# ---- design 1 ----
**src/rtl/wb_trace_if.sv**
```systemverilog
// Trace stream port of wb_trace_monitor.
//   master: drives the head entry (tr_valid, tr_kind, tr_dst, tr_data, tr_seq)
//           and samples tr_ready.
//   slave : consumer side; samples the head entry and drives tr_ready.
interface wb_trace_if #(
  parameter int unsigned DATA_W     = 32,
  parameter int unsigned DM_ADDRESS = 9,
  parameter int unsigned SEQ_W      = 16
);
  logic                  tr_valid;
  logic                  tr_ready;
  logic                  tr_kind;
  logic [DM_ADDRESS-1:0] tr_dst;
  logic [DATA_W-1:0]     tr_data;
  logic [SEQ_W-1:0]      tr_seq;

  modport master (
    output tr_valid, tr_kind, tr_dst, tr_data, tr_seq,
    input  tr_ready
  );

  modport slave (
    input  tr_valid, tr_kind, tr_dst, tr_data, tr_seq,
    output tr_ready
  );
endinterface

```
**src/rtl/wb_trace_monitor.sv**
```systemverilog
// Observer that turns register write-backs and data-memory stores into an
// ordered, sequence-tagged event stream held in a small FIFO, and keeps a
// shadow copy of the register file.
// Ports:
//   clk, reset                   : clock, synchronous active-high reset
//   reg_write_sig/reg_num/reg_data : WB-stage register write
//   wr/addr/wr_data              : MEM-stage store
//   tr (wb_trace_if.master)      : valid/ready event stream, head entry
//   count, overflow, drop_count  : occupancy, sticky drop flag, drop counter
//   sh_addr/sh_data              : shadow register file read port (combinational)
module wb_trace_monitor #(
  parameter int unsigned DATA_W     = 32,
  parameter int unsigned DM_ADDRESS = 9,
  parameter int unsigned DEPTH      = 8,
  parameter int unsigned SEQ_W      = 16
) (
  input  logic                      clk,
  input  logic                      reset,
  input  logic                      reg_write_sig,
  input  logic [4:0]                reg_num,
  input  logic [DATA_W-1:0]         reg_data,
  input  logic                      wr,
  input  logic [DM_ADDRESS-1:0]     addr,
  input  logic [DATA_W-1:0]         wr_data,
  wb_trace_if.master                tr,
  output logic [$clog2(DEPTH):0]    count,
  output logic                      overflow,
  output logic [SEQ_W-1:0]          drop_count,
  input  logic [4:0]                sh_addr,
  output logic [DATA_W-1:0]         sh_data
);

  localparam int unsigned PTR_W  = $clog2(DEPTH);
  localparam int unsigned CNT_W  = PTR_W + 1;
  localparam int unsigned DSUM_W = SEQ_W + 1;

  typedef struct packed {
    logic                  kind;
    logic [DM_ADDRESS-1:0] dst;
    logic [DATA_W-1:0]     data;
    logic [SEQ_W-1:0]      seq;
  } entry_t;

  entry_t            mem [DEPTH];
  logic [PTR_W-1:0]  wr_ptr;
  logic [PTR_W-1:0]  rd_ptr;
  logic [SEQ_W-1:0]  seq_ctr;
  logic [DATA_W-1:0] shadow [32];

  logic              r_ev_c;
  logic              s_ev_c;
  logic              r_acc_c;
  logic              s_acc_c;
  logic              pop_c;
  logic [CNT_W-1:0]  space_c;
  logic [1:0]        n_ev_c;
  logic [1:0]        n_push_c;
  logic [1:0]        n_drop_c;
  logic [DSUM_W-1:0] drop_sum_c;
  entry_t            r_entry_c;
  entry_t            s_entry_c;
  entry_t            head_c;

  // Event detection and acceptance; free space uses the pre-pop occupancy.
  always_comb begin
    r_ev_c     = reg_write_sig && (reg_num != 5'd0);
    s_ev_c     = wr;
    space_c    = CNT_W'(DEPTH) - count;
    // R always has priority for the last free slot.
    r_acc_c    = r_ev_c && (space_c != '0);
    s_acc_c    = s_ev_c && ((space_c >= CNT_W'(2)) ||
                            ((space_c == CNT_W'(1)) && !r_ev_c));
    n_ev_c     = 2'(r_ev_c) + 2'(s_ev_c);
    n_push_c   = 2'(r_acc_c) + 2'(s_acc_c);
    n_drop_c   = n_ev_c - n_push_c;
    pop_c      = (count != '0) && tr.tr_ready;
    drop_sum_c = {1'b0, drop_count} + DSUM_W'(n_drop_c);
    r_entry_c  = '{kind: 1'b0, dst: DM_ADDRESS'(reg_num), data: reg_data,
                   seq: seq_ctr};
    // A store shares the cycle's sequence base with R, so it takes +1 only if R fired.
    s_entry_c  = '{kind: 1'b1, dst: addr, data: wr_data,
                   seq: seq_ctr + SEQ_W'(r_ev_c)};
  end

  // Control state, counters and shadow register file.
  always_ff @(posedge clk) begin
    if (reset) begin
      wr_ptr     <= '0;
      rd_ptr     <= '0;
      count      <= '0;
      seq_ctr    <= '0;
      overflow   <= 1'b0;
      drop_count <= '0;
      for (int i = 0; i < 32; i++) shadow[i] <= '0;
    end else begin
      wr_ptr  <= wr_ptr + PTR_W'(n_push_c);
      rd_ptr  <= rd_ptr + PTR_W'(pop_c);
      count   <= count + CNT_W'(n_push_c) - CNT_W'(pop_c);
      seq_ctr <= seq_ctr + SEQ_W'(n_ev_c);
      if (n_drop_c != 2'd0) overflow <= 1'b1;
      drop_count <= drop_sum_c[SEQ_W] ? '1 : drop_sum_c[SEQ_W-1:0];
      // Shadow tracks every R event, even ones the FIFO dropped.
      if (r_ev_c) shadow[reg_num] <= reg_data;
    end
  end

  // FIFO storage; R lands in the lower slot when both are accepted.
  always_ff @(posedge clk) begin
    if (!reset) begin
      if (r_acc_c) mem[wr_ptr] <= r_entry_c;
      if (s_acc_c) mem[wr_ptr + PTR_W'(r_acc_c)] <= s_entry_c;
    end
  end

  // Head of FIFO, forced to zero when empty.
  always_comb begin
    head_c      = mem[rd_ptr];
    tr.tr_valid = (count != '0);
    tr.tr_kind  = tr.tr_valid ? head_c.kind : 1'b0;
    tr.tr_dst   = tr.tr_valid ? head_c.dst  : '0;
    tr.tr_data  = tr.tr_valid ? head_c.data : '0;
    tr.tr_seq   = tr.tr_valid ? head_c.seq  : '0;
  end

  assign sh_data = (sh_addr == 5'd0) ? '0 : shadow[sh_addr];

endmodule
```
**src/flat_wrapper.sv**
```systemverilog
// flat-port wrapper written by rule: the top's interface ports become plain ports
module wb_trace_monitor_flat 
#(
  parameter int unsigned DATA_W     = 32,
  parameter int unsigned DM_ADDRESS = 9,
  parameter int unsigned DEPTH      = 8,
  parameter int unsigned SEQ_W      = 16
)
  (clk, reset, reg_write_sig, reg_num, reg_data, wr, addr, wr_data, count, overflow, drop_count, sh_addr, sh_data, tr_tr_valid, tr_tr_kind, tr_tr_dst, tr_tr_data, tr_tr_seq, tr_tr_ready);
  wb_trace_if #(.DATA_W(DATA_W), .DM_ADDRESS(DM_ADDRESS), .SEQ_W(SEQ_W)) tr_i ();
  input  logic clk;
  input  logic reset;
  input  logic reg_write_sig;
  input  logic [4:0] reg_num;
  input  logic [DATA_W-1:0] reg_data;
  input  logic wr;
  input  logic [DM_ADDRESS-1:0] addr;
  input  logic [DATA_W-1:0] wr_data;
  output logic [$clog2(DEPTH):0] count;
  output logic overflow;
  output logic [SEQ_W-1:0] drop_count;
  input  logic [4:0] sh_addr;
  output logic [DATA_W-1:0] sh_data;
  output wire logic [$bits(tr_i.tr_valid)-1:0] tr_tr_valid;
  output wire logic [$bits(tr_i.tr_kind)-1:0] tr_tr_kind;
  output wire logic [$bits(tr_i.tr_dst)-1:0] tr_tr_dst;
  output wire logic [$bits(tr_i.tr_data)-1:0] tr_tr_data;
  output wire logic [$bits(tr_i.tr_seq)-1:0] tr_tr_seq;
  input wire logic [$bits(tr_i.tr_ready)-1:0] tr_tr_ready;
  assign tr_tr_valid = tr_i.tr_valid;
  assign tr_tr_kind = tr_i.tr_kind;
  assign tr_tr_dst = tr_i.tr_dst;
  assign tr_tr_data = tr_i.tr_data;
  assign tr_tr_seq = tr_i.tr_seq;
  assign tr_i.tr_ready = tr_tr_ready;
  wb_trace_monitor #(.DATA_W(DATA_W), .DM_ADDRESS(DM_ADDRESS), .DEPTH(DEPTH), .SEQ_W(SEQ_W)) u_core (.clk(clk), .reset(reset), .reg_write_sig(reg_write_sig), .reg_num(reg_num), .reg_data(reg_data), .wr(wr), .addr(addr), .wr_data(wr_data), .tr(tr_i), .count(count), .overflow(overflow), .drop_count(drop_count), .sh_addr(sh_addr), .sh_data(sh_data));
endmodule
```
**config.mk**
```make
export PLATFORM = sky130hd
export DESIGN_NAME = wb_trace_monitor_flat
export DESIGN_NICKNAME = d
export VERILOG_FILES = /design/src/rtl/wb_trace_if.sv /design/src/rtl/wb_trace_monitor.sv /design/src/flat_wrapper.sv
export SDC_FILE = /design/constraint.sdc
export NUM_CORES = 2
export LEC_CHECK = 0
export ABC_AREA = 1
export CAP_MARGIN = 5
export CORE_ASPECT_RATIO = 1.1
export CORE_MARGIN = 2
export CORE_UTILIZATION = 30
export CTS_CLUSTER_DIAMETER = 200
export CTS_CLUSTER_SIZE = 10
export DETAILED_ROUTE_END_ITERATION = 10
export REMOVE_ABC_BUFFERS = 1
export SLEW_MARGIN = 20
export SYNTH_ARGS = -nofsm -noshare
export SYNTH_HDL_FRONTEND = slang
export SYNTH_SLANG_ARGS = --single-unit
```
**constraint.sdc**
```tcl
create_clock -name clk -period 6.19 [get_ports clk]
set_clock_uncertainty 0.2 [all_clocks]
set_input_delay 0.619 -clock clk [delete_from_list [all_inputs] [get_ports clk]]
set_output_delay 0.619 -clock clk [all_outputs]
set_load 0.01 [all_outputs]
```
Fig. 1: design 1, clock nets
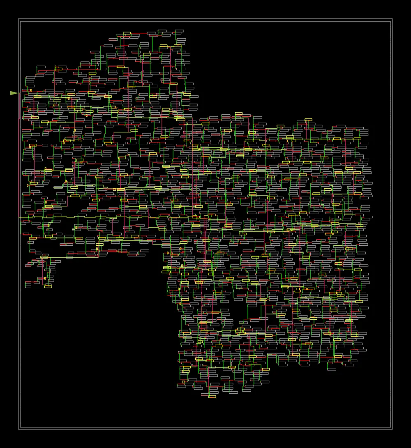
clk pwr: 0.00923 W
number of sequential cells in the layout: 1531
clock sink total: 1531

Fig. 2: design 1, cell area per tile
24 x 26 tiles, from black (low) to pale yellow (high), 0 to 100% covered.
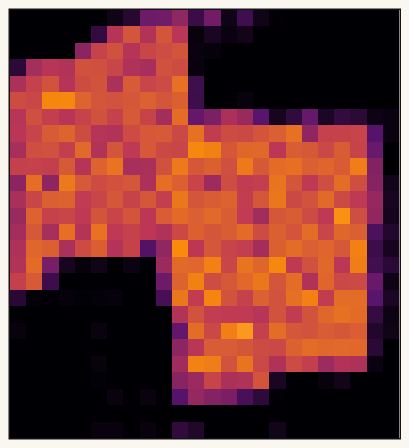
fullest tile	78%
nearly empty tiles	34%
mean over tiles	32%
tiles over 75% full	0.30%
emptiest ninth of the die	bottom left
densest ninth of the die	middle

Fig. 3: design 1, signal wires by layer
Scale: 1 px per um.
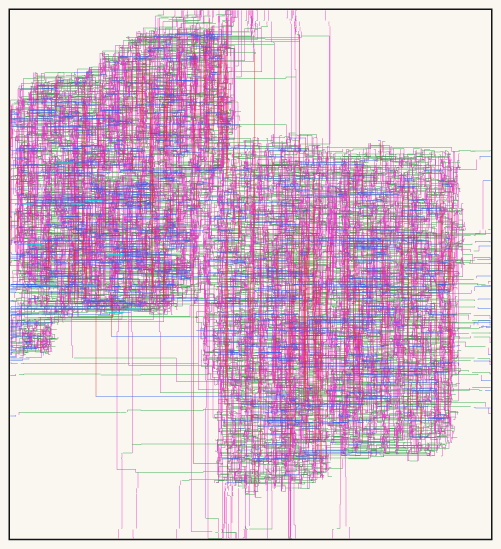
layer	colour	wire length
metal 2	magenta	127 mm
metal 1	green	107 mm
metal 5	cyan	140 um
metal 4	red	14900 um
metal 3	blue	27.4 mm

==> flow_metrics.py <==
# Synthesis and PnR figures
metrics = {
    "routing": {
        "detail_route.first_pass.iterations": 6,
        "dr_total_vias": 63100,
    },
    "logic_synthesis": {
        "synth_dominant_cell_count": "nand2_1",
        "ys_seq_share_pct": 60.5,
        "synth.cell_area_mm2": 0.0751,
    },
    "clock_tree": {
        "insertion_delay_ns": 0.85,
    },
    "run": {
        "max_cap_violations": 0,
    },
    "setup_path": {
        "cp_num_buf_inv": 4,
        "largest_stage_delay_on_the_critical_path_ns": 0.63,
        "cp_cell_sequence": "buf_8 -> inv_8 -> buf_4 -> o21ai_0 -> o22ai_1 -> nor2_1 -> nor2_1 -> nor2_1 -> nor2_1 -> clkdlybuf4s50_1",
        "rrSetupSlack_ns": 1.65,
    },
    "pwr": {
        "power.density_cell_area_mw_per_mm2": 342,
        "cellInternalPower_w": 0.0192,
    },
    "final_layout": {
        "final-comb-area_mm2": 0.0262,
        "finalNetCount": 8419,
        "biggestCellCategory": "sequential cells",
    },
    "final_timing": {
        "fmaxAchievable_ghz": 0.200,
    },
    "outcome": {
        "run_status": "completed",
    },
    "global_routing": {
        "use_met3_pct": 3.99,
    },
}
through the flow:
step | cell area [um^2] | setup slack, ns | hold WS, ns | power (W)
finish | 85100 | 1.18 | 0.248 | 0.0291
CTS | 85100 | 0.938 | 0.252 | 0.0291
global placement | 80400 | 0.904 | 0.237 | 0.0199
floorplan | 72100 | -11.23 | 0.222 | 0.0162
detailed placement | 80400 | 0.815 | 0.237 | 0.0199
global route | 85100 | 1.01 | 0.270 | 0.0300
tightest hold or removal path, stage by stage, from the launching register on:
cell	delay (ns)
dfxtp_1	0.30
nand2_1	0.06
nand2_1	0.04

# ---- design 2 ----
<file path="src/rtl/vcr_ugal_source_mc_if.sv">
// Flit-side bundle of the UGAL source decision unit: incoming flit
// descriptor plus the resulting route class and intermediate router.
interface vcr_ugal_source_mc_if #(
    parameter int num_vcs           = 2,
    parameter int router_addr_width = 4,
    parameter int node_addr_width   = 2
);
    logic                                         flit_valid;
    logic                                         flit_head;
    logic [num_vcs-1:0]                           flit_vc;
    logic [router_addr_width+node_addr_width-1:0] dest_info;
    logic [router_addr_width-1:0]                 intm_router_address;
    logic                                         route_min;

    modport master (
        output flit_valid, flit_head, flit_vc, dest_info,
        input  intm_router_address, route_min
    );

    modport slave (
        input  flit_valid, flit_head, flit_vc, dest_info,
        output intm_router_address, route_min
    );
endinterface

</file>
<file path="src/rtl/vcr_ugal_source_mc.sv">
// UGAL source-routing decision for a flattened-butterfly injection port:
// random intermediate sampling, weighted min/non-min compare, per-VC latch.
module vcr_ugal_source_mc #(
    parameter int num_flit_buffers     = 8,
    parameter int num_vcs              = 2,
    parameter int num_routers_per_dim  = 4,
    parameter int num_dimensions       = 2,
    parameter int num_nodes_per_router = 4,
    parameter int num_candidates       = 2,
    parameter int ugal_threshold       = 3,
    parameter int min_weight           = 1,
    parameter int nonmin_weight        = 2,
    localparam int DW   = $clog2(num_routers_per_dim),
    localparam int RAW  = num_dimensions * DW,
    localparam int NODW = $clog2(num_nodes_per_router),
    localparam int NP   = num_dimensions * (num_routers_per_dim - 1),
    localparam int CCW  = $clog2(num_vcs * num_flit_buffers) + 1
) (
    input  logic                  clk,
    input  logic                  reset,
    vcr_ugal_source_mc_if.slave   flit_if,
    input  logic [1:0]            mode_i,
    input  logic [RAW-1:0]        src_router_address_i,
    input  logic [NP*CCW-1:0]     credit_count_i,
    output logic [15:0]           nonmin_decisions_o
);
    localparam int PW   = (NP > 1) ? $clog2(NP) : 1;
    localparam int VW   = (num_vcs > 1) ? $clog2(num_vcs) : 1;
    localparam int LW   = num_candidates * RAW;
    localparam int CMPW = CCW + 4;

    // Fibonacci feedback masks for maximal-length sequences (bit n-1 = tap n).
    function automatic logic [31:0] lfsr_taps(input int w);
        case (w)
            2:  return 32'h0000_0003;
            3:  return 32'h0000_0006;
            4:  return 32'h0000_000C;
            5:  return 32'h0000_0014;
            6:  return 32'h0000_0030;
            7:  return 32'h0000_0060;
            8:  return 32'h0000_00B8;
            9:  return 32'h0000_0110;
            10: return 32'h0000_0240;
            11: return 32'h0000_0500;
            12: return 32'h0000_0829;
            13: return 32'h0000_100D;
            14: return 32'h0000_2015;
            15: return 32'h0000_6000;
            16: return 32'h0000_D008;
            20: return 32'h0009_0000;
            24: return 32'h00E1_0000;
            28: return 32'h0900_0000;
            32: return 32'h8020_0003;
            default: return (32'h1 << (w - 1)) | 32'h1;
        endcase
    endfunction

    localparam logic [LW-1:0] TAPS = LW'(lfsr_taps(LW));

    function automatic logic [DW-1:0] digit(input logic [RAW-1:0] a, input int d);
        return a[(num_dimensions-1-d)*DW +: DW];
    endfunction

    function automatic logic [PW-1:0] first_hop(input logic [RAW-1:0] a, input logic [RAW-1:0] s);
        logic [PW-1:0] p;
        logic          found;
        p     = '0;
        found = 1'b0;
        for (int d = 0; d < num_dimensions; d++) begin
            if (!found && digit(a, d) != digit(s, d)) begin
                found = 1'b1;
                if (digit(a, d) < digit(s, d))
                    p = PW'(d * (num_routers_per_dim - 1)) + PW'(digit(a, d));
                else
                    p = PW'(d * (num_routers_per_dim - 1)) + PW'(digit(a, d)) - PW'(1);
            end
        end
        return p;
    endfunction

    function automatic logic [CCW-1:0] occ_of(input logic [NP*CCW-1:0] cc, input logic [PW-1:0] p);
        return cc[(NP-1-int'(p))*CCW +: CCW];
    endfunction

    // Digit-wise modular add; no carry crosses a dimension boundary.
    function automatic logic [RAW-1:0] add_dig(input logic [RAW-1:0] a, input logic [RAW-1:0] b);
        logic [RAW-1:0] r;
        r = '0;
        for (int d = 0; d < num_dimensions; d++)
            r[(num_dimensions-1-d)*DW +: DW] = digit(a, d) + digit(b, d);
        return r;
    endfunction

    logic [LW-1:0]  lfsr_q, lfsr_d;
    logic [15:0]    cnt_q, cnt_d;
    logic           vc_min_q  [num_vcs];
    logic [RAW-1:0] vc_intm_q [num_vcs];

    logic [RAW-1:0]  dest_rtr;
    logic [NODW-1:0] unused_dest_node;
    logic            head_fire, vc_onehot;
    logic [PW-1:0]   pmin, hop;
    logic [CCW-1:0]  occ_min, occ_c, best_occ;
    logic [RAW-1:0]  cand, best_intm;
    logic [CMPW-1:0] lhs, rhs;
    logic            cmp_min, head_min;
    logic [RAW-1:0]  head_intm;
    logic [VW-1:0]   rd_idx;
    logic            rd_found;

    assign dest_rtr         = flit_if.dest_info[NODW +: RAW];
    assign unused_dest_node = flit_if.dest_info[NODW-1:0];
    assign head_fire        = flit_if.flit_valid & flit_if.flit_head;
    assign vc_onehot        = (flit_if.flit_vc != '0) &&
                              ((flit_if.flit_vc & (flit_if.flit_vc - num_vcs'(1))) == '0);

    always_comb begin
        pmin      = first_hop(dest_rtr, src_router_address_i);
        occ_min   = occ_of(credit_count_i, pmin);
        best_occ  = '0;
        best_intm = src_router_address_i;
        hop       = '0;
        occ_c     = '0;
        cand      = '0;
        for (int i = 0; i < num_candidates; i++) begin
            cand  = add_dig(src_router_address_i, lfsr_q[i*RAW +: RAW]);
            hop   = (cand == src_router_address_i) ? pmin : first_hop(cand, src_router_address_i);
            occ_c = occ_of(credit_count_i, hop);
            if (i == 0 || occ_c < best_occ) begin
                best_occ  = occ_c;
                best_intm = cand;
            end
        end

        lhs     = CMPW'(occ_min) * CMPW'(min_weight);
        rhs     = CMPW'(best_occ) * CMPW'(nonmin_weight) + CMPW'(ugal_threshold);
        cmp_min = (lhs <= rhs);

        if (dest_rtr == src_router_address_i) head_min = 1'b1;
        else if (mode_i == 2'b01)             head_min = 1'b1;
        else if (mode_i == 2'b10)             head_min = 1'b0;
        else                                  head_min = cmp_min;
        head_intm = head_min ? src_router_address_i : best_intm;

        rd_idx   = '0;
        rd_found = 1'b0;
        for (int v = 0; v < num_vcs; v++) begin
            if (!rd_found && flit_if.flit_vc[v]) begin
                rd_idx   = VW'(v);
                rd_found = 1'b1;
            end
        end

        if (head_fire) begin
            flit_if.route_min           = head_min;
            flit_if.intm_router_address = head_intm;
        end else begin
            flit_if.route_min           = vc_min_q[rd_idx];
            flit_if.intm_router_address = vc_intm_q[rd_idx];
        end

        lfsr_d = head_fire ? {lfsr_q[LW-2:0], ^(lfsr_q & TAPS)} : lfsr_q;
        cnt_d  = cnt_q;
        if (head_fire && !head_min && cnt_q != 16'hFFFF)
            cnt_d = cnt_q + 16'd1;
    end

    always_ff @(posedge clk) begin
        if (reset) begin
            lfsr_q <= LW'(1);
            cnt_q  <= '0;
            for (int v = 0; v < num_vcs; v++) begin
                vc_min_q[v]  <= 1'b1;
                vc_intm_q[v] <= '0;
            end
        end else begin
            lfsr_q <= lfsr_d;
            cnt_q  <= cnt_d;
            for (int v = 0; v < num_vcs; v++) begin
                if (head_fire && vc_onehot && flit_if.flit_vc[v]) begin
                    vc_min_q[v]  <= head_min;
                    vc_intm_q[v] <= head_intm;
                end
            end
        end
    end

    assign nonmin_decisions_o = cnt_q;
endmodule

</file>
<file path="src/flat_wrapper.sv">
// flat-port wrapper written by rule: the top's interface ports become plain ports
module vcr_ugal_source_mc_flat 
#(
    parameter int num_flit_buffers     = 8,
    parameter int num_vcs              = 2,
    parameter int num_routers_per_dim  = 4,
    parameter int num_dimensions       = 2,
    parameter int num_nodes_per_router = 4,
    parameter int num_candidates       = 2,
    parameter int ugal_threshold       = 3,
    parameter int min_weight           = 1,
    parameter int nonmin_weight        = 2,
    localparam int DW   = $clog2(num_routers_per_dim),
    localparam int RAW  = num_dimensions * DW,
    localparam int NODW = $clog2(num_nodes_per_router),
    localparam int NP   = num_dimensions * (num_routers_per_dim - 1),
    localparam int CCW  = $clog2(num_vcs * num_flit_buffers) + 1
)
  (clk, reset, mode_i, src_router_address_i, credit_count_i, nonmin_decisions_o, flit_if_flit_valid, flit_if_flit_head, flit_if_flit_vc, flit_if_dest_info, flit_if_intm_router_address, flit_if_route_min);
  vcr_ugal_source_mc_if #(.num_vcs(num_vcs), .router_addr_width(4), .node_addr_width(2)) flit_if_i ();
  input  logic clk;
  input  logic reset;
  input  logic [1:0] mode_i;
  input  logic [RAW-1:0] src_router_address_i;
  input  logic [NP*CCW-1:0] credit_count_i;
  output logic [15:0] nonmin_decisions_o;
  input wire logic [$bits(flit_if_i.flit_valid)-1:0] flit_if_flit_valid;
  input wire logic [$bits(flit_if_i.flit_head)-1:0] flit_if_flit_head;
  input wire logic [$bits(flit_if_i.flit_vc)-1:0] flit_if_flit_vc;
  input wire logic [$bits(flit_if_i.dest_info)-1:0] flit_if_dest_info;
  output wire logic [$bits(flit_if_i.intm_router_address)-1:0] flit_if_intm_router_address;
  output wire logic [$bits(flit_if_i.route_min)-1:0] flit_if_route_min;
  assign flit_if_i.flit_valid = flit_if_flit_valid;
  assign flit_if_i.flit_head = flit_if_flit_head;
  assign flit_if_i.flit_vc = flit_if_flit_vc;
  assign flit_if_i.dest_info = flit_if_dest_info;
  assign flit_if_intm_router_address = flit_if_i.intm_router_address;
  assign flit_if_route_min = flit_if_i.route_min;
  vcr_ugal_source_mc #(.num_flit_buffers(num_flit_buffers), .num_vcs(num_vcs), .num_routers_per_dim(num_routers_per_dim), .num_dimensions(num_dimensions), .num_nodes_per_router(num_nodes_per_router), .num_candidates(num_candidates), .ugal_threshold(ugal_threshold), .min_weight(min_weight), .nonmin_weight(nonmin_weight)) u_core (.clk(clk), .reset(reset), .flit_if(flit_if_i), .mode_i(mode_i), .src_router_address_i(src_router_address_i), .credit_count_i(credit_count_i), .nonmin_decisions_o(nonmin_decisions_o));
endmodule
</file>
<file path="config.mk">
export PLATFORM = sky130hd
export DESIGN_NAME = vcr_ugal_source_mc_flat
export DESIGN_NICKNAME = d
export VERILOG_FILES = /design/src/rtl/vcr_ugal_source_mc_if.sv /design/src/rtl/vcr_ugal_source_mc.sv /design/src/flat_wrapper.sv
export SDC_FILE = /design/constraint.sdc
export NUM_CORES = 1
export LEC_CHECK = 0
export CAP_MARGIN = 20
export CELL_PAD_IN_SITES_DETAIL_PLACEMENT = 1
export CELL_PAD_IN_SITES_GLOBAL_PLACEMENT = 1
export CORE_UTILIZATION = 23
export CTS_CLUSTER_DIAMETER = 30
export DETAILED_ROUTE_END_ITERATION = 10
export PLACE_DENSITY_LB_ADDON = 0.1
export SLEW_MARGIN = 20
export SYNTH_ARGS = -nofsm -noshare
export SYNTH_HDL_FRONTEND = slang
export SYNTH_SLANG_ARGS = --single-unit
</file>
<file path="constraint.sdc">
create_clock -name clk -period 28.3 [get_ports clk]
set_input_delay 5.66 -clock clk [delete_from_list [all_inputs] [get_ports clk]]
set_output_delay 5.66 -clock clk [all_outputs]
set_load 0.005 [all_outputs]
</file>
Fig. 4: design 2, signal wires by layer
Scale: 1.5 px per um.
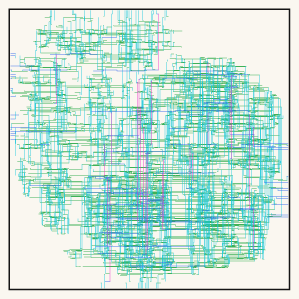
layer	colour	wire length
metal 4	magenta	1010 um
metal 2	cyan	16200 um
metal 3	blue	1650 um
metal 1	green	17100 um

cell type report:
type	count	area [um^2]	area share [%]
Inverter	55	206	2.31
Timing Repair Buffer	82	781	8.74
Clock inverter	2	60.1	0.673
Clock buffer	6	139	1.56
Sequential cell	34	781	8.74
Multi-Input combinational cell	931	6410	71.8
Tap cell	442	553	6.19
worst register-to-register path: cells and delay by family, from the launching register on:
family,cells,cell delay (ns)
AND-OR/OR-AND,15,4.18
adder cells (fa/ha/maj),7,2.19
buffers and inverters,5,0.67
flip-flops,1,0.35
multiplexers,1,0.32
AND/OR/NAND/NOR,8,2.65
==> flow_metrics.py <==
# Synthesis and PnR figures
metrics = {
    "floorplanning": {
        "dieArea_mm2": 0.0346,
        "ios": 69,
        "core_mm2": 0.0329,
        "die_width_um": 186,
    },
    "logic_synthesis": {
        "yosys.area_share.simple_pct": 27.5,
        "synth.cell_area_mm2": 0.00778,
        "ys_seq_share_pct": 10.0,
        "post_synth_inst_count": 1104,
        "enable_flop_cells": 10,
        "syn_nets": 1206,
        "yosysChipArea_mm2": 0.00778,
        "yosysTopAreaCellShare_pct": 7.56,
    },
    "pwr": {
        "power.density_cell_area_mw_per_mm2": 80.6,
        "power.group.top": "combinational cells",
        "leakagePower_nw": 3.29,
        "cellInternalPower_w": 0.000323,
        "powerClk_w": 0.0000744,
        "powerSeq_w": 0.0000543,
    },
    "final_timing": {
        "finalSetupTns_ns": 0,
        "whs_ns": 0.476,
        "timing.final.crit_share_pct": 78.8,
        "fmaxAchievable_ghz": 0.0449,
    },
    "setup_path": {
        "signal_arrival_time_at_the_worst_endpoint_ns": 16.64,
        "critical_path_required_ns": 22.64,
        "crit_end": "flit_if_intm_router_address[0]",
        "worst_path_most_repeated_cell": "ha_1",
    },
    "clock_tree": {
        "hold_buffers": 0,
        "cts_inserted_buffers": 5,
        "h-tree-depth": 2,
    },
    "routing": {
        "post_drt_via_cell_ratio": 5.66,
        "dr_wl_met2_mm": 16.2,
        "routedWlPerCell_um": 23.1,
    },
    "final_layout": {
        "largest_register_ffs": 16,
        "finalNetCount": 1211,
        "insertedDiodeCount": 0,
    },
    "global_routing": {
        "grt_first_pass_wirelength_mm": 54.0,
        "use_met3_pct": 2.62,
    },
    "run": {
        "max_cap_violations": 0,
    },
    "placed_design": {
        "placed_cell_area_mm2": 0.00873,
    },
    "min_path": {
        "hold_path_depth": 2,
        "hold_path_startpoint": "u_core.lfsr_q[2]",
    },
    "outcome": {
        "run_status": "completed",
    },
}

# ---- design 3 ----
$ cat config.mk
export PLATFORM = sky130hd
export DESIGN_NAME = switch_selftest_seq
export DESIGN_NICKNAME = d
export VERILOG_FILES = /design/src/rtl/switch_selftest_seq_pkg.sv /design/src/rtl/switch_selftest_rom.sv /design/src/rtl/switch_selftest_seq.sv
export SDC_FILE = /design/constraint.sdc
export NUM_CORES = 1
export LEC_CHECK = 0
export CORE_MARGIN = 2
export CORE_UTILIZATION = 58
export DETAILED_ROUTE_END_ITERATION = 7
export GPL_ROUTABILITY_DRIVEN = 0
export GPL_TIMING_DRIVEN = 0
export PLACE_DENSITY = 0.86
export SLEW_MARGIN = 5
export SYNTH_ARGS = -nofsm -noshare
export SYNTH_HDL_FRONTEND = slang
export SYNTH_SLANG_ARGS = --single-unit
$ cat constraint.sdc
create_clock -name xclk -period 9.95 [get_ports xclk]
set_clock_uncertainty 0.2 [all_clocks]
set_input_delay 0.995 -clock xclk [delete_from_list [all_inputs] [get_ports xclk]]
set_output_delay 0.995 -clock xclk [all_outputs]
set_load 0.05 [all_outputs]
$ cat src/rtl/switch_selftest_seq_pkg.sv
// Shared definitions for the switch self-test sequencer.
// Holds the FSM state encoding, the step-table entry layout, the switch-app
// register addresses and small helpers used by the sequencer and its ROM.
package switch_selftest_seq_pkg;

    localparam int unsigned STEP_W   = 4;
    localparam int unsigned SETTLE_W = 13;
    localparam int unsigned TMO_W    = 5;
    localparam int unsigned ADDR_W   = 8;
    localparam int unsigned DATA_W   = 16;
    localparam int unsigned FIELD_W  = 12;

    // Sequencer states
    typedef enum logic [2:0] {
        ST_IDLE    = 3'd0,
        ST_WRITE   = 3'd1,
        ST_SETTLE  = 3'd2,
        ST_READ    = 3'd3,
        ST_WAIT_RD = 3'd4,
        ST_CHECK   = 3'd5,
        ST_NEXT    = 3'd6,
        ST_FINISH  = 3'd7
    } state_t;

    // One step of the self-test table
    typedef struct packed {
        logic [ADDR_W-1:0]  wr_addr;
        logic [ADDR_W-1:0]  rd_addr;
        logic [FIELD_W-1:0] wdata;
        logic [FIELD_W-1:0] expected;
        logic [FIELD_W-1:0] mask;
        logic               long_settle;
    } step_entry_t;

    // Switch-app register addresses on the common address bus
    localparam logic [ADDR_W-1:0] WRITE_LOOPBACK_MUX       = 8'h20;
    localparam logic [ADDR_W-1:0] WRITE_SELF_TEST_SWITCHES = 8'h21;
    localparam logic [ADDR_W-1:0] WRITE_IO_PIN_SWITCHES    = 8'h22;
    localparam logic [ADDR_W-1:0] WRITE_INTEGRATOR         = 8'h23;
    localparam logic [ADDR_W-1:0] WRITE_ANLG_IN_B1         = 8'h24;
    localparam logic [ADDR_W-1:0] READ_LOOPBACK_MUX        = 8'hA0;
    localparam logic [ADDR_W-1:0] READ_SELF_TEST_SWITCHES  = 8'hA1;
    localparam logic [ADDR_W-1:0] READ_IO_PIN_SWITCHES     = 8'hA2;
    localparam logic [ADDR_W-1:0] READ_INTEGRATOR          = 8'hA3;
    localparam logic [ADDR_W-1:0] READ_ANLG_IN_B1          = 8'hA4;

    // Build a table entry from its fields
    function automatic step_entry_t make_entry(
        input logic [ADDR_W-1:0]  wa,
        input logic [ADDR_W-1:0]  ra,
        input logic [FIELD_W-1:0] wd,
        input logic [FIELD_W-1:0] ex,
        input logic [FIELD_W-1:0] mk,
        input logic               lg
    );
        step_entry_t e;
        e.wr_addr     = wa;
        e.rd_addr     = ra;
        e.wdata       = wd;
        e.expected    = ex;
        e.mask        = mk;
        e.long_settle = lg;
        return e;
    endfunction

    // Masked compare of a readback word against the entry's expected value
    function automatic logic step_match(
        input logic [DATA_W-1:0] captured,
        input step_entry_t       e
    );
        logic [DATA_W-1:0] mask16;
        mask16 = {4'h0, e.mask};
        return (captured & mask16) == ({4'h0, e.expected} & mask16);
    endfunction

endpackage

$ cat src/rtl/switch_selftest_rom.sv
// Default self-test step table, combinational step -> entry lookup.
// Ports:
//   step  - table index
//   entry - write/read addresses, write data, expected value, mask, settle flag
// Indices past the populated table return an all-zero entry.
module switch_selftest_rom
    import switch_selftest_seq_pkg::*;
(
    input  logic [STEP_W-1:0] step,
    output step_entry_t       entry
);

    // Final two entries return the switches to their open state
    always_comb begin
        entry = '0;
        case (step)
            4'd0: entry = make_entry(WRITE_LOOPBACK_MUX, READ_LOOPBACK_MUX,
                                     12'h009, 12'h009, 12'h00F, 1'b0);
            4'd1: entry = make_entry(WRITE_SELF_TEST_SWITCHES, READ_SELF_TEST_SWITCHES,
                                     12'h0A5, 12'h0A5, 12'h0FF, 1'b0);
            4'd2: entry = make_entry(WRITE_IO_PIN_SWITCHES, READ_IO_PIN_SWITCHES,
                                     12'h5A3, 12'h5A3, 12'hFFF, 1'b0);
            4'd3: entry = make_entry(WRITE_INTEGRATOR, READ_INTEGRATOR,
                                     12'h001, 12'h001, 12'h001, 1'b0);
            // Only the lowest set B1 switch drives, so 0x3 reads back as 0x1
            4'd4: entry = make_entry(WRITE_ANLG_IN_B1, READ_ANLG_IN_B1,
                                     12'h003, 12'h001, 12'h00F, 1'b1);
            4'd5: entry = make_entry(WRITE_ANLG_IN_B1, READ_ANLG_IN_B1,
                                     12'h000, 12'h000, 12'h00F, 1'b1);
            4'd6: entry = make_entry(WRITE_LOOPBACK_MUX, READ_LOOPBACK_MUX,
                                     12'h000, 12'h000, 12'h00F, 1'b0);
            4'd7: entry = make_entry(WRITE_SELF_TEST_SWITCHES, READ_SELF_TEST_SWITCHES,
                                     12'h000, 12'h000, 12'h0FF, 1'b0);
            default: entry = '0;
        endcase
    end

endmodule

$ cat src/rtl/switch_selftest_seq.sv
// Board self-test bus initiator for the analog-switch application.
// On start, walks the step table: write a switch register, settle, read it
// back, compare under mask; reports pass or the first failing step.
// Ports:
//   xclk, reset              - clock, async active-low reset
//   start, abort             - one-cycle request / level abort
//   m_ab, m_db               - address / write data to the switch app
//   m_write_qualified        - one-cycle write strobe
//   m_read_qualified         - one-cycle read strobe
//   s_db_in, s_data_avail    - readback data / data-available from the app
//   busy, done               - sequence active / one-cycle completion pulse
//   pass, fail_step, fail_data - result of the last sequence
module switch_selftest_seq
    import switch_selftest_seq_pkg::*;
#(
    parameter int unsigned NUM_STEPS    = 8,
    parameter int unsigned SHORT_SETTLE = 4,
    parameter int unsigned LONG_SETTLE  = 3750,
    parameter int unsigned RD_TIMEOUT   = 16
) (
    input  logic        xclk,
    input  logic        reset,
    input  logic        start,
    input  logic        abort,
    output logic [7:0]  m_ab,
    output logic [15:0] m_db,
    output logic        m_write_qualified,
    output logic        m_read_qualified,
    input  logic [15:0] s_db_in,
    input  logic        s_data_avail,
    output logic        busy,
    output logic        done,
    output logic        pass,
    output logic [3:0]  fail_step,
    output logic [15:0] fail_data
);

    // Settle counter counts down to 0, so it is loaded one short of the span
    localparam logic [SETTLE_W-1:0] SHORT_LOAD = SETTLE_W'(SHORT_SETTLE - 32'd1);
    localparam logic [SETTLE_W-1:0] LONG_LOAD  = SETTLE_W'(LONG_SETTLE - 32'd1);
    localparam logic [TMO_W-1:0]    TMO_LOAD   = TMO_W'(RD_TIMEOUT);
    localparam logic [STEP_W-1:0]   LAST_STEP  = STEP_W'(NUM_STEPS - 32'd1);
    localparam logic [3:0]          NO_STEP    = 4'hF;
    localparam logic [15:0]         TMO_DATA   = 16'hDEAD;

    state_t              state, state_nx;
    logic [STEP_W-1:0]   step, step_nx, rom_idx;
    logic [SETTLE_W-1:0] settle_cnt, settle_nx;
    logic [TMO_W-1:0]    tmo_cnt, tmo_nx;
    logic [DATA_W-1:0]   captured, captured_nx;
    step_entry_t         entry;

    logic                pass_nx;
    logic [3:0]          fail_step_nx;
    logic [15:0]         fail_data_nx;
    logic [7:0]          m_ab_nx;
    logic [15:0]         m_db_nx;
    logic                wr_nx, rd_nx, busy_nx, done_nx;

    // ROM index looks ahead to the step whose strobe is about to be issued
    always_comb begin
        rom_idx = step;
        if (state == ST_IDLE) begin
            rom_idx = '0;
        end else if (state == ST_NEXT) begin
            rom_idx = step + STEP_W'(1);
        end
    end

    switch_selftest_rom u_rom (
        .step  (rom_idx),
        .entry (entry)
    );

    // State and output registers
    always_ff @(posedge xclk or negedge reset) begin
        if (!reset) begin
            state             <= ST_IDLE;
            step              <= '0;
            settle_cnt        <= '0;
            tmo_cnt           <= '0;
            captured          <= '0;
            m_ab              <= '0;
            m_db              <= '0;
            m_write_qualified <= 1'b0;
            m_read_qualified  <= 1'b0;
            busy              <= 1'b0;
            done              <= 1'b0;
            pass              <= 1'b0;
            fail_step         <= NO_STEP;
            fail_data         <= '0;
        end else begin
            state             <= state_nx;
            step              <= step_nx;
            settle_cnt        <= settle_nx;
            tmo_cnt           <= tmo_nx;
            captured          <= captured_nx;
            m_ab              <= m_ab_nx;
            m_db              <= m_db_nx;
            m_write_qualified <= wr_nx;
            m_read_qualified  <= rd_nx;
            busy              <= busy_nx;
            done              <= done_nx;
            pass              <= pass_nx;
            fail_step         <= fail_step_nx;
            fail_data         <= fail_data_nx;
        end
    end

    // Next-state, counters and result bookkeeping
    always_comb begin
        state_nx     = state;
        step_nx      = step;
        settle_nx    = settle_cnt;
        tmo_nx       = tmo_cnt;
        captured_nx  = captured;
        pass_nx      = pass;
        fail_step_nx = fail_step;
        fail_data_nx = fail_data;

        case (state)
            ST_IDLE: begin
                if (start && !abort) begin
                    state_nx     = ST_WRITE;
                    step_nx      = '0;
                    pass_nx      = 1'b0;
                    fail_step_nx = NO_STEP;
                    fail_data_nx = '0;
                end
            end
            ST_WRITE: begin
                settle_nx = entry.long_settle ? LONG_LOAD : SHORT_LOAD;
                state_nx  = ST_SETTLE;
            end
            ST_SETTLE: begin
                if (settle_cnt == '0) begin
                    state_nx = ST_READ;
                end else begin
                    settle_nx = settle_cnt - SETTLE_W'(1);
                end
            end
            ST_READ: begin
                tmo_nx   = TMO_LOAD;
                state_nx = ST_WAIT_RD;
            end
            ST_WAIT_RD: begin
                // Counter still at its load value marks the first cycle, where
                // data-available may be left over from the previous read
                if ((tmo_cnt != TMO_LOAD) && s_data_avail) begin
                    captured_nx = s_db_in;
                    state_nx    = ST_CHECK;
                end else if (tmo_cnt == '0) begin
                    fail_step_nx = step;
                    fail_data_nx = TMO_DATA;
                    state_nx     = ST_FINISH;
                end else begin
                    tmo_nx = tmo_cnt - TMO_W'(1);
                end
            end
            ST_CHECK: begin
                if (step_match(captured, entry)) begin
                    state_nx = ST_NEXT;
                end else begin
                    fail_step_nx = step;
                    fail_data_nx = captured;
                    state_nx     = ST_FINISH;
                end
            end
            ST_NEXT: begin
                if (step == LAST_STEP) begin
                    pass_nx  = 1'b1;
                    state_nx = ST_FINISH;
                end else begin
                    step_nx  = step + STEP_W'(1);
                    state_nx = ST_WRITE;
                end
            end
            ST_FINISH: begin
                state_nx = ST_IDLE;
            end
            default: begin
                state_nx = ST_IDLE;
            end
        endcase

        // Abort overrides everything once the sequence is running; FINISH is
        // left alone so it cannot produce a second done pulse
        if (abort && (state != ST_IDLE) && (state != ST_FINISH)) begin
            state_nx     = ST_FINISH;
            pass_nx      = 1'b0;
            fail_step_nx = NO_STEP;
            fail_data_nx = fail_data;
        end
    end

    // Registered bus and status outputs follow the state being entered
    always_comb begin
        wr_nx   = (state_nx == ST_WRITE);
        rd_nx   = (state_nx == ST_READ);
        busy_nx = (state_nx != ST_IDLE);
        done_nx = (state_nx == ST_FINISH);
        m_ab_nx = '0;
        m_db_nx = '0;
        if (wr_nx) begin
            m_ab_nx = entry.wr_addr;
            m_db_nx = {4'h0, entry.wdata};
        end else if (rd_nx) begin
            m_ab_nx = entry.rd_addr;
        end
    end

endmodule

Fig. 5: design 3, signal wires by layer
Scale: 3 px per um.
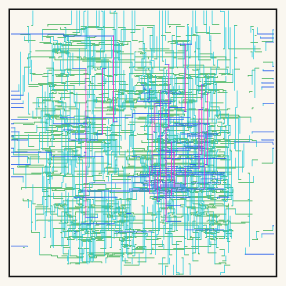
layer	colour	wire length
metal 1	green	4160 um
metal 3	blue	784 um
metal 2	cyan	4960 um
metal 4	magenta	375 um

Fig. 6: design 3, placed cells, one colour a class
Scale: 3 px per um.
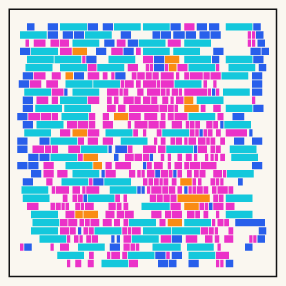
class	colour	cells	share of their area
combinational and other logic	magenta	302	41%
clock drivers and dummy loads	orange	16	4.1%
sequential cells	cyan	77	39%
remaining buffers and delay cells	blue	96	16%

==> flow_metrics.py <==
# Synthesis and PnR figures
metrics = {
    "logic_synthesis": {
        "library_cell_occupying_the_most_area_in_the_post_synthesis_netlist": "dfrtp_1",
        "synth.top_cells.by_area": "dfrtp_1, mux2_2, o21ai_0, a21oi_1, o32a_1",
    },
    "clock_tree": {
        "cts_sinks": 77,
    },
    "outcome": {
        "run_status": "completed",
    },
    "final_layout": {
        "clock_tree_cell_share_of_total_cell_area_pct": 4.02,
        "final_core_utilization_pct": 74.4,
        "final-comb-area_mm2": 0.00198,
    },
    "global_routing": {
        "grt_util_met1_pct": 35.9,
        "grt_util_all_layers_pct": 27.6,
    },
    "setup_path": {
        "signal_arrival_time_at_the_worst_endpoint_ns": 4.31,
        "worst_r2r_path_depth": 13,
        "critPathKind": "reg -> reg",
    },
    "final_timing": {
        "whs_ns": 0.299,
        "timing.final.crit_share_pct": 43.3,
    },
    "pwr": {
        "seq_power_share_pct": 29.0,
    },
    "routing": {
        "detail_route.first_pass.iterations": 6,
        "wl_met1_mm": 4.16,
    },
}
[cell families (layout without fill, tap and decap cells)]
family / count (synthesis) / after routing / synth area share, %
adder cells (fa/ha/maj): 8 / 8 / 2.41
buffers and inverters: 52 / 126 / 6.51
XOR/XNOR: 4 / 4 / 0.845
flip-flops: 77 / 77 / 46.6
other: 1 / 11 / 0.0904
AND/OR/NAND/NOR: 128 / 128 / 18.1
AND-OR/OR-AND: 114 / 114 / 19.4
multiplexers: 23 / 23 / 6.03

# ---- design 4 ----
===== config.mk =====
export PLATFORM = sky130hd
export DESIGN_NAME = i2s_receiver
export DESIGN_NICKNAME = d
export VERILOG_FILES = /design/src/rtl/i2s_receiver.sv
export SDC_FILE = /design/constraint.sdc
export NUM_CORES = 1
export LEC_CHECK = 0
export ABC_CLOCK_PERIOD_IN_PS = 4200
export CORE_MARGIN = 8
export CORE_UTILIZATION = 30
export CTS_CLUSTER_DIAMETER = 200
export DETAILED_ROUTE_END_ITERATION = 10
export PLACE_DENSITY = 0.48
export SLEW_MARGIN = 30
export SYNTH_ARGS = -nofsm -noshare
export SYNTH_HDL_FRONTEND = slang
export SYNTH_SLANG_ARGS = --single-unit

===== constraint.sdc =====
create_clock -name clk -period 4.2 [get_ports clk]
set_input_delay 0.42 -clock clk [delete_from_list [all_inputs] [get_ports clk]]
set_output_delay 0.42 -clock clk [all_outputs]
set_load 0.02 [all_outputs]

===== src/rtl/i2s_receiver.sv =====
// i2s_receiver: I2S slave receive path. Captures serial stereo audio from an
// external master and presents {left,right} frames on a valid/ready stream.
//
// Ports:
//   clk        system clock
//   arst       asynchronous active-high reset
//   i2s_sclk   bit clock from external master (asynchronous)
//   i2s_lrclk  word select, 0 = left, 1 = right (asynchronous)
//   i2s_sdata  serial data, sampled on rising sclk (asynchronous)
//   out_data   {left, right}, each DATA_BW bits
//   out_valid  out_data holds an unconsumed frame
//   out_ready  consumer accepts when out_valid && out_ready
//   overflow   sticky: a completed frame was dropped
//   frame_err  sticky: lrclk changed before a full word was received
//   err_clr    synchronous clear of overflow and frame_err
module i2s_receiver #(
  parameter int DATA_BW     = 24,
  parameter int SYNC_STAGES = 2
) (
  input  logic                   clk,
  input  logic                   arst,
  input  logic                   i2s_sclk,
  input  logic                   i2s_lrclk,
  input  logic                   i2s_sdata,
  output logic [2*DATA_BW-1:0]   out_data,
  output logic                   out_valid,
  input  logic                   out_ready,
  output logic                   overflow,
  output logic                   frame_err,
  input  logic                   err_clr
);

  // state | meaning
  // WAIT_SYNC | waiting for the first lrclk change, sdata ignored
  // RX        | receiving slot bits for channel ch_q
  localparam logic [0:0] ST_WAIT_SYNC = 1'b0;
  localparam logic [0:0] ST_RX        = 1'b1;

  localparam int              CNT_W    = $clog2(DATA_BW + 1);
  localparam logic [CNT_W-1:0] CNT_FULL = CNT_W'(DATA_BW);
  localparam logic [CNT_W-1:0] CNT_LAST = CNT_W'(DATA_BW - 1);

  logic [SYNC_STAGES-1:0] sclk_sync_q, sclk_sync_d;
  logic [SYNC_STAGES-1:0] lr_sync_q, lr_sync_d;
  logic [SYNC_STAGES-1:0] sd_sync_q, sd_sync_d;
  logic                   sclk_prev_q, sclk_prev_d;
  logic                   lr_prev_q, lr_prev_d;
  logic                   lr_seen_q, lr_seen_d;
  logic [0:0]             state_q, state_d;
  logic                   ch_q, ch_d;
  logic [CNT_W-1:0]       bit_cnt_q, bit_cnt_d;
  logic [DATA_BW-1:0]     shreg_q, shreg_d;
  logic                   word_done_q, word_done_d;
  logic [DATA_BW-1:0]     left_q, left_d;
  logic [DATA_BW-1:0]     right_q, right_d;
  logic                   have_left_q, have_left_d;
  logic                   frame_rdy_q, frame_rdy_d;
  logic [2*DATA_BW-1:0]   out_data_q, out_data_d;
  logic                   out_valid_q, out_valid_d;
  logic                   overflow_q, overflow_d;
  logic                   frame_err_q, frame_err_d;

  logic sclk_s, lr_s, sd_s;
  logic sclk_rise, lr_change;
  logic ferr_set, ovf_set;

  assign sclk_s    = sclk_sync_q[SYNC_STAGES-1];
  assign lr_s      = lr_sync_q[SYNC_STAGES-1];
  assign sd_s      = sd_sync_q[SYNC_STAGES-1];
  assign sclk_rise = sclk_s & ~sclk_prev_q;
  // The first rise after reset only records lrclk, so releasing reset in the
  // middle of a slot never looks like a word-select edge.
  assign lr_change = sclk_rise & lr_seen_q & (lr_s != lr_prev_q);

  always_comb begin
    sclk_sync_d = {sclk_sync_q[SYNC_STAGES-2:0], i2s_sclk};
    lr_sync_d   = {lr_sync_q[SYNC_STAGES-2:0], i2s_lrclk};
    sd_sync_d   = {sd_sync_q[SYNC_STAGES-2:0], i2s_sdata};
    sclk_prev_d = sclk_s;
    lr_prev_d   = lr_prev_q;
    lr_seen_d   = lr_seen_q;
    state_d     = state_q;
    ch_d        = ch_q;
    bit_cnt_d   = bit_cnt_q;
    shreg_d     = shreg_q;
    word_done_d = 1'b0;
    left_d      = left_q;
    right_d     = right_q;
    have_left_d = have_left_q;
    frame_rdy_d = 1'b0;
    out_data_d  = out_data_q;
    out_valid_d = out_valid_q;
    ferr_set    = 1'b0;
    ovf_set     = 1'b0;

    if (sclk_rise) begin
      lr_prev_d = lr_s;
      lr_seen_d = 1'b1;
    end

    // Bit capture. The bit sampled on an lrclk change belongs to the
    // previous slot and is dropped; the MSB arrives on the next rise.
    case (state_q)
      ST_WAIT_SYNC: begin
        if (lr_change) begin
          state_d   = ST_RX;
          ch_d      = lr_s;
          bit_cnt_d = '0;
        end
      end
      default: begin
        if (lr_change) begin
          if (bit_cnt_q < CNT_FULL) begin
            ferr_set = 1'b1;
            if (!ch_q) have_left_d = 1'b0;
          end
          ch_d      = lr_s;
          bit_cnt_d = '0;
        end else if (sclk_rise && (bit_cnt_q < CNT_FULL)) begin
          shreg_d     = {shreg_q[DATA_BW-2:0], sd_s};
          bit_cnt_d   = bit_cnt_q + CNT_W'(1);
          word_done_d = (bit_cnt_q == CNT_LAST);
        end
      end
    endcase

    // Word latch, one cycle after the last bit shifts in. ch_q cannot move
    // meanwhile because sclk phases span several clk cycles.
    if (word_done_q) begin
      if (!ch_q) begin
        left_d      = shreg_q;
        have_left_d = 1'b1;
      end else begin
        right_d = shreg_q;
        if (have_left_q) begin
          frame_rdy_d = 1'b1;
          have_left_d = 1'b0;
        end
      end
    end

    // Output stream: a waiting frame is never overwritten.
    if (out_valid_q && out_ready) out_valid_d = 1'b0;
    if (frame_rdy_q) begin
      if (!out_valid_q || out_ready) begin
        out_data_d  = {left_q, right_q};
        out_valid_d = 1'b1;
      end else begin
        ovf_set = 1'b1;
      end
    end

    overflow_d  = (overflow_q  & ~err_clr) | ovf_set;
    frame_err_d = (frame_err_q & ~err_clr) | ferr_set;
  end

  always_ff @(posedge clk or posedge arst) begin
    if (arst) begin
      sclk_sync_q <= '0;
      lr_sync_q   <= '0;
      sd_sync_q   <= '0;
      sclk_prev_q <= 1'b0;
      lr_prev_q   <= 1'b0;
      lr_seen_q   <= 1'b0;
      state_q     <= ST_WAIT_SYNC;
      ch_q        <= 1'b0;
      bit_cnt_q   <= '0;
      shreg_q     <= '0;
      word_done_q <= 1'b0;
      left_q      <= '0;
      right_q     <= '0;
      have_left_q <= 1'b0;
      frame_rdy_q <= 1'b0;
      out_data_q  <= '0;
      out_valid_q <= 1'b0;
      overflow_q  <= 1'b0;
      frame_err_q <= 1'b0;
    end else begin
      sclk_sync_q <= sclk_sync_d;
      lr_sync_q   <= lr_sync_d;
      sd_sync_q   <= sd_sync_d;
      sclk_prev_q <= sclk_prev_d;
      lr_prev_q   <= lr_prev_d;
      lr_seen_q   <= lr_seen_d;
      state_q     <= state_d;
      ch_q        <= ch_d;
      bit_cnt_q   <= bit_cnt_d;
      shreg_q     <= shreg_d;
      word_done_q <= word_done_d;
      left_q      <= left_d;
      right_q     <= right_d;
      have_left_q <= have_left_d;
      frame_rdy_q <= frame_rdy_d;
      out_data_q  <= out_data_d;
      out_valid_q <= out_valid_d;
      overflow_q  <= overflow_d;
      frame_err_q <= frame_err_d;
    end
  end

  assign out_data  = out_data_q;
  assign out_valid = out_valid_q;
  assign overflow  = overflow_q;
  assign frame_err = frame_err_q;

endmodule


Fig. 7: design 4, pin map
Scale: 2 px per um. Pins as bars across the die edge, other pins in grey.
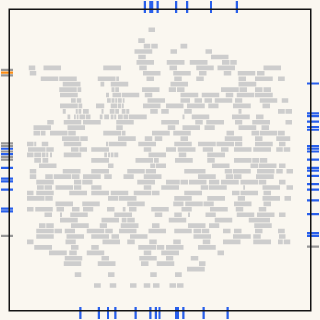
port	colour	pins	direction	edge
out_data	blue	48	output	19 right, 13 bottom, 8 left, 8 top
i2s_sclk	orange	1	input	left
all pins by edge	20 right, 17 left, 13 bottom, 8 top

==> flow_metrics.py <==
# Synthesis and PnR figures
metrics = {
    "routing": {
        "routedWlPerCell_um": 15.4,
        "drt_drc_violations_left": 0,
        "detail_route.first_pass.iterations": 4,
        "dr_wl_met2_mm": 4.67,
        "routed_wl_mm": 9.76,
    },
    "floorplanning": {
        "dieArea_mm2": 0.0225,
        "die_width_um": 150,
        "num_rows": 49,
    },
    "outcome": {
        "run_status": "completed",
    },
    "logic_synthesis": {
        "ys_top_cells_by_count": "dfrtp_1, mux2_2, mux2_4",
        "synth_stat.cells": 327,
        "synth_compound_gate_area_share_pct": 2.14,
        "synth.cell_area_mm2": 0.00538,
        "async_flop_share_pct": 100,
        "enable_flop_cells": 0,
        "synth_dominant_cell_count": "dfrtp_1",
    },
    "final_layout": {
        "insertedDiodeCount": 0,
        "buffer_area_share_pct": 9.36,
        "comb.multi_input.count": 167,
        "seqCellArea_mm2": 0.00355,
        "area.share.combinational_pct": 25.5,
        "flop-count": 142,
    },
    "placed_design": {
        "place_hpwl_mm": 6.28,
        "port-buffer-count": 57,
    },
    "setup_path": {
        "critical_path_required_ns": 4.50,
        "rrSetupSlack_ns": 2.22,
    },
    "final_timing": {
        "setup_clock_skew_after_layout_ns": 0.00772,
        "slew-limit-headroom_pct": 45.9,
        "fmaxAchievable_ghz": 0.504,
        "setup-violations-final": 0,
    },
    "clock_tree": {
        "hold_buffers": 0,
    },
    "run": {
        "max_cap_violations": 0,
    },
    "global_routing": {
        "use_met3_pct": 3.69,
    },
}
[state kept, by name (all words and copies together) (netlist names)]
register	flops
lr_prev_q	1
right_q	24
lr_sync_q	2
state_q	1
out_data	48
frame_err	1
bit_cnt_q	5
sclk_sync_q	2
left_q	24
sclk_prev_q	1
have_left_q	1
out_valid	1
lr_seen_q	1
sd_sync_q	2
overflow	1
ch_q	1
shreg_q	24
word_done_q	1
frame_rdy_q	1
[report_power, final]
group | switching (W) | internal [W]
logic | 0.0000685 | 0.000108
clock network | 0.000528 | 0.000877
registers | 0.0000719 | 0.00144

# ---- design 5 ----
Fig. 8: design 5, cell area per tile
Scale: 2 px per um. 13 x 23 tiles, from black (low) to pale yellow (high), 0 to 100% covered.
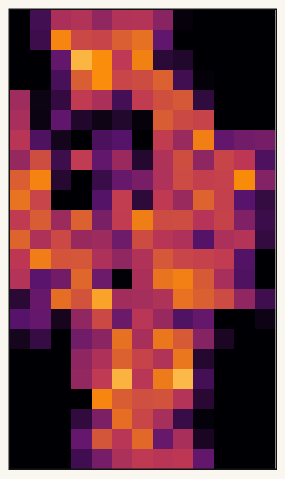
Fig. 9: design 5, clock nets
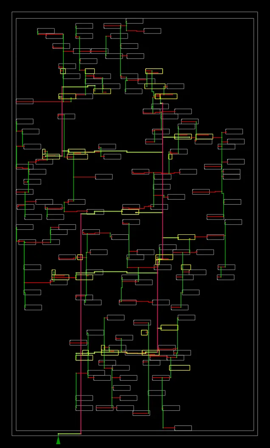
Fig. 10: design 5, pin map
Scale: 2 px per um. Pins as bars across the die edge, other pins in grey.
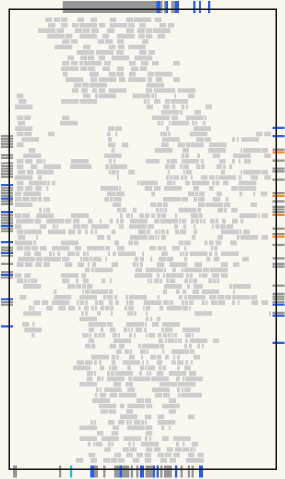
## config.mk

```make
export PLATFORM = sky130hd
export DESIGN_NAME = instr_fetch_unit
export DESIGN_NICKNAME = d
export VERILOG_FILES = /design/src/rtl/instr_fetch_unit.sv
export SDC_FILE = /design/constraint.sdc
export NUM_CORES = 1
export LEC_CHECK = 0
export CAP_MARGIN = 20
export CORE_ASPECT_RATIO = 1.75
export CORE_MARGIN = 2
export CORE_UTILIZATION = 25
export CTS_CLUSTER_SIZE = 14
export DETAILED_ROUTE_END_ITERATION = 16
export SLEW_MARGIN = 25
export SYNTH_ARGS = -nofsm -noshare
export SYNTH_HDL_FRONTEND = slang
export SYNTH_SLANG_ARGS = --single-unit
```

## constraint.sdc

```tcl
create_clock -name clk -period 5.6 [get_ports clk]
set_input_delay 1.68 -clock clk [delete_from_list [all_inputs] [get_ports clk]]
set_output_delay 1.68 -clock clk [all_outputs]
set_load 0.1 [all_outputs]
```

## src/rtl/instr_fetch_unit.sv

```systemverilog
// Instruction fetch unit: owns the PC, runs a req/ack read to instruction memory and hands the
// captured word to the IR stage. Optional ack watchdog enabled by defining FETCH_TIMEOUT_EN.
`timescale 1ns/1ps

module instr_fetch_unit #(
    parameter logic [31:0] RESET_PC       = 32'h0000_0000,
    parameter logic [5:0]  HALT_OP        = 6'b111111,
    parameter int unsigned TIMEOUT_CYCLES = 16
) (
    input  logic        clk,
    input  logic        Reset,
    input  logic        start,
    input  logic        pc_load,
    input  logic [31:0] pc_in,
    output logic        mem_req,
    output logic [31:0] mem_addr,
    input  logic [31:0] mem_rdata,
    input  logic        mem_ack,
    output logic [31:0] instruction,
    output logic [3:0]  PC4,
    output logic        IRWre,
    output logic [31:0] pc,
    output logic        busy,
    output logic        halted,
    output logic        fetch_err
);

    if (RESET_PC[1:0] != 2'b00) begin : g_bad_reset_pc
        $error("RESET_PC must be word aligned");
    end
    if (TIMEOUT_CYCLES == 0) begin : g_bad_timeout
        $error("TIMEOUT_CYCLES must be nonzero");
    end

    typedef enum logic [1:0] {StIdle, StReq, StCapture} state_e;

    state_e      state;
    logic        pend_valid;
    logic [31:0] pend_pc;
    logic [31:0] pc_in_al;
    logic [31:0] pc_inc;
    logic        tmo_hit;

    assign pc_in_al = pc_in & ~32'd3;
    assign pc_inc   = pc + 32'd4;
    assign busy     = (state != StIdle);

`ifdef FETCH_TIMEOUT_EN
    localparam int unsigned CntW = $clog2(TIMEOUT_CYCLES + 1);
    logic [CntW-1:0] tmo_cnt;
    // Fires on the last of TIMEOUT_CYCLES request cycles without an ack.
    assign tmo_hit = (tmo_cnt == CntW'(TIMEOUT_CYCLES - 1));
`else
    assign tmo_hit   = 1'b0;
    assign fetch_err = 1'b0;
`endif

    always_ff @(posedge clk or negedge Reset) begin
        if (!Reset) begin
            state       <= StIdle;
            pc          <= RESET_PC;
            instruction <= '0;
            PC4         <= '0;
            IRWre       <= 1'b0;
            mem_req     <= 1'b0;
            mem_addr    <= '0;
            halted      <= 1'b0;
            pend_valid  <= 1'b0;
            pend_pc     <= '0;
`ifdef FETCH_TIMEOUT_EN
            tmo_cnt     <= '0;
            fetch_err   <= 1'b0;
`endif
        end else begin
            IRWre <= 1'b0;
            unique case (state)
                StIdle: begin
                    if (pc_load) begin
                        pc <= pc_in_al;
                    end
                    if (start && !halted) begin
                        state    <= StReq;
                        mem_req  <= 1'b1;
                        mem_addr <= pc_load ? pc_in_al : pc;
`ifdef FETCH_TIMEOUT_EN
                        tmo_cnt  <= '0;
`endif
                    end
                end
                StReq: begin
                    if (pc_load) begin
                        pend_valid <= 1'b1;
                        pend_pc    <= pc_in_al;
                    end
                    if (mem_ack || tmo_hit) begin
                        // A timed-out fetch delivers a NOP so the IR stage still sees one word.
                        instruction <= mem_ack ? mem_rdata : 32'h0000_0000;
                        PC4         <= pc_inc[31:28];
                        pc          <= pc_inc;
                        mem_req     <= 1'b0;
                        IRWre       <= 1'b1;
                        state       <= StCapture;
`ifdef FETCH_TIMEOUT_EN
                        if (!mem_ack) begin
                            fetch_err <= 1'b1;
                        end
                    end else begin
                        tmo_cnt <= tmo_cnt + 1'b1;
`endif
                    end
                end
                StCapture: begin
                    if (instruction[31:26] == HALT_OP) begin
                        halted <= 1'b1;
                    end
                    // A redirect seen during the fetch overrides the sequential pc+4.
                    if (pc_load) begin
                        pc <= pc_in_al;
                    end else if (pend_valid) begin
                        pc <= pend_pc;
                    end
                    pend_valid <= 1'b0;
                    state      <= StIdle;
                end
                default: state <= StIdle;
            endcase
        end
    end

endmodule

```

==> flow_metrics.py <==
# Synthesis and PnR figures
metrics = {
    "routing": {
        "drt_drc_violations_left": 0,
        "dr_wl_met2_mm": 12.5,
    },
    "final_timing": {
        "rsz0062_at_grt": "no",
        "slew-limit-headroom_pct": 30.3,
        "hold_viol_final": 0,
    },
    "placed_design": {
        "port-buffer-count": 170,
        "dp_worst_setup_slack_ns": 1.65,
    },
    "clock_tree": {
        "cts_sinks": 136,
        "hold_buffers": 0,
        "tritoncts": "yes",
    },
    "setup_path": {
        "crit_end": "busy",
        "cp_max_fo": 5,
    },
    "logic_synthesis": {
        "post_synth_inst_count": 725,
        "yosys.area_share.simple_pct": 14.2,
        "library_cell_occupying_the_most_area_in_the_post_synthesis_netlist": "dfrtp_1",
    },
    "outcome": {
        "run_status": "completed",
    },
    "floorplanning": {
        "core_util_floorplan_pct": 25.3,
    },
    "global_routing": {
        "busiest_layer": "met2",
    },
    "final_layout": {
        "final_design_area_no_fill_mm2": 0.00990,
    },
}
## Picture notes: Fig. 8
fullest tile	85%
densest ninth of the die	bottom middle
nearly empty tiles	27%
tiles over 75% full	2.0%
mean over tiles	31%
emptiest ninth of the die	bottom right

## Picture notes: Fig. 9
setup clock skew after layout: 0.00873 ns
number of clock buffers in the layout: 20

## Picture notes: Fig. 10
port	colour	pins	direction	edge
PC4	orange	4	output	right
mem_addr	blue	32	output	10 bottom, 9 left, 8 top, 5 right
Reset	cyan	1	input	bottom

## cell type report
type	instances	area [um^2]	share of cell area [%]
Multi-Input combinational cell	520	3570	36.1
Sequential cell	136	3400	34.4
Timing Repair Buffer	180	1790	18.1
Tap cell	378	473	4.78
Clock buffer	20	457	4.61
Clock inverter	12	150	1.52
Inverter	13	48.8	0.493
Antenna cell	2	5.00	0.0506
## flip-flops by register name, indices dropped and copies added, names as in the netlist
name / count
instruction: 32
mem_addr: 32
pc: 32
pend_pc: 30
PC4: 4
state: 2
IRWre: 1
halted: 1
mem_req: 1
pend_valid: 1

# ---- design 6 ----
Fig. 11: design 6, cell area per tile
Scale: 2 px per um. 21 x 21 tiles, from black (low) to pale yellow (high), 0 to 100% covered.
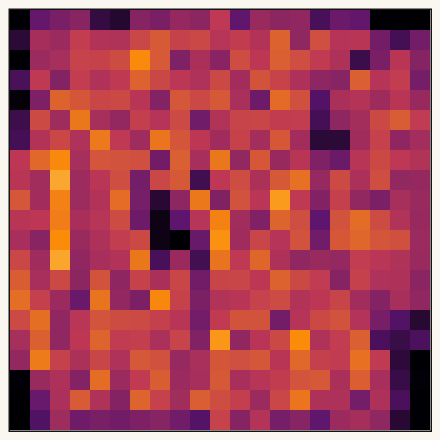
Fig. 12: design 6, placed cells, one colour a class
Scale: 1.5 px per um.
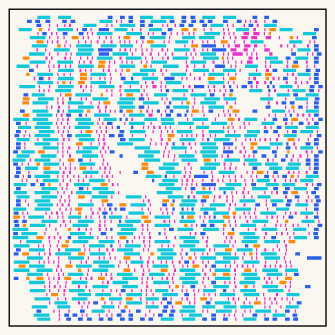
`src/rtl/alu_op_issuer.sv`:
```
// Command FIFO plus issue FSM driving a fixed-latency ALU and returning results in order.
// Optional `ALU_ISSUER_TAG_EN adds an 8-bit per-command tag returned on rsp_tag.
module alu_op_issuer #(
  parameter int unsigned WIDTH   = 32,
  parameter int unsigned OPW     = 4,
  parameter int unsigned DEPTH   = 4,
  parameter int unsigned ALU_LAT = 1
) (
  input  logic             clk,
  input  logic             reset,
  input  logic             cmd_valid,
  output logic             cmd_ready,
  input  logic [WIDTH-1:0] cmd_a,
  input  logic [WIDTH-1:0] cmd_b,
  input  logic [OPW-1:0]   cmd_op,
  output logic [WIDTH-1:0] alu_a,
  output logic [WIDTH-1:0] alu_b,
  output logic [OPW-1:0]   alu_op,
  input  logic [WIDTH-1:0] alu_result,
  output logic             rsp_valid,
  input  logic             rsp_ready,
  output logic [WIDTH-1:0] rsp_result,
  output logic [OPW-1:0]   rsp_op,
`ifdef ALU_ISSUER_TAG_EN
  output logic [7:0]       rsp_tag,
`endif
  output logic             busy
);

  localparam int unsigned AW = $clog2(DEPTH);
  localparam int unsigned CW = $clog2(ALU_LAT + 1);
  localparam logic [AW:0]   FullCnt = (AW + 1)'(DEPTH);
  localparam logic [AW-1:0] PtrOne  = AW'(1);
  localparam logic [CW-1:0] LatCnt  = CW'(ALU_LAT);
  localparam logic [CW-1:0] CntOne  = CW'(1);

  typedef enum logic [1:0] {StIdle, StWait, StResp} state_e;

  state_e        state_q, state_d;
  logic [CW-1:0] cnt_q, cnt_d;
  logic [AW-1:0] wptr_q, rptr_q;
  logic [AW:0]   count_q, count_d;
  logic          push, pop, full, empty, capture;

  logic [WIDTH-1:0] mem_a  [DEPTH];
  logic [WIDTH-1:0] mem_b  [DEPTH];
  logic [OPW-1:0]   mem_op [DEPTH];

  assign full      = (count_q == FullCnt);
  assign empty     = (count_q == '0);
  // Registered count only: a pop does not reopen cmd_ready in the same cycle.
  assign cmd_ready = reset & ~full;
  assign push      = cmd_valid & cmd_ready;
  assign pop       = (state_q == StIdle) & ~empty;
  assign busy      = ~empty | (state_q != StIdle);

  always_comb begin
    count_d = count_q;
    case ({push, pop})
      2'b10:   count_d = count_q + 1'b1;
      2'b01:   count_d = count_q - 1'b1;
      default: count_d = count_q;
    endcase
  end

  always_comb begin
    state_d = state_q;
    cnt_d   = cnt_q;
    capture = 1'b0;
    unique case (state_q)
      StIdle: begin
        if (!empty) begin
          state_d = StWait;
          cnt_d   = LatCnt;
        end
      end
      StWait: begin
        cnt_d = cnt_q - CntOne;
        if (cnt_q == CntOne) begin
          state_d = StResp;
          capture = 1'b1;
        end
      end
      StResp: begin
        if (rsp_ready) state_d = StIdle;
      end
      default: state_d = StIdle;
    endcase
  end

  always_ff @(posedge clk) begin
    if (push) begin
      mem_a[wptr_q]  <= cmd_a;
      mem_b[wptr_q]  <= cmd_b;
      mem_op[wptr_q] <= cmd_op;
    end
  end

  always_ff @(posedge clk or negedge reset) begin
    if (!reset) begin
      state_q    <= StIdle;
      cnt_q      <= '0;
      wptr_q     <= '0;
      rptr_q     <= '0;
      count_q    <= '0;
      alu_a      <= '0;
      alu_b      <= '0;
      alu_op     <= '0;
      rsp_valid  <= 1'b0;
      rsp_result <= '0;
      rsp_op     <= '0;
    end else begin
      state_q <= state_d;
      cnt_q   <= cnt_d;
      count_q <= count_d;
      if (push) wptr_q <= wptr_q + PtrOne;
      // Operands stay on the bus after issue until the next pop.
      if (pop) begin
        rptr_q <= rptr_q + PtrOne;
        alu_a  <= mem_a[rptr_q];
        alu_b  <= mem_b[rptr_q];
        alu_op <= mem_op[rptr_q];
      end
      if (capture) begin
        rsp_valid  <= 1'b1;
        rsp_result <= alu_result;
        rsp_op     <= alu_op;
      end else if ((state_q == StResp) && rsp_ready) begin
        rsp_valid <= 1'b0;
      end
    end
  end

`ifdef ALU_ISSUER_TAG_EN
  logic [7:0] tag_q, issue_tag_q;
  logic [7:0] mem_tag [DEPTH];

  always_ff @(posedge clk) begin
    if (push) mem_tag[wptr_q] <= tag_q;
  end

  always_ff @(posedge clk or negedge reset) begin
    if (!reset) begin
      tag_q       <= '0;
      issue_tag_q <= '0;
      rsp_tag     <= '0;
    end else begin
      if (push)    tag_q       <= tag_q + 8'd1;
      if (pop)     issue_tag_q <= mem_tag[rptr_q];
      if (capture) rsp_tag     <= issue_tag_q;
    end
  end
`endif

endmodule
```
`config.mk`:
```
export PLATFORM = sky130hd
export DESIGN_NAME = alu_op_issuer
export DESIGN_NICKNAME = d
export VERILOG_FILES = /design/src/rtl/alu_op_issuer.sv
export SDC_FILE = /design/constraint.sdc
export NUM_CORES = 1
export LEC_CHECK = 0
export ABC_AREA = 1
export CELL_PAD_IN_SITES_DETAIL_PLACEMENT = 2
export CELL_PAD_IN_SITES_GLOBAL_PLACEMENT = 2
export CORE_MARGIN = 1
export CORE_UTILIZATION = 37
export CTS_BUF_LIST = sky130_fd_sc_hd__clkbuf_4 sky130_fd_sc_hd__clkbuf_8
export DETAILED_ROUTE_END_ITERATION = 6
export GPL_TIMING_DRIVEN = 0
export PLACE_DENSITY = 0.79
export SLEW_MARGIN = 10
export SYNTH_ARGS = -nofsm -noshare
export SYNTH_HDL_FRONTEND = slang
export SYNTH_SLANG_ARGS = --single-unit
```
`constraint.sdc`:
```
create_clock -name clk -period 5.84 [get_ports clk]
set_clock_uncertainty 0.15 [all_clocks]
set_input_delay 1.168 -clock clk [delete_from_list [all_inputs] [get_ports clk]]
set_output_delay 1.168 -clock clk [all_outputs]
set_load 0.05 [all_outputs]
```
==> flow_metrics.py <==
# Synthesis and PnR figures
metrics = {
    "clock_tree": {
        "insertion_delay_ns": 0.62,
        "h-tree-depth": 3,
        "cts_max_path_buffers": 3,
        "hold_buffers": 0,
        "tritoncts": "yes",
        "cts_inserted_buffers": 70,
    },
    "setup_path": {
        "critical_path_required_ns": 4.52,
        "signal_arrival_time_at_the_worst_endpoint_ns": 3.14,
        "cp_slowest_cell": "clkdlybuf4s50_1",
        "cp-end-kind": "primary output",
        "crit_end": "cmd_ready",
    },
    "placed_design": {
        "placed_cell_area_mm2": 0.0192,
        "globalplace.congestion": 0.734,
    },
    "final_layout": {
        "layout_top_registers": "mem_a x128, mem_b x128",
        "num-nonclk-inverters": 323,
        "final-comb-area_mm2": 0.00335,
        "final_cell_mix": "nand2_1, inv_1, edfxtp_1",
        "flop-count": 387,
        "sequential_share_of_cell_area_pct": 53.4,
        "layout.clock_buffers": 117,
    },
    "final_timing": {
        "fmaxAchievable_ghz": 0.224,
        "slew_viol_final": 0,
    },
    "pwr": {
        "power.group.top": "combinational cells",
        "leakagePower_nw": 9.58,
        "powerClk_w": 0.00265,
        "max-vdd-ir-drop_uv": 264,
    },
    "logic_synthesis": {
        "library_cell_occupying_the_most_area_in_the_post_synthesis_netlist": "edfxtp_1",
        "ys_top_logic_family": "simple AND/OR/NAND/NOR gates",
        "yosysChipArea_mm2": 0.0160,
        "enable_flop_cells": 272,
        "ys_seq_share_pct": 68.9,
        "post_synth_fa_ha_maj_area_fraction_pct": 0.515,
    },
    "global_routing": {
        "grt_max_degree": 82,
        "grt_first_pass_wirelength_mm": 77.5,
    },
    "routing": {
        "routed_wl_mm": 50.0,
        "post_drt_via_cell_ratio": 4.68,
    },
    "run": {
        "max_cap_violations": 0,
    },
    "floorplanning": {
        "chipHeight_um": 210,
    },
    "outcome": {
        "run_status": "completed",
    },
}
About Fig. 11:
mean over tiles	45%
fullest tile	81%
tiles over 75% full	1.1%

About Fig. 12:
class	colour	cells	share of their area
remaining buffers and delay cells	blue	291	14%
sequential cells	cyan	387	55%
combinational and other logic	magenta	1120	23%
clock drivers and dummy loads	orange	128	7.3%

[routing by layer]
layer	up-vias	share of wire (%)	GRT usage, %
met2	253	53	43.2
met5	-	0.056	0
met1	5932	40	26.5
met4	4	1.8	7.17
li1	5472	-	-
met3	70	5.1	4.86
[per-stage QoR]
stage / TNS [ns] / total power [W]
2_1_floorplan: 0 / 0.00718
3_3_place_gp: -2450.63 / 0.00897
3_5_place_dp: 0 / 0.00925
4_1_cts: 0 / 0.0120
5_1_grt: 0 / 0.0125
6_report: 0 / 0.0118

# ---- design 7 ----
Fig. 13: design 7, clock nets
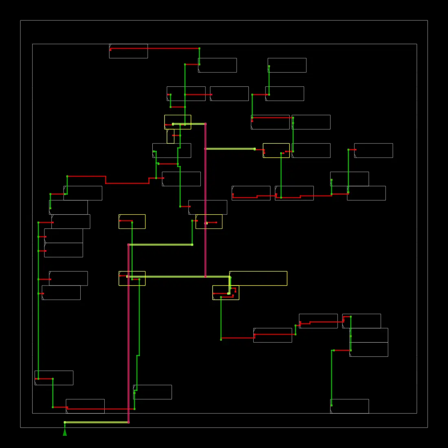
Fig. 14: design 7, signal wires by layer
Scale: 4 px per um.
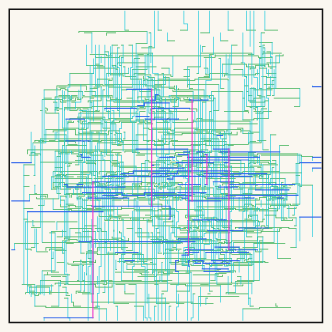
Fig. 15: design 7, pin map
Scale: 4 px per um. Pins as bars across the die edge, other pins in grey.
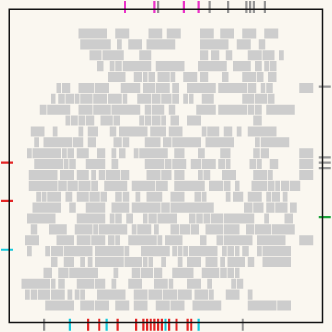
**src/rtl/multiple_transfer_sequencer.sv**
```systemverilog
// LDM/STM register-list sequencer: walks the latched list lowest register first,
// one register per accepted step, with every output taken straight from a flop.
module multiple_transfer_sequencer #(
    parameter int LIST_WIDTH = 16  // only 16 is supported (4-bit register numbers)
) (
    input  logic                  phi1_clock,
    input  logic                  reset_n,
    input  logic                  start,
    input  logic [LIST_WIDTH-1:0] reg_list,
    input  logic                  step,
    input  logic                  abort,
    output logic                  busy,
    output logic                  valid,
    output logic [3:0]            reg_nb_out,
    output logic                  first,
    output logic                  last,
    output logic [3:0]            xfer_index,
    output logic [4:0]            reg_count,
    output logic                  done
);

    typedef enum logic {IDLE = 1'b0, SCAN = 1'b1} state_t;

    state_t                state_q, state_n;
    logic [LIST_WIDTH-1:0] pending_q, pending_n;
    logic [3:0]            idx_n;
    logic [4:0]            cnt_n;
    logic                  done_n;

    logic                  busy_n, valid_n, first_n, last_n;
    logic [3:0]            nb_n;

    function automatic logic [3:0] lowest_bit(input logic [LIST_WIDTH-1:0] m);
        lowest_bit = '0;
        for (int i = LIST_WIDTH - 1; i >= 0; i--)
            if (m[i]) lowest_bit = 4'(i);
    endfunction

    function automatic logic [4:0] ones(input logic [LIST_WIDTH-1:0] m);
        ones = '0;
        for (int i = 0; i < LIST_WIDTH; i++)
            ones = ones + 5'(m[i]);
    endfunction

    // State and registered outputs
    always_ff @(posedge phi1_clock) begin
        if (!reset_n) begin
            state_q    <= IDLE;
            pending_q  <= '0;
            busy       <= 1'b0;
            valid      <= 1'b0;
            reg_nb_out <= '0;
            first      <= 1'b0;
            last       <= 1'b0;
            xfer_index <= '0;
            reg_count  <= '0;
            done       <= 1'b0;
        end else begin
            state_q    <= state_n;
            pending_q  <= pending_n;
            busy       <= busy_n;
            valid      <= valid_n;
            reg_nb_out <= nb_n;
            first      <= first_n;
            last       <= last_n;
            xfer_index <= idx_n;
            reg_count  <= cnt_n;
            done       <= done_n;
        end
    end

    // Next state: abort beats step; start only matters in IDLE
    always_comb begin
        state_n   = state_q;
        pending_n = pending_q;
        idx_n     = xfer_index;
        cnt_n     = reg_count;
        done_n    = 1'b0;
        case (state_q)
            IDLE: begin
                if (start) begin
                    cnt_n = ones(reg_list);
                    idx_n = '0;
                    if (reg_list != '0) begin
                        state_n   = SCAN;
                        pending_n = reg_list;
                    end else begin
                        done_n = 1'b1;
                    end
                end
            end
            SCAN: begin
                if (abort) begin
                    state_n   = IDLE;
                    pending_n = '0;
                end else if (step) begin
                    // Clearing the lowest set bit retires the current register
                    pending_n = pending_q & (pending_q - LIST_WIDTH'(1));
                    if (xfer_index != 4'hF) idx_n = xfer_index + 4'd1;
                    if (pending_n == '0) begin
                        state_n = IDLE;
                        done_n  = 1'b1;
                    end
                end
            end
            default: state_n = IDLE;
        endcase
    end

    // Output values for the coming cycle, decoded from the next state
    always_comb begin
        busy_n  = (state_n == SCAN);
        valid_n = (state_n == SCAN);
        nb_n    = '0;
        first_n = 1'b0;
        last_n  = 1'b0;
        if (state_n == SCAN) begin
            nb_n    = lowest_bit(pending_n);
            first_n = (idx_n == 4'd0);
            last_n  = (pending_n != '0) &&
                      ((pending_n & (pending_n - LIST_WIDTH'(1))) == '0);
        end
    end

endmodule

```
**config.mk**
```make
export PLATFORM = sky130hd
export DESIGN_NAME = multiple_transfer_sequencer
export DESIGN_NICKNAME = d
export VERILOG_FILES = /design/src/rtl/multiple_transfer_sequencer.sv
export SDC_FILE = /design/constraint.sdc
export NUM_CORES = 1
export LEC_CHECK = 0
export CORE_MARGIN = 2
export CORE_UTILIZATION = 50
export DETAILED_ROUTE_END_ITERATION = 10
export GPL_TIMING_DRIVEN = 0
export MAX_ROUTING_LAYER = met4
export PLACE_DENSITY = 0.77
export REMOVE_ABC_BUFFERS = 1
export SYNTH_ARGS = -nofsm -noshare
export SYNTH_HDL_FRONTEND = slang
export SYNTH_SLANG_ARGS = --single-unit
```
**constraint.sdc**
```tcl
create_clock -name phi1_clock -period 6.2 [get_ports phi1_clock]
set_input_delay 1.24 -clock phi1_clock [delete_from_list [all_inputs] [get_ports phi1_clock]]
set_output_delay 1.24 -clock phi1_clock [all_outputs]
set_load 0.05 [all_outputs]
```
==> flow_metrics.py <==
# Synthesis and PnR figures
metrics = {
    "outcome": {
        "run_status": "completed",
    },
    "final_timing": {
        "fmaxAchievable_ghz": 0.213,
        "hold_viol_final": 0,
    },
    "logic_synthesis": {
        "yosysTopAreaCellShare_pct": 24.2,
        "yosysChipArea_mm2": 0.00274,
        "synthXorXnorAreaFrac_pct": 0.640,
    },
    "clock_tree": {
        "hold_buffers": 0,
        "clk_transition_reported_paths_ns": 0.07,
        "h-tree-depth": 2,
        "clockRootBuffer": "clkbuf_8",
    },
    "setup_path": {
        "cp-end-kind": "flop",
        "setup.worst_path.start_class": "input pin",
        "cp_cell_sequence": "clkdlybuf4s50_1 -> inv_1 -> fa_1 -> fa_1 -> fa_1 -> fa_1 -> inv_1 -> ha_1 -> inv_1 -> fa_1 -> nor2b_1 -> o211ai_1 -> a21oi_1",
        "worst_path_most_repeated_cell": "fa_1",
        "critical_path_required_ns": 6.41,
    },
    "min_path": {
        "end_of_the_worst_hold_path": "reg_count[4]",
    },
    "final_layout": {
        "layout_top_registers": "pending_q x16, reg_count x5",
        "max_flop_register": "pending_q",
        "comb.multi_input.count": 250,
        "buffer_area_share_pct": 11.8,
        "flop-count": 33,
        "largest_register_ffs": 16,
        "final_core_utilization_pct": 61.7,
    },
    "global_routing": {
        "grt_max_degree": 24,
    },
    "floorplanning": {
        "chipHeight_um": 78.0,
    },
    "placed_design": {
        "placed_cell_area_mm2": 0.00310,
    },
}
Notes on Fig. 13 above:
clk pwr: 0.000214 W
later-pin clock latency in the skew report: 0.29 ns
setup clock skew after layout: 0.00926 ns

Notes on Fig. 14 above:
layer	colour	wire length
metal 4	magenta	146 um
metal 3	blue	630 um
metal 2	cyan	3770 um
metal 1	green	3400 um

Notes on Fig. 15 above:
port	colour	pins	direction	edge
reg_list	red	16	input	14 bottom, 2 left
reg_nb_out	magenta	4	output	top
reg_count	cyan	5	output	4 bottom, 1 left
abort	green	1	input	right
all pins by edge	20 bottom, 11 top, 5 right, 3 left

==> per-layer routing <==
metal	vias up	GRT usage, %	part of all wire (%)
met1	1325	36.9	43
met5	-	-	0
li1	1277	-	-
met2	150	45.6	47
met3	14	3.26	7.9
met4	0	7.37	1.8
==> power by group <==
group | switching [W] | leakage, nW | internal [W]
clock network | 0.0000832 | 0.0585 | 0.000131
registers | 0.0000263 | 0.270 | 0.000233
logic | 0.000260 | 0.914 | 0.000173
total | 0.000370 | 1.24 | 0.000538

# ---- design 8 ----
Fig. 16: design 8, placed cells, one colour a class
Scale: 3 px per um.
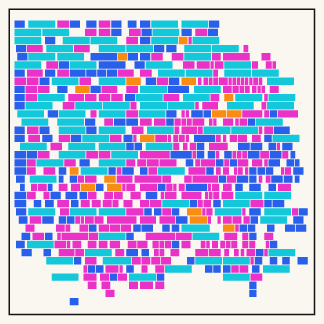
### config.mk
export PLATFORM = sky130hd
export DESIGN_NAME = usb_cdc_bridge_packet_rx_flat
export DESIGN_NICKNAME = d
export VERILOG_FILES = /design/src/rtl/usb_cdc_bridge_packet_rx_pkg.sv /design/src/rtl/usb_cdc_bridge_packet_rx_if.sv /design/src/rtl/usb_cdc_bridge_crc8.sv /design/src/rtl/usb_cdc_bridge_packet_rx.sv /design/src/flat_wrapper.sv
export SDC_FILE = /design/constraint.sdc
export NUM_CORES = 1
export LEC_CHECK = 0
export ABC_CLOCK_PERIOD_IN_PS = 1900
export CAP_MARGIN = 20
export CORE_UTILIZATION = 48
export DETAILED_ROUTE_END_ITERATION = 8
export MAX_ROUTING_LAYER = met4
export PLACE_DENSITY = 0.83
export SLEW_MARGIN = 20
export SYNTH_ARGS = -nofsm -noshare
export SYNTH_HDL_FRONTEND = slang
export SYNTH_SLANG_ARGS = --single-unit
### constraint.sdc
create_clock -name clk -period 1.9 [get_ports clk]
set_input_delay 0.475 -clock clk [delete_from_list [all_inputs] [get_ports clk]]
set_output_delay 0.475 -clock clk [all_outputs]
set_load 0.01 [all_outputs]
### src/rtl/usb_cdc_bridge_packet_rx_pkg.sv
// Shared constants, enums and the CRC-8 step for the bridge packet receiver.
package usb_cdc_bridge_packet_rx_pkg;

  localparam logic [7:0]  BRIDGE_PACKET_HEADER = 8'h5A;
  localparam int unsigned BRIDGE_PACKET_SIZE   = 8;
  localparam int unsigned FLASH_PAGE_SIZE      = 256;

  localparam logic [2:0] INVALID_BCMD                   = 3'd0;
  localparam logic [2:0] EXECUTE_FLASH_CMD_BCMD         = 3'd1;
  localparam logic [2:0] EXECUTE_FLASH_WR_REG_BCMD      = 3'd2;
  localparam logic [2:0] EXECUTE_FLASH_PROGRAM_MEM_BCMD = 3'd3;
  localparam logic [2:0] EXECUTE_FLASH_RD_REG_BCMD      = 3'd4;
  localparam logic [2:0] EXECUTE_FLASH_READ_MEM_BCMD    = 3'd5;
  localparam logic [2:0] RESERVE_0_BCMD                 = 3'd6;
  localparam logic [2:0] RESERVE_1_BCMD                 = 3'd7;

  localparam logic [4:0] L_1B   = 5'd1;
  localparam logic [4:0] L_256B = 5'd31;

  typedef enum logic [1:0] {
    ERR_NONE    = 2'd0,
    ERR_CRC     = 2'd1,
    ERR_BCMD    = 2'd2,
    ERR_TIMEOUT = 2'd3
  } t_rx_err;

  typedef enum logic [2:0] {
    S_HUNT,
    S_COLLECT,
    S_CHECK,
    S_ISSUE,
    S_PAYLOAD,
    S_PL_CRC
  } t_rx_state;

  // CRC-8, poly 0x07, MSB first, one byte per call
  function automatic logic [7:0] crc8_next(input logic [7:0] crc, input logic [7:0] data);
    logic [7:0] c;
    c = crc ^ data;
    for (int unsigned i = 0; i < 8; i++) begin
      c = c[7] ? ((c << 1) ^ 8'h07) : (c << 1);
    end
    return c;
  endfunction

endpackage

### src/rtl/usb_cdc_bridge_packet_rx_if.sv
// Byte stream in, decoded command, payload stream and error report of the packet receiver.
interface usb_cdc_bridge_packet_rx_if;
  logic [7:0]  rx_data;
  logic        rx_valid;
  logic        rx_ready;
  logic        cmd_valid;
  logic        cmd_ready;
  logic [2:0]  cmd_bcmd;
  logic [4:0]  cmd_len;
  logic [7:0]  cmd_fcmd;
  logic [31:0] cmd_arg;
  logic [7:0]  pl_data;
  logic        pl_valid;
  logic        pl_ready;
  logic        pl_last;
  logic        pl_done;
  logic        err_valid;
  logic [1:0]  err_code;

  // master is the receiver itself, slave is its surrounding (CDC source, executor, page sink)
  modport master (
    input  rx_data, rx_valid, cmd_ready, pl_ready,
    output rx_ready, cmd_valid, cmd_bcmd, cmd_len, cmd_fcmd, cmd_arg,
           pl_data, pl_valid, pl_last, pl_done, err_valid, err_code
  );

  modport slave (
    output rx_data, rx_valid, cmd_ready, pl_ready,
    input  rx_ready, cmd_valid, cmd_bcmd, cmd_len, cmd_fcmd, cmd_arg,
           pl_data, pl_valid, pl_last, pl_done, err_valid, err_code
  );
endinterface

### src/rtl/usb_cdc_bridge_crc8.sv
// CRC-8 accumulator; clr together with en restarts the sum with din as first byte.
module usb_cdc_bridge_crc8
  import usb_cdc_bridge_packet_rx_pkg::*;
(
  input  logic       clk,
  input  logic       rst_n,
  input  logic       clr,
  input  logic       en,
  input  logic [7:0] din,
  output logic [7:0] crc
);

  always_ff @(posedge clk or negedge rst_n) begin
    if (!rst_n) begin
      crc <= '0;
    end else if (clr) begin
      crc <= en ? crc8_next(8'h00, din) : 8'h00;
    end else if (en) begin
      crc <= crc8_next(crc, din);
    end
  end

endmodule

### src/rtl/usb_cdc_bridge_packet_rx.sv
// Hunts 0x5A headers, assembles and validates 8-byte bridge packets, issues the command and
// forwards the program-page payload with its trailing CRC check.
module usb_cdc_bridge_packet_rx
  import usb_cdc_bridge_packet_rx_pkg::*;
#(
  parameter int unsigned TIMEOUT_CYCLES = 4096,
  parameter bit          CRC_CHECK_EN   = 1'b1
) (
  input logic                        clk,
  input logic                        rst_n,
  usb_cdc_bridge_packet_rx_if.master bus
);

  localparam int unsigned   TW       = (TIMEOUT_CYCLES > 1) ? $clog2(TIMEOUT_CYCLES) : 1;
  localparam logic [TW-1:0] TMO_LAST = TW'(TIMEOUT_CYCLES - 1);
  localparam logic [2:0]    IDX_CRC  = 3'(BRIDGE_PACKET_SIZE - 1);
  localparam logic [7:0]    PL_LAST  = 8'(FLASH_PAGE_SIZE - 1);

  t_rx_state     state, state_nxt;
  t_rx_err       err_q, err_nxt;
  logic          armed, done_q, done_nxt;
  logic          rdy, accept, timed, bcmd_bad, crc_clr, crc_en;
  logic [2:0]    idx;
  logic [7:0]    pl_cnt, crc_byte, crc_val;
  logic [TW-1:0] tmo_cnt;
  logic [2:0]    bcmd_q;
  logic [4:0]    len_q;
  logic [7:0]    fcmd_q;
  logic [31:0]   arg_q;

  usb_cdc_bridge_crc8 u_crc (
    .clk   (clk),
    .rst_n (rst_n),
    .clr   (crc_clr),
    .en    (crc_en),
    .din   (bus.rx_data),
    .crc   (crc_val)
  );

  assign timed    = state inside {S_COLLECT, S_PAYLOAD, S_PL_CRC};
  assign bcmd_bad = (bcmd_q inside {INVALID_BCMD, RESERVE_0_BCMD, RESERVE_1_BCMD}) ||
                    ((bcmd_q == EXECUTE_FLASH_RD_REG_BCMD) && (len_q == L_1B));

  always_ff @(posedge clk or negedge rst_n) begin
    if (!rst_n) state <= S_HUNT;
    else        state <= state_nxt;
  end

  always_comb begin
    state_nxt = state;
    err_nxt   = ERR_NONE;
    done_nxt  = 1'b0;
    crc_clr   = 1'b0;
    crc_en    = 1'b0;
    rdy       = 1'b0;
    // armed holds rx_ready low until the first edge after reset release
    case (state)
      S_HUNT, S_COLLECT, S_PL_CRC: rdy = armed;
      S_PAYLOAD:                   rdy = armed & bus.pl_ready;
      default:                     rdy = 1'b0;
    endcase
    accept = bus.rx_valid & rdy;

    case (state)
      S_HUNT: begin
        if (accept && (bus.rx_data == BRIDGE_PACKET_HEADER)) begin
          crc_clr   = 1'b1;
          crc_en    = 1'b1;
          state_nxt = S_COLLECT;
        end
      end
      S_COLLECT: begin
        if (accept) begin
          if (idx == IDX_CRC) state_nxt = S_CHECK;
          else                crc_en    = 1'b1;
        end
      end
      S_CHECK: begin
        if (CRC_CHECK_EN && (crc_byte != crc_val)) begin
          err_nxt   = ERR_CRC;
          state_nxt = S_HUNT;
        end else if (bcmd_bad) begin
          err_nxt   = ERR_BCMD;
          state_nxt = S_HUNT;
        end else begin
          state_nxt = S_ISSUE;
        end
      end
      S_ISSUE: begin
        if (bus.cmd_ready) begin
          if (bcmd_q == EXECUTE_FLASH_PROGRAM_MEM_BCMD) begin
            crc_clr   = 1'b1;
            state_nxt = S_PAYLOAD;
          end else begin
            state_nxt = S_HUNT;
          end
        end
      end
      S_PAYLOAD: begin
        if (accept) begin
          crc_en = 1'b1;
          if (pl_cnt == PL_LAST) state_nxt = S_PL_CRC;
        end
      end
      S_PL_CRC: begin
        if (accept) begin
          if (!CRC_CHECK_EN || (bus.rx_data == crc_val)) done_nxt = 1'b1;
          else                                           err_nxt  = ERR_CRC;
          state_nxt = S_HUNT;
        end
      end
      default: state_nxt = S_HUNT;
    endcase

    if (timed && !accept && (tmo_cnt == TMO_LAST)) begin
      err_nxt   = ERR_TIMEOUT;
      state_nxt = S_HUNT;
    end
  end

  always_ff @(posedge clk or negedge rst_n) begin
    if (!rst_n) begin
      armed   <= 1'b0;
      err_q   <= ERR_NONE;
      done_q  <= 1'b0;
      tmo_cnt <= '0;
      idx     <= '0;
      pl_cnt  <= '0;
    end else begin
      armed  <= 1'b1;
      err_q  <= err_nxt;
      done_q <= done_nxt;
      if (!timed || accept) tmo_cnt <= '0;
      else                  tmo_cnt <= tmo_cnt + 1'b1;
      if (state == S_HUNT)                  idx <= 3'd1;
      else if (state == S_COLLECT && accept) idx <= idx + 3'd1;
      if (state == S_ISSUE)                  pl_cnt <= '0;
      else if (state == S_PAYLOAD && accept) pl_cnt <= pl_cnt + 8'd1;
    end
  end

  always_ff @(posedge clk or negedge rst_n) begin
    if (!rst_n) begin
      bcmd_q   <= '0;
      len_q    <= '0;
      fcmd_q   <= '0;
      arg_q    <= '0;
      crc_byte <= '0;
    end else if (state == S_COLLECT && accept) begin
      case (idx)
        3'd1:    {len_q, bcmd_q} <= bus.rx_data;
        3'd2:    fcmd_q          <= bus.rx_data;
        3'd7:    crc_byte        <= bus.rx_data;
        default: arg_q           <= {arg_q[23:0], bus.rx_data};
      endcase
    end
  end

  assign bus.rx_ready  = rdy;
  assign bus.cmd_valid = (state == S_ISSUE);
  assign bus.cmd_bcmd  = bcmd_q;
  assign bus.cmd_len   = len_q;
  assign bus.cmd_fcmd  = fcmd_q;
  assign bus.cmd_arg   = arg_q;
  assign bus.pl_valid  = (state == S_PAYLOAD) & bus.rx_valid;
  assign bus.pl_data   = (state == S_PAYLOAD) ? bus.rx_data : '0;
  assign bus.pl_last   = (state == S_PAYLOAD) && (pl_cnt == PL_LAST);
  assign bus.pl_done   = done_q;
  assign bus.err_valid = (err_q != ERR_NONE);
  assign bus.err_code  = err_q;

endmodule

### src/flat_wrapper.sv
// flat-port wrapper written by rule: the top's interface ports become plain ports
module usb_cdc_bridge_packet_rx_flat import usb_cdc_bridge_packet_rx_pkg::*;
#(
  parameter int unsigned TIMEOUT_CYCLES = 4096,
  parameter bit          CRC_CHECK_EN   = 1'b1
)
  (clk, rst_n, bus_rx_data, bus_rx_valid, bus_cmd_ready, bus_pl_ready, bus_rx_ready, bus_cmd_valid, bus_cmd_bcmd, bus_cmd_len, bus_cmd_fcmd, bus_cmd_arg, bus_pl_data, bus_pl_valid, bus_pl_last, bus_pl_done, bus_err_valid, bus_err_code);
  usb_cdc_bridge_packet_rx_if bus_i ();
  input logic clk;
  input logic rst_n;
  input wire logic [$bits(bus_i.rx_data)-1:0] bus_rx_data;
  input wire logic [$bits(bus_i.rx_valid)-1:0] bus_rx_valid;
  input wire logic [$bits(bus_i.cmd_ready)-1:0] bus_cmd_ready;
  input wire logic [$bits(bus_i.pl_ready)-1:0] bus_pl_ready;
  output wire logic [$bits(bus_i.rx_ready)-1:0] bus_rx_ready;
  output wire logic [$bits(bus_i.cmd_valid)-1:0] bus_cmd_valid;
  output wire logic [$bits(bus_i.cmd_bcmd)-1:0] bus_cmd_bcmd;
  output wire logic [$bits(bus_i.cmd_len)-1:0] bus_cmd_len;
  output wire logic [$bits(bus_i.cmd_fcmd)-1:0] bus_cmd_fcmd;
  output wire logic [$bits(bus_i.cmd_arg)-1:0] bus_cmd_arg;
  output wire logic [$bits(bus_i.pl_data)-1:0] bus_pl_data;
  output wire logic [$bits(bus_i.pl_valid)-1:0] bus_pl_valid;
  output wire logic [$bits(bus_i.pl_last)-1:0] bus_pl_last;
  output wire logic [$bits(bus_i.pl_done)-1:0] bus_pl_done;
  output wire logic [$bits(bus_i.err_valid)-1:0] bus_err_valid;
  output wire logic [$bits(bus_i.err_code)-1:0] bus_err_code;
  assign bus_i.rx_data = bus_rx_data;
  assign bus_i.rx_valid = bus_rx_valid;
  assign bus_i.cmd_ready = bus_cmd_ready;
  assign bus_i.pl_ready = bus_pl_ready;
  assign bus_rx_ready = bus_i.rx_ready;
  assign bus_cmd_valid = bus_i.cmd_valid;
  assign bus_cmd_bcmd = bus_i.cmd_bcmd;
  assign bus_cmd_len = bus_i.cmd_len;
  assign bus_cmd_fcmd = bus_i.cmd_fcmd;
  assign bus_cmd_arg = bus_i.cmd_arg;
  assign bus_pl_data = bus_i.pl_data;
  assign bus_pl_valid = bus_i.pl_valid;
  assign bus_pl_last = bus_i.pl_last;
  assign bus_pl_done = bus_i.pl_done;
  assign bus_err_valid = bus_i.err_valid;
  assign bus_err_code = bus_i.err_code;
  usb_cdc_bridge_packet_rx #(.TIMEOUT_CYCLES(TIMEOUT_CYCLES), .CRC_CHECK_EN(CRC_CHECK_EN)) u_core (.clk(clk), .rst_n(rst_n), .bus(bus_i));
endmodule
==> flow_metrics.py <==
# Synthesis and PnR figures
metrics = {
    "floorplanning": {
        "core_mm2": 0.00937,
    },
    "setup_path": {
        "cp_num_buf_inv": 4,
        "crit_end": "bus_pl_data[6]",
        "r2r_path_end": "u_core.u_crc.crc[2]",
    },
    "final_timing": {
        "setup-violations-final": 29,
        "timing.final.ws_setup_ns": -0.184,
    },
    "logic_synthesis": {
        "yosys-mux-area-fraction_pct": 14.6,
    },
    "outcome": {
        "violations_in_the_final_reports": "negative setup slack",
        "run_status": "complete, but fails checks",
    },
    "placed_design": {
        "placed_cells_incl_taps": 667,
        "place_hpwl_mm": 8.31,
    },
    "run": {
        "max_cap_violations": 0,
    },
    "min_path": {
        "hold_path_depth": 1,
    },
    "final_layout": {
        "final_cell_count_no_fill": 709,
        "finalNetCount": 600,
    },
    "pwr": {
        "power.combinational.total_w": 0.00349,
    },
}
## Picture notes: Fig. 16
class	colour	cells	share of their area
clock drivers and dummy loads	orange	16	2.9%
remaining buffers and delay cells	blue	176	24%
combinational and other logic	magenta	294	38%
sequential cells	cyan	94	35%

-- registers in the layout, indices dropped and copies added (netlist names), 3 cells and up --
name,cells
u_core.crc_byte,8
u_core.u_crc.crc,8
u_core.tmo_cnt,12
u_core.bus.cmd_len,5
u_core.bus.cmd_bcmd,3
u_core.idx,3
u_core.state,3
u_core.bus.cmd_arg,32
u_core.pl_cnt,8
u_core.bus.cmd_fcmd,8

# ---- design 9 ----
### config.mk
export PLATFORM = sky130hd
export DESIGN_NAME = mips_muldiv_unit
export DESIGN_NICKNAME = d
export VERILOG_FILES = /design/src/rtl/mips_muldiv_pkg.sv /design/src/rtl/mips_muldiv_unit.sv
export SDC_FILE = /design/constraint.sdc
export NUM_CORES = 1
export LEC_CHECK = 0
export CAP_MARGIN = 40
export CORE_MARGIN = 4
export CORE_UTILIZATION = 40
export CTS_BUF_LIST = sky130_fd_sc_hd__clkbuf_16
export CTS_CLUSTER_SIZE = 24
export DETAILED_ROUTE_END_ITERATION = 16
export HOLD_SLACK_MARGIN = 0.12
export PLACE_DENSITY = 0.61
export SLEW_MARGIN = 5
export SYNTH_ARGS = -nofsm -noshare
export SYNTH_HDL_FRONTEND = slang
export SYNTH_SLANG_ARGS = --single-unit
### constraint.sdc
create_clock -name clk -period 5.85 [get_ports clk]
set_input_delay 0.8775 -clock clk [delete_from_list [all_inputs] [get_ports clk]]
set_output_delay 0.8775 -clock clk [all_outputs]
set_load 0.05 [all_outputs]
### src/rtl/mips_muldiv_pkg.sv
// mips_muldiv_pkg: shared op/state types and conditional negation for the HI/LO unit
package mips_muldiv_pkg;
  localparam int NEG_W = 128;
  typedef logic [NEG_W-1:0] wide_t;
  typedef enum logic [2:0] {
    MULT  = 3'd0,
    MULTU = 3'd1,
    DIV   = 3'd2,
    DIVU  = 3'd3,
    MTHI  = 3'd4,
    MTLO  = 3'd5
  } muldiv_op_t;
  typedef enum logic [1:0] {IDLE, RUN, FIXUP} muldiv_state_t;
  function automatic wide_t neg_if(input wide_t value, input logic cond);
    return cond ? -value : value;
  endfunction
endpackage

### src/rtl/mips_muldiv_unit.sv
// mips_muldiv_unit: iterative MULT/MULTU/DIV/DIVU engine owning the HI/LO registers
module mips_muldiv_unit
  import mips_muldiv_pkg::*;
#(
  parameter int WIDTH = 32,
  localparam int CNT_W = $clog2(WIDTH + 1)
) (
  input  logic             clk,
  input  logic             reset,
  input  logic             start,
  input  muldiv_op_t       op,
  input  logic [WIDTH-1:0] rs_data,
  input  logic [WIDTH-1:0] rt_data,
  output logic             busy,
  output logic             done,
  output logic [WIDTH-1:0] hi,
  output logic [WIDTH-1:0] lo,
  output logic             div_by_zero
);
  localparam int W2 = 2 * WIDTH;
  muldiv_state_t state, next_state;
  logic [CNT_W-1:0] cnt;
  logic [WIDTH-1:0] acc_hi, acc_lo, b_mag, mag_a, mag_b;
  logic             is_div, dz, sign_q, sign_r;
  logic             is_muldiv, op_div, op_signed, div_ok;
  logic [WIDTH:0]   mul_sum, div_sh, div_diff;
  logic [W2-1:0]    prod_fix;
  logic [WIDTH-1:0] quot_fix, rem_fix;
  assign busy      = state != IDLE;
  assign is_muldiv = op inside {MULT, MULTU, DIV, DIVU};
  assign op_div    = op == DIV || op == DIVU;
  assign op_signed = op == MULT || op == DIV;
  assign mag_a     = WIDTH'(neg_if(wide_t'(rs_data), op_signed && rs_data[WIDTH-1]));
  assign mag_b     = WIDTH'(neg_if(wide_t'(rt_data), op_signed && rt_data[WIDTH-1]));
  // Multiply: right-shifting add of b into the upper half, multiplier consumed from acc_lo[0]
  assign mul_sum   = {1'b0, acc_hi} + {1'b0, acc_lo[0] ? b_mag : '0};
  // Divide: restoring step, quotient bits shift into acc_lo as dividend bits shift out
  assign div_sh    = {acc_hi, acc_lo[WIDTH-1]};
  assign div_diff  = div_sh - {1'b0, b_mag};
  assign div_ok    = !div_diff[WIDTH];
  assign prod_fix  = W2'(neg_if(wide_t'({acc_hi, acc_lo}), sign_q));
  assign quot_fix  = WIDTH'(neg_if(wide_t'(acc_lo), sign_q));
  assign rem_fix   = WIDTH'(neg_if(wide_t'(acc_hi), sign_r));
  always_comb begin
    next_state = state;
    case (state)
      IDLE:    next_state = (start && is_muldiv) ? ((op_div && rt_data == '0) ? FIXUP : RUN) : IDLE;
      RUN:     next_state = (cnt == CNT_W'(1)) ? FIXUP : RUN;
      default: next_state = IDLE;
    endcase
  end
  always_ff @(posedge clk or posedge reset) begin
    if (reset) begin
      state       <= IDLE;
      cnt         <= '0;
      acc_hi      <= '0;
      acc_lo      <= '0;
      b_mag       <= '0;
      is_div      <= 1'b0;
      dz          <= 1'b0;
      sign_q      <= 1'b0;
      sign_r      <= 1'b0;
      done        <= 1'b0;
      hi          <= '0;
      lo          <= '0;
      div_by_zero <= 1'b0;
    end else begin
      state <= next_state;
      done  <= 1'b0;
      case (state)
        IDLE: if (start) begin
          div_by_zero <= 1'b0;
          if (op == MTHI) hi <= rs_data;
          if (op == MTLO) lo <= rs_data;
          is_div <= op_div;
          dz     <= op_div && rt_data == '0;
          sign_q <= op_signed && (rs_data[WIDTH-1] ^ rt_data[WIDTH-1]);
          sign_r <= op_signed && rs_data[WIDTH-1];
          acc_hi <= '0;
          acc_lo <= (op_div && rt_data == '0) ? rs_data : mag_a;
          b_mag  <= mag_b;
          cnt    <= CNT_W'(WIDTH);
        end
        RUN: begin
          cnt <= cnt - CNT_W'(1);
          if (is_div) begin
            acc_hi <= div_ok ? div_diff[WIDTH-1:0] : div_sh[WIDTH-1:0];
            acc_lo <= {acc_lo[WIDTH-2:0], div_ok};
          end else
            {acc_hi, acc_lo} <= W2'({mul_sum, acc_lo} >> 1);
        end
        default: begin
          done <= 1'b1;
          if (dz) begin
            hi          <= acc_lo;
            lo          <= '1;
            div_by_zero <= 1'b1;
          end else if (is_div) begin
            hi <= rem_fix;
            lo <= quot_fix;
          end else
            {hi, lo} <= prod_fix;
        end
      endcase
    end
  end
endmodule

Fig. 17: design 9, pin map
Scale: 2 px per um. Pins as bars across the die edge, other pins in grey.
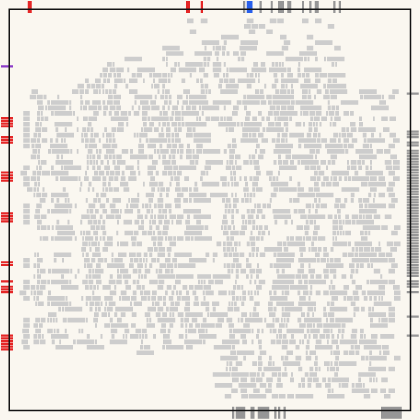
port	colour	pins	direction	edge
rt_data	red	32	input	27 left, 5 top
op	blue	3	input	top
clk	purple	1	input	left

Fig. 18: design 9, signal wires by layer
Scale: 1.5 px per um.
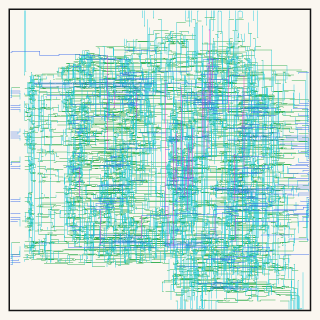
layer	colour	wire length
metal 3	blue	3570 um
metal 4	magenta	940 um
metal 2	cyan	21.7 mm
metal 1	green	21.3 mm

Fig. 19: design 9, placed cells, one colour a class
Scale: 1.5 px per um.
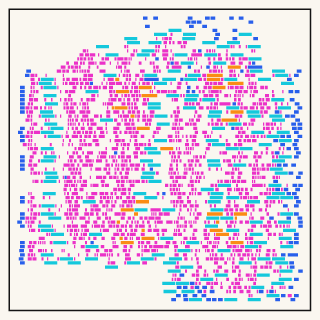
class	colour	cells	share of their area
sequential cells	cyan	174	26%
remaining buffers and delay cells	blue	158	9.5%
combinational and other logic	magenta	1540	60%
clock drivers and dummy loads	orange	31	3.9%

==> flow_metrics.py <==
# Synthesis and PnR figures
metrics = {
    "outcome": {
        "run_status": "completed",
    },
    "final_timing": {
        "whs_ns": 0.480,
        "hold_viol_final": 0,
        "slew-limit-headroom_pct": 41.6,
    },
    "routing": {
        "dr.max_layer_used": "met4",
    },
    "setup_path": {
        "critical_path.startpoint": "acc_lo[31]",
        "timing.critical_path.max_delay_family": "AND-OR/OR-AND gates",
        "cp-end-kind": "flop",
        "critPathKind": "reg -> reg",
        "critical_path_required_ns": 6.19,
        "cp_slowest_cell": "dfrtp_1",
    },
    "logic_synthesis": {
        "synth_stat.cells": 1837,
        "synth.top_cells.by_area": "dfrtp_1, xnor2_1, o21ai_0, ha_1, mux2i_1",
        "post_synth_fa_ha_maj_area_fraction_pct": 6.22,
        "ys_seq_share_pct": 29.6,
        "syn_nets": 1979,
        "synth_top_flop_cell": "dfrtp_1",
    },
    "floorplanning": {
        "die_width_um": 200,
    },
    "placed_design": {
        "port-buffer-count": 136,
        "dp_worst_setup_slack_ns": 1.80,
    },
    "final_layout": {
        "final_core_utilization_pct": 47.0,
        "final-comb-area_mm2": 0.00973,
        "biggestCellCategory": "combinational gates",
    },
    "pwr": {
        "combinationalPowerShare_pct": 66.0,
        "power_w": 0.0113,
        "power.group.top": "combinational cells",
    },
    "clock_tree": {
        "post_cts_buffers": 0,
    },
}
==> how the worst min path moves through the flow <==
stage	end	slack [ns]	depth (start not counted)
finish	b_mag[25]	0.48	2
global route	b_mag[25]	0.51	2
CTS	lo[0]	0.49	1
detailed placement	lo[0]	0.47	1
global placement	lo[9]	0.46	2
floorplan	b_mag[10]	0.45	2
==> worst min-delay path: stages (launching register included) <==
cell     delay, ns
dfrtp_1       0.34
nand2_1       0.05
o21ai_0       0.06

# ---- design 10 ----
Fig. 20: design 10, cell area per tile
Scale: 4 px per um. 7 x 7 tiles, from black (low) to pale yellow (high), 0 to 100% covered.
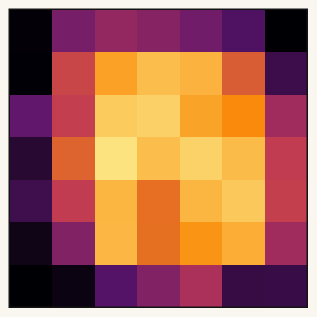
[src/rtl/display_pkg.sv]
// Shared constants for the 7-segment display blocks: code width, blank code
// and default scan timing for a 50 MHz clock at 1 kHz per digit.
package display_pkg;
    localparam int          DIGIT_W          = 4;
    localparam logic [3:0]  BLANK_CODE       = 4'hF;
    localparam int          CLK_HZ           = 50_000_000;
    localparam int          DIGIT_HZ         = 1_000;
    localparam int          SCAN_DIV_DEFAULT = CLK_HZ / DIGIT_HZ;
    localparam int          CNT_W_DEFAULT    = 16;
endpackage

[src/rtl/scan_prescaler.sv]
// Free-running divide-by-SCAN_DIV prescaler; tick marks the last count of each
// period and the count holds while en is low.
module scan_prescaler #(
    parameter int SCAN_DIV = 50000,
    parameter int CNT_W    = 16
) (
    input  logic clk,
    input  logic rst_n,
    input  logic en,
    output logic tick
);
    logic [CNT_W-1:0] cnt;

    assign tick = en && (cnt == CNT_W'(SCAN_DIV - 1));

    always_ff @(posedge clk or negedge rst_n) begin
        if (!rst_n) begin
            cnt <= '0;
        end else if (en) begin
            cnt <= tick ? '0 : cnt + 1'b1;
        end
    end
endmodule

[src/rtl/bcd_scan_mux.sv]
// Multiplexed common-anode display scanner: snapshots one frame of BCD digits,
// walks them MS-first one slot per prescaler tick, with leading-zero blanking.
module bcd_scan_mux
    import display_pkg::*;
#(
    parameter int NUM_DIGITS = 4,
    parameter int SCAN_DIV   = 50000,
    parameter int CNT_W      = 16
) (
    input  logic                          clk,
    input  logic                          rst_n,
    input  logic                          en,
    input  logic [4*NUM_DIGITS-1:0]       digits_in,
    input  logic [NUM_DIGITS-1:0]         dp_in,
    input  logic                          blank_lz,
    output logic [3:0]                    bcd_out,
    output logic [NUM_DIGITS-1:0]         digit_sel,
    output logic                          dp_out,
    output logic                          frame_start
);
    localparam int IDX_W = $clog2(NUM_DIGITS);

    logic                          tick;
    logic [IDX_W-1:0]              idx;
    logic                          restart;
    logic [4*NUM_DIGITS-1:0]       snap;
    logic [NUM_DIGITS-1:0]         snap_dp;

    logic                          frame_wrap;
    logic [IDX_W-1:0]              nxt_idx;
    logic [4*NUM_DIGITS-1:0]       src_digits;
    logic [NUM_DIGITS-1:0]         src_dp;
    logic [NUM_DIGITS-1:0]         lz_mask;
    logic                          all_zero;
    logic [DIGIT_W-1:0]            nxt_code;
    logic                          nxt_dp;
    logic                          nxt_blank;

    scan_prescaler #(.SCAN_DIV(SCAN_DIV), .CNT_W(CNT_W)) u_presc (
        .clk   (clk),
        .rst_n (rst_n),
        .en    (en),
        .tick  (tick)
    );

    // A wrapping tick shows the freshly captured frame, so decode from the
    // live inputs on that edge rather than the stale snapshot.
    always_comb begin
        frame_wrap = restart || (idx == '0);
        nxt_idx    = frame_wrap ? IDX_W'(NUM_DIGITS - 1) : IDX_W'(idx - 1'b1);
        src_digits = frame_wrap ? digits_in : snap;
        src_dp     = frame_wrap ? dp_in : snap_dp;
        all_zero   = 1'b1;
        lz_mask    = '0;
        nxt_code   = BLANK_CODE;
        nxt_dp     = 1'b0;
        nxt_blank  = 1'b0;
        for (int k = NUM_DIGITS - 1; k >= 0; k--) begin
            all_zero   = all_zero && (src_digits[k*DIGIT_W +: DIGIT_W] == '0);
            lz_mask[k] = all_zero && (k != 0);
        end
        for (int k = 0; k < NUM_DIGITS; k++) begin
            if (nxt_idx == IDX_W'(k)) begin
                nxt_code  = src_digits[k*DIGIT_W +: DIGIT_W];
                nxt_dp    = src_dp[k];
                nxt_blank = blank_lz && lz_mask[k];
            end
        end
    end

    always_ff @(posedge clk or negedge rst_n) begin
        if (!rst_n) begin
            idx         <= IDX_W'(NUM_DIGITS - 1);
            restart     <= 1'b1;
            snap        <= '0;
            snap_dp     <= '0;
            bcd_out     <= BLANK_CODE;
            digit_sel   <= '1;
            dp_out      <= 1'b0;
            frame_start <= 1'b0;
        end else begin
            frame_start <= 1'b0;
            if (!en) begin
                restart   <= 1'b1;
                bcd_out   <= BLANK_CODE;
                digit_sel <= '1;
                dp_out    <= 1'b0;
            end else if (tick) begin
                idx       <= nxt_idx;
                restart   <= 1'b0;
                digit_sel <= ~(NUM_DIGITS'(1) << nxt_idx);
                bcd_out   <= nxt_blank ? BLANK_CODE : nxt_code;
                dp_out    <= nxt_dp;
                if (frame_wrap) begin
                    snap        <= digits_in;
                    snap_dp     <= dp_in;
                    frame_start <= 1'b1;
                end
            end
        end
    end
endmodule

[config.mk]
export PLATFORM = sky130hd
export DESIGN_NAME = bcd_scan_mux
export DESIGN_NICKNAME = d
export VERILOG_FILES = /design/src/rtl/display_pkg.sv /design/src/rtl/scan_prescaler.sv /design/src/rtl/bcd_scan_mux.sv
export SDC_FILE = /design/constraint.sdc
export NUM_CORES = 1
export LEC_CHECK = 0
export CAP_MARGIN = 20
export CORE_MARGIN = 4
export CORE_UTILIZATION = 54
export DETAILED_ROUTE_END_ITERATION = 16
export GPL_TIMING_DRIVEN = 1
export PLACE_DENSITY = 0.89
export SETUP_SLACK_MARGIN = 0.3
export SLEW_MARGIN = 20
export SYNTH_ARGS = -nofsm -noshare
export SYNTH_HDL_FRONTEND = slang
export SYNTH_HIERARCHICAL = 1
export SYNTH_SLANG_ARGS = --single-unit
[constraint.sdc]
create_clock -name clk -period 3.1 [get_ports clk]
set_clock_uncertainty 0.1 [all_clocks]
set_input_delay 0.62 -clock clk [delete_from_list [all_inputs] [get_ports clk]]
set_output_delay 0.62 -clock clk [all_outputs]
set_load 0.05 [all_outputs]
==> flow_metrics.py <==
# Synthesis and PnR figures
metrics = {
    "pwr": {
        "power.combinational.total_w": 0.000132,
        "power.net_switching_w": 0.000307,
    },
    "placed_design": {
        "port-buffer-count": 33,
        "globalplace.congestion": 0.815,
    },
    "final_layout": {
        "final_cell_count_no_fill": 284,
        "finalNetCount": 259,
    },
    "setup_path": {
        "cp_slowest_cell": "or4_1",
        "largest_stage_delay_on_the_critical_path_ns": 0.61,
        "critical_path_required_ns": 3.22,
        "cp-end-kind": "flop",
        "timing.critical_path.depth": 6,
    },
    "outcome": {
        "run_status": "completed",
    },
    "floorplanning": {
        "die_width_um": 74.1,
    },
    "run": {
        "max_cap_violations": 0,
    },
    "routing": {
        "dr_wl_met2_mm": 1.90,
        "routed_wl_mm": 4.32,
        "detail_route.first_pass.iterations": 4,
    },
    "final_timing": {
        "setup-violations-final": 0,
        "hold_viol_final": 0,
        "rsz0062_at_grt": "no",
    },
    "logic_synthesis": {
        "yosys.area_share.simple_pct": 18.0,
        "yosys-mux-area-fraction_pct": 15.2,
        "avgSynthCellArea_um2": 11.9,
        "synth_top_flop_cell": "dfrtp_1",
        "yosysTopAreaCellShare_pct": 40.3,
    },
    "global_routing": {
        "antenna_found_initial": 0,
    },
}
Notes on Fig. 20 above:
mean over tiles	50%
tiles over 75% full	33%
emptiest ninth of the die	bottom left
fullest tile	94%
densest ninth of the die	middle

flip-flops by register name, indices dropped and copies added, names as in the netlist:
name and cells:
digit_sel 4, snap_dp 4, restart 1, dp_out 1
idx 2, bcd_out 4, snap 16, u_presc/cnt 16
frame_start 1
final cells by class:
type | instances | area [um^2] | share of cell area [%]
Sequential cell | 49 | 1240 | 44.1
Multi-Input combinational cell | 135 | 1040 | 37.1
Timing Repair Buffer | 36 | 350 | 12.5
Clock buffer | 8 | 90.1 | 3.21
Tap cell | 50 | 62.6 | 2.23
Inverter | 6 | 22.5 | 0.802

# ---- design 11 ----
Fig. 21: design 11, clock nets
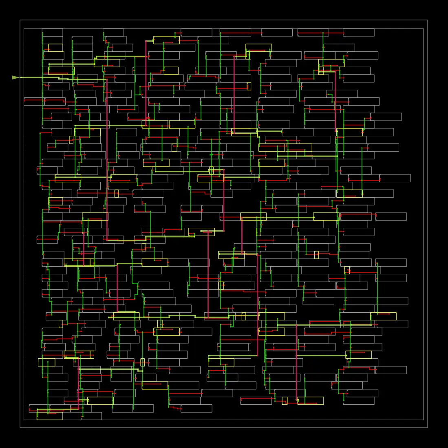
Fig. 22: design 11, pin map
Scale: 2 px per um. Pins as bars across the die edge, other pins in grey.
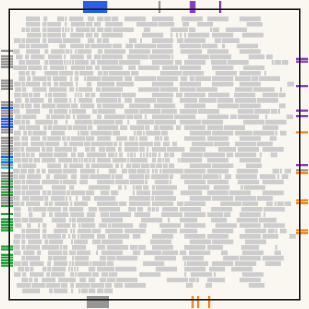
Fig. 23: design 11, signal wires by layer
Scale: 2 px per um.
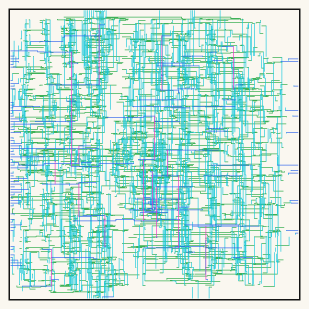
$ cat src/rtl/player_input_hub.sv
// rtl/player_input_hub.sv - per-player cursor/button pipeline, click event capture,
// round-robin arbitration and first-word-fall-through event queue.
module player_input_hub #(
  parameter int NUM_PLAYERS   = 2,
  parameter int CANVAS_WIDTH  = 360,
  parameter int CANVAS_HEIGHT = 720,
  parameter int SYNC_STAGES   = 3,
  parameter int FIFO_DEPTH    = 8,
  localparam int XW = $clog2(CANVAS_WIDTH),
  localparam int YW = $clog2(CANVAS_HEIGHT),
  localparam int PW = (NUM_PLAYERS > 1) ? $clog2(NUM_PLAYERS) : 1
) (
  input  logic                      clk_in,
  input  logic                      rst_in,
  input  logic [NUM_PLAYERS*XW-1:0] mouse_x_in,
  input  logic [NUM_PLAYERS*YW-1:0] mouse_y_in,
  input  logic [NUM_PLAYERS-1:0]    click_in,
  input  logic                      enable_in,
  output logic [NUM_PLAYERS*XW-1:0] mouse_x_out,
  output logic [NUM_PLAYERS*YW-1:0] mouse_y_out,
  output logic [NUM_PLAYERS-1:0]    click_out,
  output logic                      event_valid_out,
  input  logic                      event_ready_in,
  output logic [PW-1:0]             event_player_out,
  output logic [XW-1:0]             event_x_out,
  output logic [YW-1:0]             event_y_out,
  output logic                      overflow_out
);

  localparam int AW = $clog2(FIFO_DEPTH);
  localparam int CW = AW + 1;
  localparam logic [XW-1:0] X_MAX = XW'(CANVAS_WIDTH - 1);
  localparam logic [YW-1:0] Y_MAX = YW'(CANVAS_HEIGHT - 1);

  logic [NUM_PLAYERS*XW-1:0] x_pipe [SYNC_STAGES];
  logic [NUM_PLAYERS*YW-1:0] y_pipe [SYNC_STAGES];
  logic [NUM_PLAYERS-1:0]    c_pipe [SYNC_STAGES];
  logic [NUM_PLAYERS*XW-1:0] x_pre;
  logic [NUM_PLAYERS*XW-1:0] x_lim;
  logic [NUM_PLAYERS*YW-1:0] y_pre;
  logic [NUM_PLAYERS*YW-1:0] y_lim;

  // The clamp sits in front of the final stage, so its input is stage S-2 (or the port).
  generate
    if (SYNC_STAGES > 1) begin : g_pre_multi
      assign x_pre = x_pipe[SYNC_STAGES-2];
      assign y_pre = y_pipe[SYNC_STAGES-2];
    end else begin : g_pre_single
      assign x_pre = mouse_x_in;
      assign y_pre = mouse_y_in;
    end
  endgenerate

  always_comb begin
    x_lim = x_pre;
    y_lim = y_pre;
    for (int p = 0; p < NUM_PLAYERS; p++) begin
      if (x_pre[p*XW +: XW] > X_MAX) x_lim[p*XW +: XW] = X_MAX;
      if (y_pre[p*YW +: YW] > Y_MAX) y_lim[p*YW +: YW] = Y_MAX;
    end
  end

  always_ff @(posedge clk_in) begin
    if (rst_in) begin
      for (int i = 0; i < SYNC_STAGES; i++) begin
        x_pipe[i] <= '0;
        y_pipe[i] <= '0;
        c_pipe[i] <= '0;
      end
    end else begin
      x_pipe[0] <= mouse_x_in;
      y_pipe[0] <= mouse_y_in;
      c_pipe[0] <= click_in;
      for (int i = 1; i < SYNC_STAGES; i++) begin
        x_pipe[i] <= x_pipe[i-1];
        y_pipe[i] <= y_pipe[i-1];
        c_pipe[i] <= c_pipe[i-1];
      end
      x_pipe[SYNC_STAGES-1] <= x_lim;
      y_pipe[SYNC_STAGES-1] <= y_lim;
    end
  end

  assign mouse_x_out = x_pipe[SYNC_STAGES-1];
  assign mouse_y_out = y_pipe[SYNC_STAGES-1];
  assign click_out   = c_pipe[SYNC_STAGES-1];

  logic [NUM_PLAYERS-1:0] click_prev;
  logic [NUM_PLAYERS-1:0] rise;

  always_ff @(posedge clk_in) begin
    if (rst_in) click_prev <= '0;
    else        click_prev <= click_out;
  end

  // click_prev tracks regardless of enable, so re-enabling during a held press fires nothing.
  assign rise = click_out & ~click_prev & {NUM_PLAYERS{enable_in}};

  logic [NUM_PLAYERS-1:0] slot_flag;
  logic [XW-1:0]          slot_x [NUM_PLAYERS];
  logic [YW-1:0]          slot_y [NUM_PLAYERS];
  logic [PW-1:0]          rr_ptr;
  logic [PW-1:0]          rr_next;
  logic [PW-1:0]          grant_idx;
  logic                   grant_any;
  logic [NUM_PLAYERS-1:0] grant;
  logic [CW-1:0]          count;
  logic [AW-1:0]          wr_ptr;
  logic [AW-1:0]          rd_ptr;
  logic                   pop;
  logic                   push_ok;

  assign pop     = event_valid_out & event_ready_in;
  assign push_ok = (count < CW'(FIFO_DEPTH)) || pop;

  always_comb begin
    grant_any = 1'b0;
    grant_idx = '0;
    for (int k = 0; k < NUM_PLAYERS; k++) begin
      if (!grant_any && push_ok && slot_flag[(int'(rr_ptr) + k) % NUM_PLAYERS]) begin
        grant_any = 1'b1;
        grant_idx = PW'((int'(rr_ptr) + k) % NUM_PLAYERS);
      end
    end
  end

  always_comb begin
    grant = '0;
    for (int p = 0; p < NUM_PLAYERS; p++) begin
      grant[p] = grant_any && (grant_idx == PW'(p));
    end
  end

  assign rr_next = PW'((int'(grant_idx) + 1) % NUM_PLAYERS);

  always_ff @(posedge clk_in) begin
    if (rst_in)         rr_ptr <= '0;
    else if (grant_any) rr_ptr <= rr_next;
  end

  // A slot being granted this cycle frees up in time to take the new event.
  always_ff @(posedge clk_in) begin
    if (rst_in) begin
      slot_flag    <= '0;
      overflow_out <= 1'b0;
      for (int p = 0; p < NUM_PLAYERS; p++) begin
        slot_x[p] <= '0;
        slot_y[p] <= '0;
      end
    end else begin
      for (int p = 0; p < NUM_PLAYERS; p++) begin
        if (rise[p]) begin
          if (slot_flag[p] && !grant[p]) begin
            overflow_out <= 1'b1;
          end else begin
            slot_flag[p] <= 1'b1;
            slot_x[p]    <= mouse_x_out[p*XW +: XW];
            slot_y[p]    <= mouse_y_out[p*YW +: YW];
          end
        end else if (grant[p]) begin
          slot_flag[p] <= 1'b0;
        end
      end
    end
  end

  logic [PW-1:0] mem_p [FIFO_DEPTH];
  logic [XW-1:0] mem_x [FIFO_DEPTH];
  logic [YW-1:0] mem_y [FIFO_DEPTH];

  always_ff @(posedge clk_in) begin
    if (grant_any) begin
      mem_p[wr_ptr] <= grant_idx;
      mem_x[wr_ptr] <= slot_x[grant_idx];
      mem_y[wr_ptr] <= slot_y[grant_idx];
    end
  end

  always_ff @(posedge clk_in) begin
    if (rst_in) begin
      wr_ptr <= '0;
      rd_ptr <= '0;
      count  <= '0;
    end else begin
      if (grant_any) wr_ptr <= wr_ptr + 1'b1;
      if (pop)       rd_ptr <= rd_ptr + 1'b1;
      case ({grant_any, pop})
        2'b10:   count <= count + 1'b1;
        2'b01:   count <= count - 1'b1;
        default: count <= count;
      endcase
    end
  end

  assign event_valid_out  = (count != '0);
  assign event_player_out = event_valid_out ? mem_p[rd_ptr] : '0;
  assign event_x_out      = event_valid_out ? mem_x[rd_ptr] : '0;
  assign event_y_out      = event_valid_out ? mem_y[rd_ptr] : '0;

endmodule

$ cat config.mk
export PLATFORM = sky130hd
export DESIGN_NAME = player_input_hub
export DESIGN_NICKNAME = d
export VERILOG_FILES = /design/src/rtl/player_input_hub.sv
export SDC_FILE = /design/constraint.sdc
export NUM_CORES = 1
export LEC_CHECK = 0
export CORE_UTILIZATION = 60
export CTS_CLUSTER_SIZE = 14
export DETAILED_ROUTE_END_ITERATION = 6
export PLACE_DENSITY = 0.82
export SLEW_MARGIN = 20
export SYNTH_ARGS = -nofsm -noshare
export SYNTH_HDL_FRONTEND = slang
export SYNTH_SLANG_ARGS = --single-unit
$ cat constraint.sdc
create_clock -name clk_in -period 9.3 [get_ports clk_in]
set_input_delay 1.395 -clock clk_in [delete_from_list [all_inputs] [get_ports clk_in]]
set_output_delay 1.395 -clock clk_in [all_outputs]
set_load 0.03 [all_outputs]
==> flow_metrics.py <==
# Synthesis and PnR figures
metrics = {
    "outcome": {
        "run_status": "completed",
    },
    "setup_path": {
        "critical_path_required_ns": 7.91,
        "cp-end-kind": "primary output",
        "worst_r2r_path_depth": 10,
    },
    "logic_synthesis": {
        "yosys.area_share.simple_pct": 12.5,
        "post_synth_fa_ha_maj_area_fraction_pct": 0.514,
        "synth_dominant_cell_count": "edfxtp_1",
        "ys_top_logic_family": "simple AND/OR/NAND/NOR gates",
    },
    "routing": {
        "wl_met3_mm": 1.23,
    },
    "floorplanning": {
        "core_util_floorplan_pct": 62.0,
        "taps": 265,
        "ios": 106,
        "chipHeight_um": 144,
    },
    "final_layout": {
        "final_cell_count_no_fill": 1155,
        "syn_to_final_growth_pct": 19.3,
        "flop-count": 337,
        "finalNetCount": 915,
        "sequential_share_of_cell_area_pct": 60.1,
    },
    "clock_tree": {
        "hold_buffers": 0,
        "h-tree-depth": 2,
        "clk_transition_reported_paths_ns": 0.06,
    },
    "pwr": {
        "pwr-share-clk_pct": 41.8,
        "combinationalPowerShare_pct": 5.4,
        "cellInternalPower_w": 0.00243,
    },
    "placed_design": {
        "port-buffer-count": 105,
    },
    "global_routing": {
        "use_met3_pct": 4.67,
        "grt_util_all_layers_pct": 21.7,
    },
    "final_timing": {
        "finalSetupTns_ns": 0,
        "setup-violations-final": 0,
        "timing.final.crit_share_pct": 46.6,
    },
    "run": {
        "number_of_warnings_in_the_stage_logs": 27,
    },
}
## Picture notes: Fig. 21
later-pin clock latency in the skew report: 0.51 ns
number of clock buffers in the layout: 52
TritonCTS buffer count: 34

## Picture notes: Fig. 22
port	colour	pins	direction	edge
click_out	cyan	2	output	left
event_y_out	purple	10	output	6 right, 4 top
mouse_y_out	blue	20	output	13 top, 7 left
mouse_x_in	green	18	input	left
event_x_out	orange	9	output	6 right, 3 bottom

## Picture notes: Fig. 23
layer	colour	wire length
metal 3	blue	1230 um
metal 4	magenta	377 um
metal 2	cyan	11000 um
metal 1	green	8800 um

## critical path, delay by kind of cell (launching register included)
kind	cells	cell delay, ns
and+or+nand+nor	1	0.06
muxes	2	0.79
buffers and inverters	2	1.21
DFF	1	0.31
## power by group through the flow
| stage | clock network [W] | logic [W] | registers, W |
|---|---|---|---|
| floorplan | 0 | 0.000103 | 0.00165 |
| global placement | 0 | 0.000162 | 0.00164 |
| detailed placement | 0 | 0.000167 | 0.00165 |
| CTS | 0.00130 | 0.000169 | 0.00161 |
| global route | 0.00136 | 0.000181 | 0.00162 |
| finish | 0.00128 | 0.000167 | 0.00161 |


==> notes/layouts.md <==
Pictures saved along the way, in no particular order.

Clock nets.
image #1
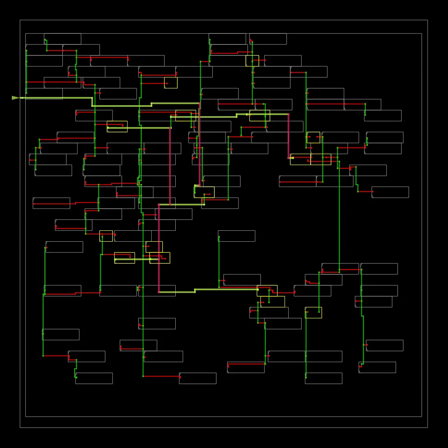
image #2
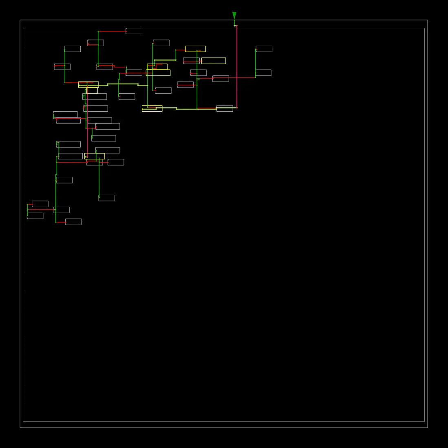
image #3
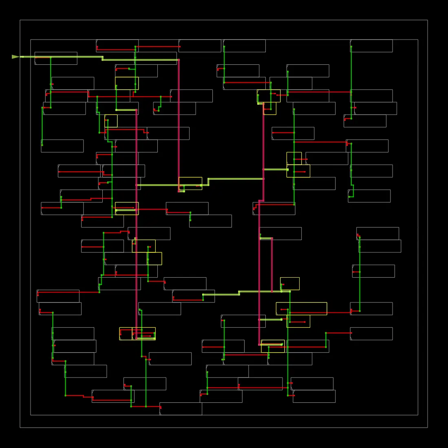
image #4
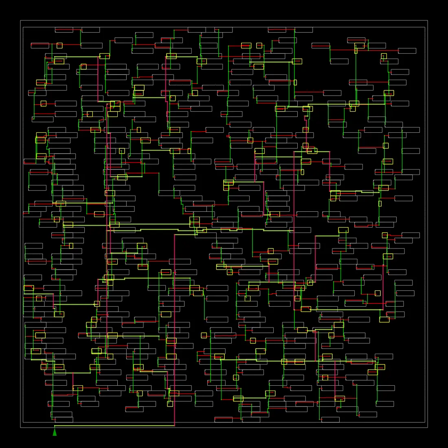
image #5
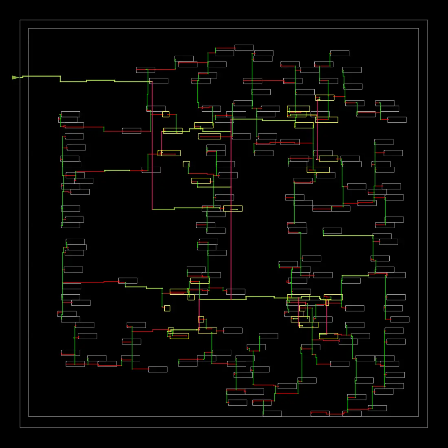
image #6
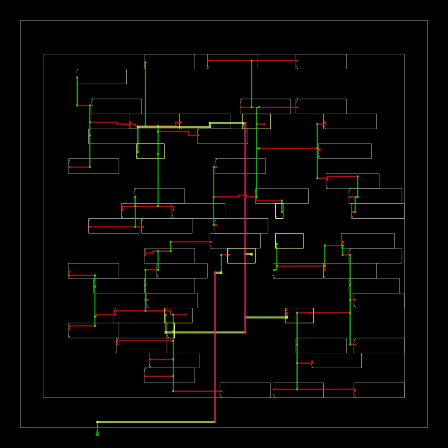
- image #6 = design 10
- image #1 = design 8
- image #2 = design 2
- image #5 = design 9
- image #3 = design 3
- image #4 = design 6


==> notes/layouts.md <==
Pictures saved along the way, in no particular order.

Cell area per tile.
panel A
Scale: 2 px per um. 20 x 20 tiles, from black (low) to pale yellow (high), 0 to 100% covered.
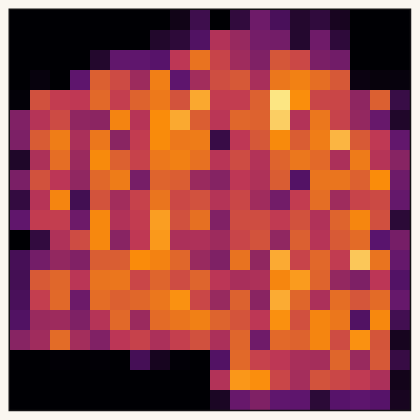
panel B
Scale: 2 px per um. 19 x 19 tiles, from black (low) to pale yellow (high), 0 to 100% covered.
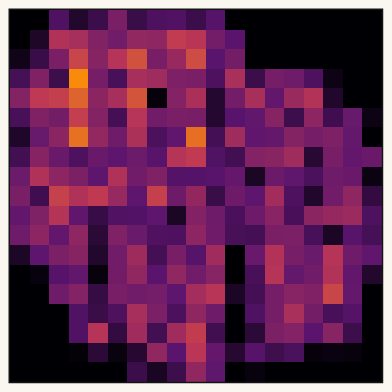
panel C
Scale: 2 px per um. 15 x 15 tiles, from black (low) to pale yellow (high), 0 to 100% covered.
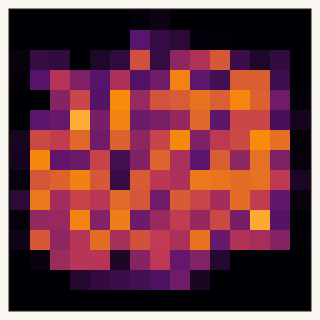
panel D
Scale: 4 px per um. 10 x 10 tiles, from black (low) to pale yellow (high), 0 to 100% covered.
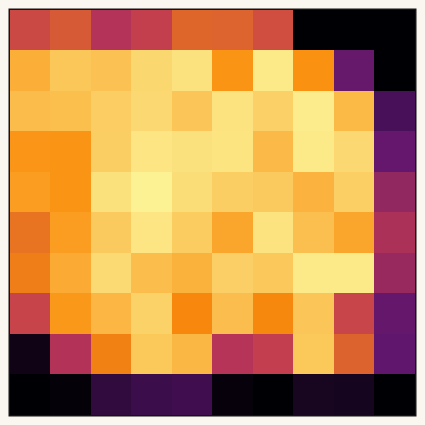
panel E
Scale: 2 px per um. 14 x 14 tiles, from black (low) to pale yellow (high), 0 to 100% covered.
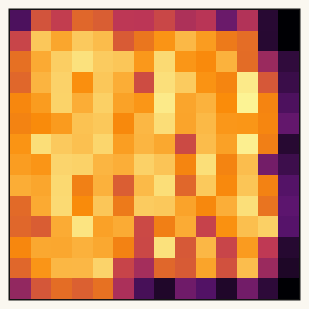
panel F
Scale: 4 px per um. 9 x 9 tiles, from black (low) to pale yellow (high), 0 to 100% covered.
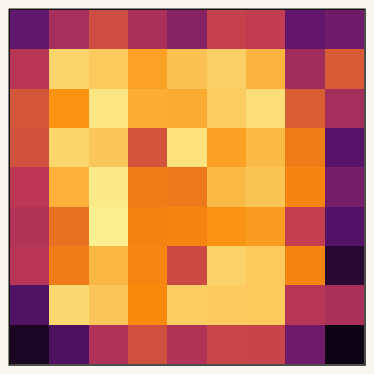
Panel A is design 9.
Panel E is design 11.
Panel D is design 8.
Panel B is design 2.
Panel C is design 4.
Panel F is design 3.

Key to panel C:
mean over tiles	29%
emptiest ninth of the die	top left
densest ninth of the die	middle
tiles over 75% full	0.90%
nearly empty tiles	31%

Power is estimated from default activity; no workload was simulated.
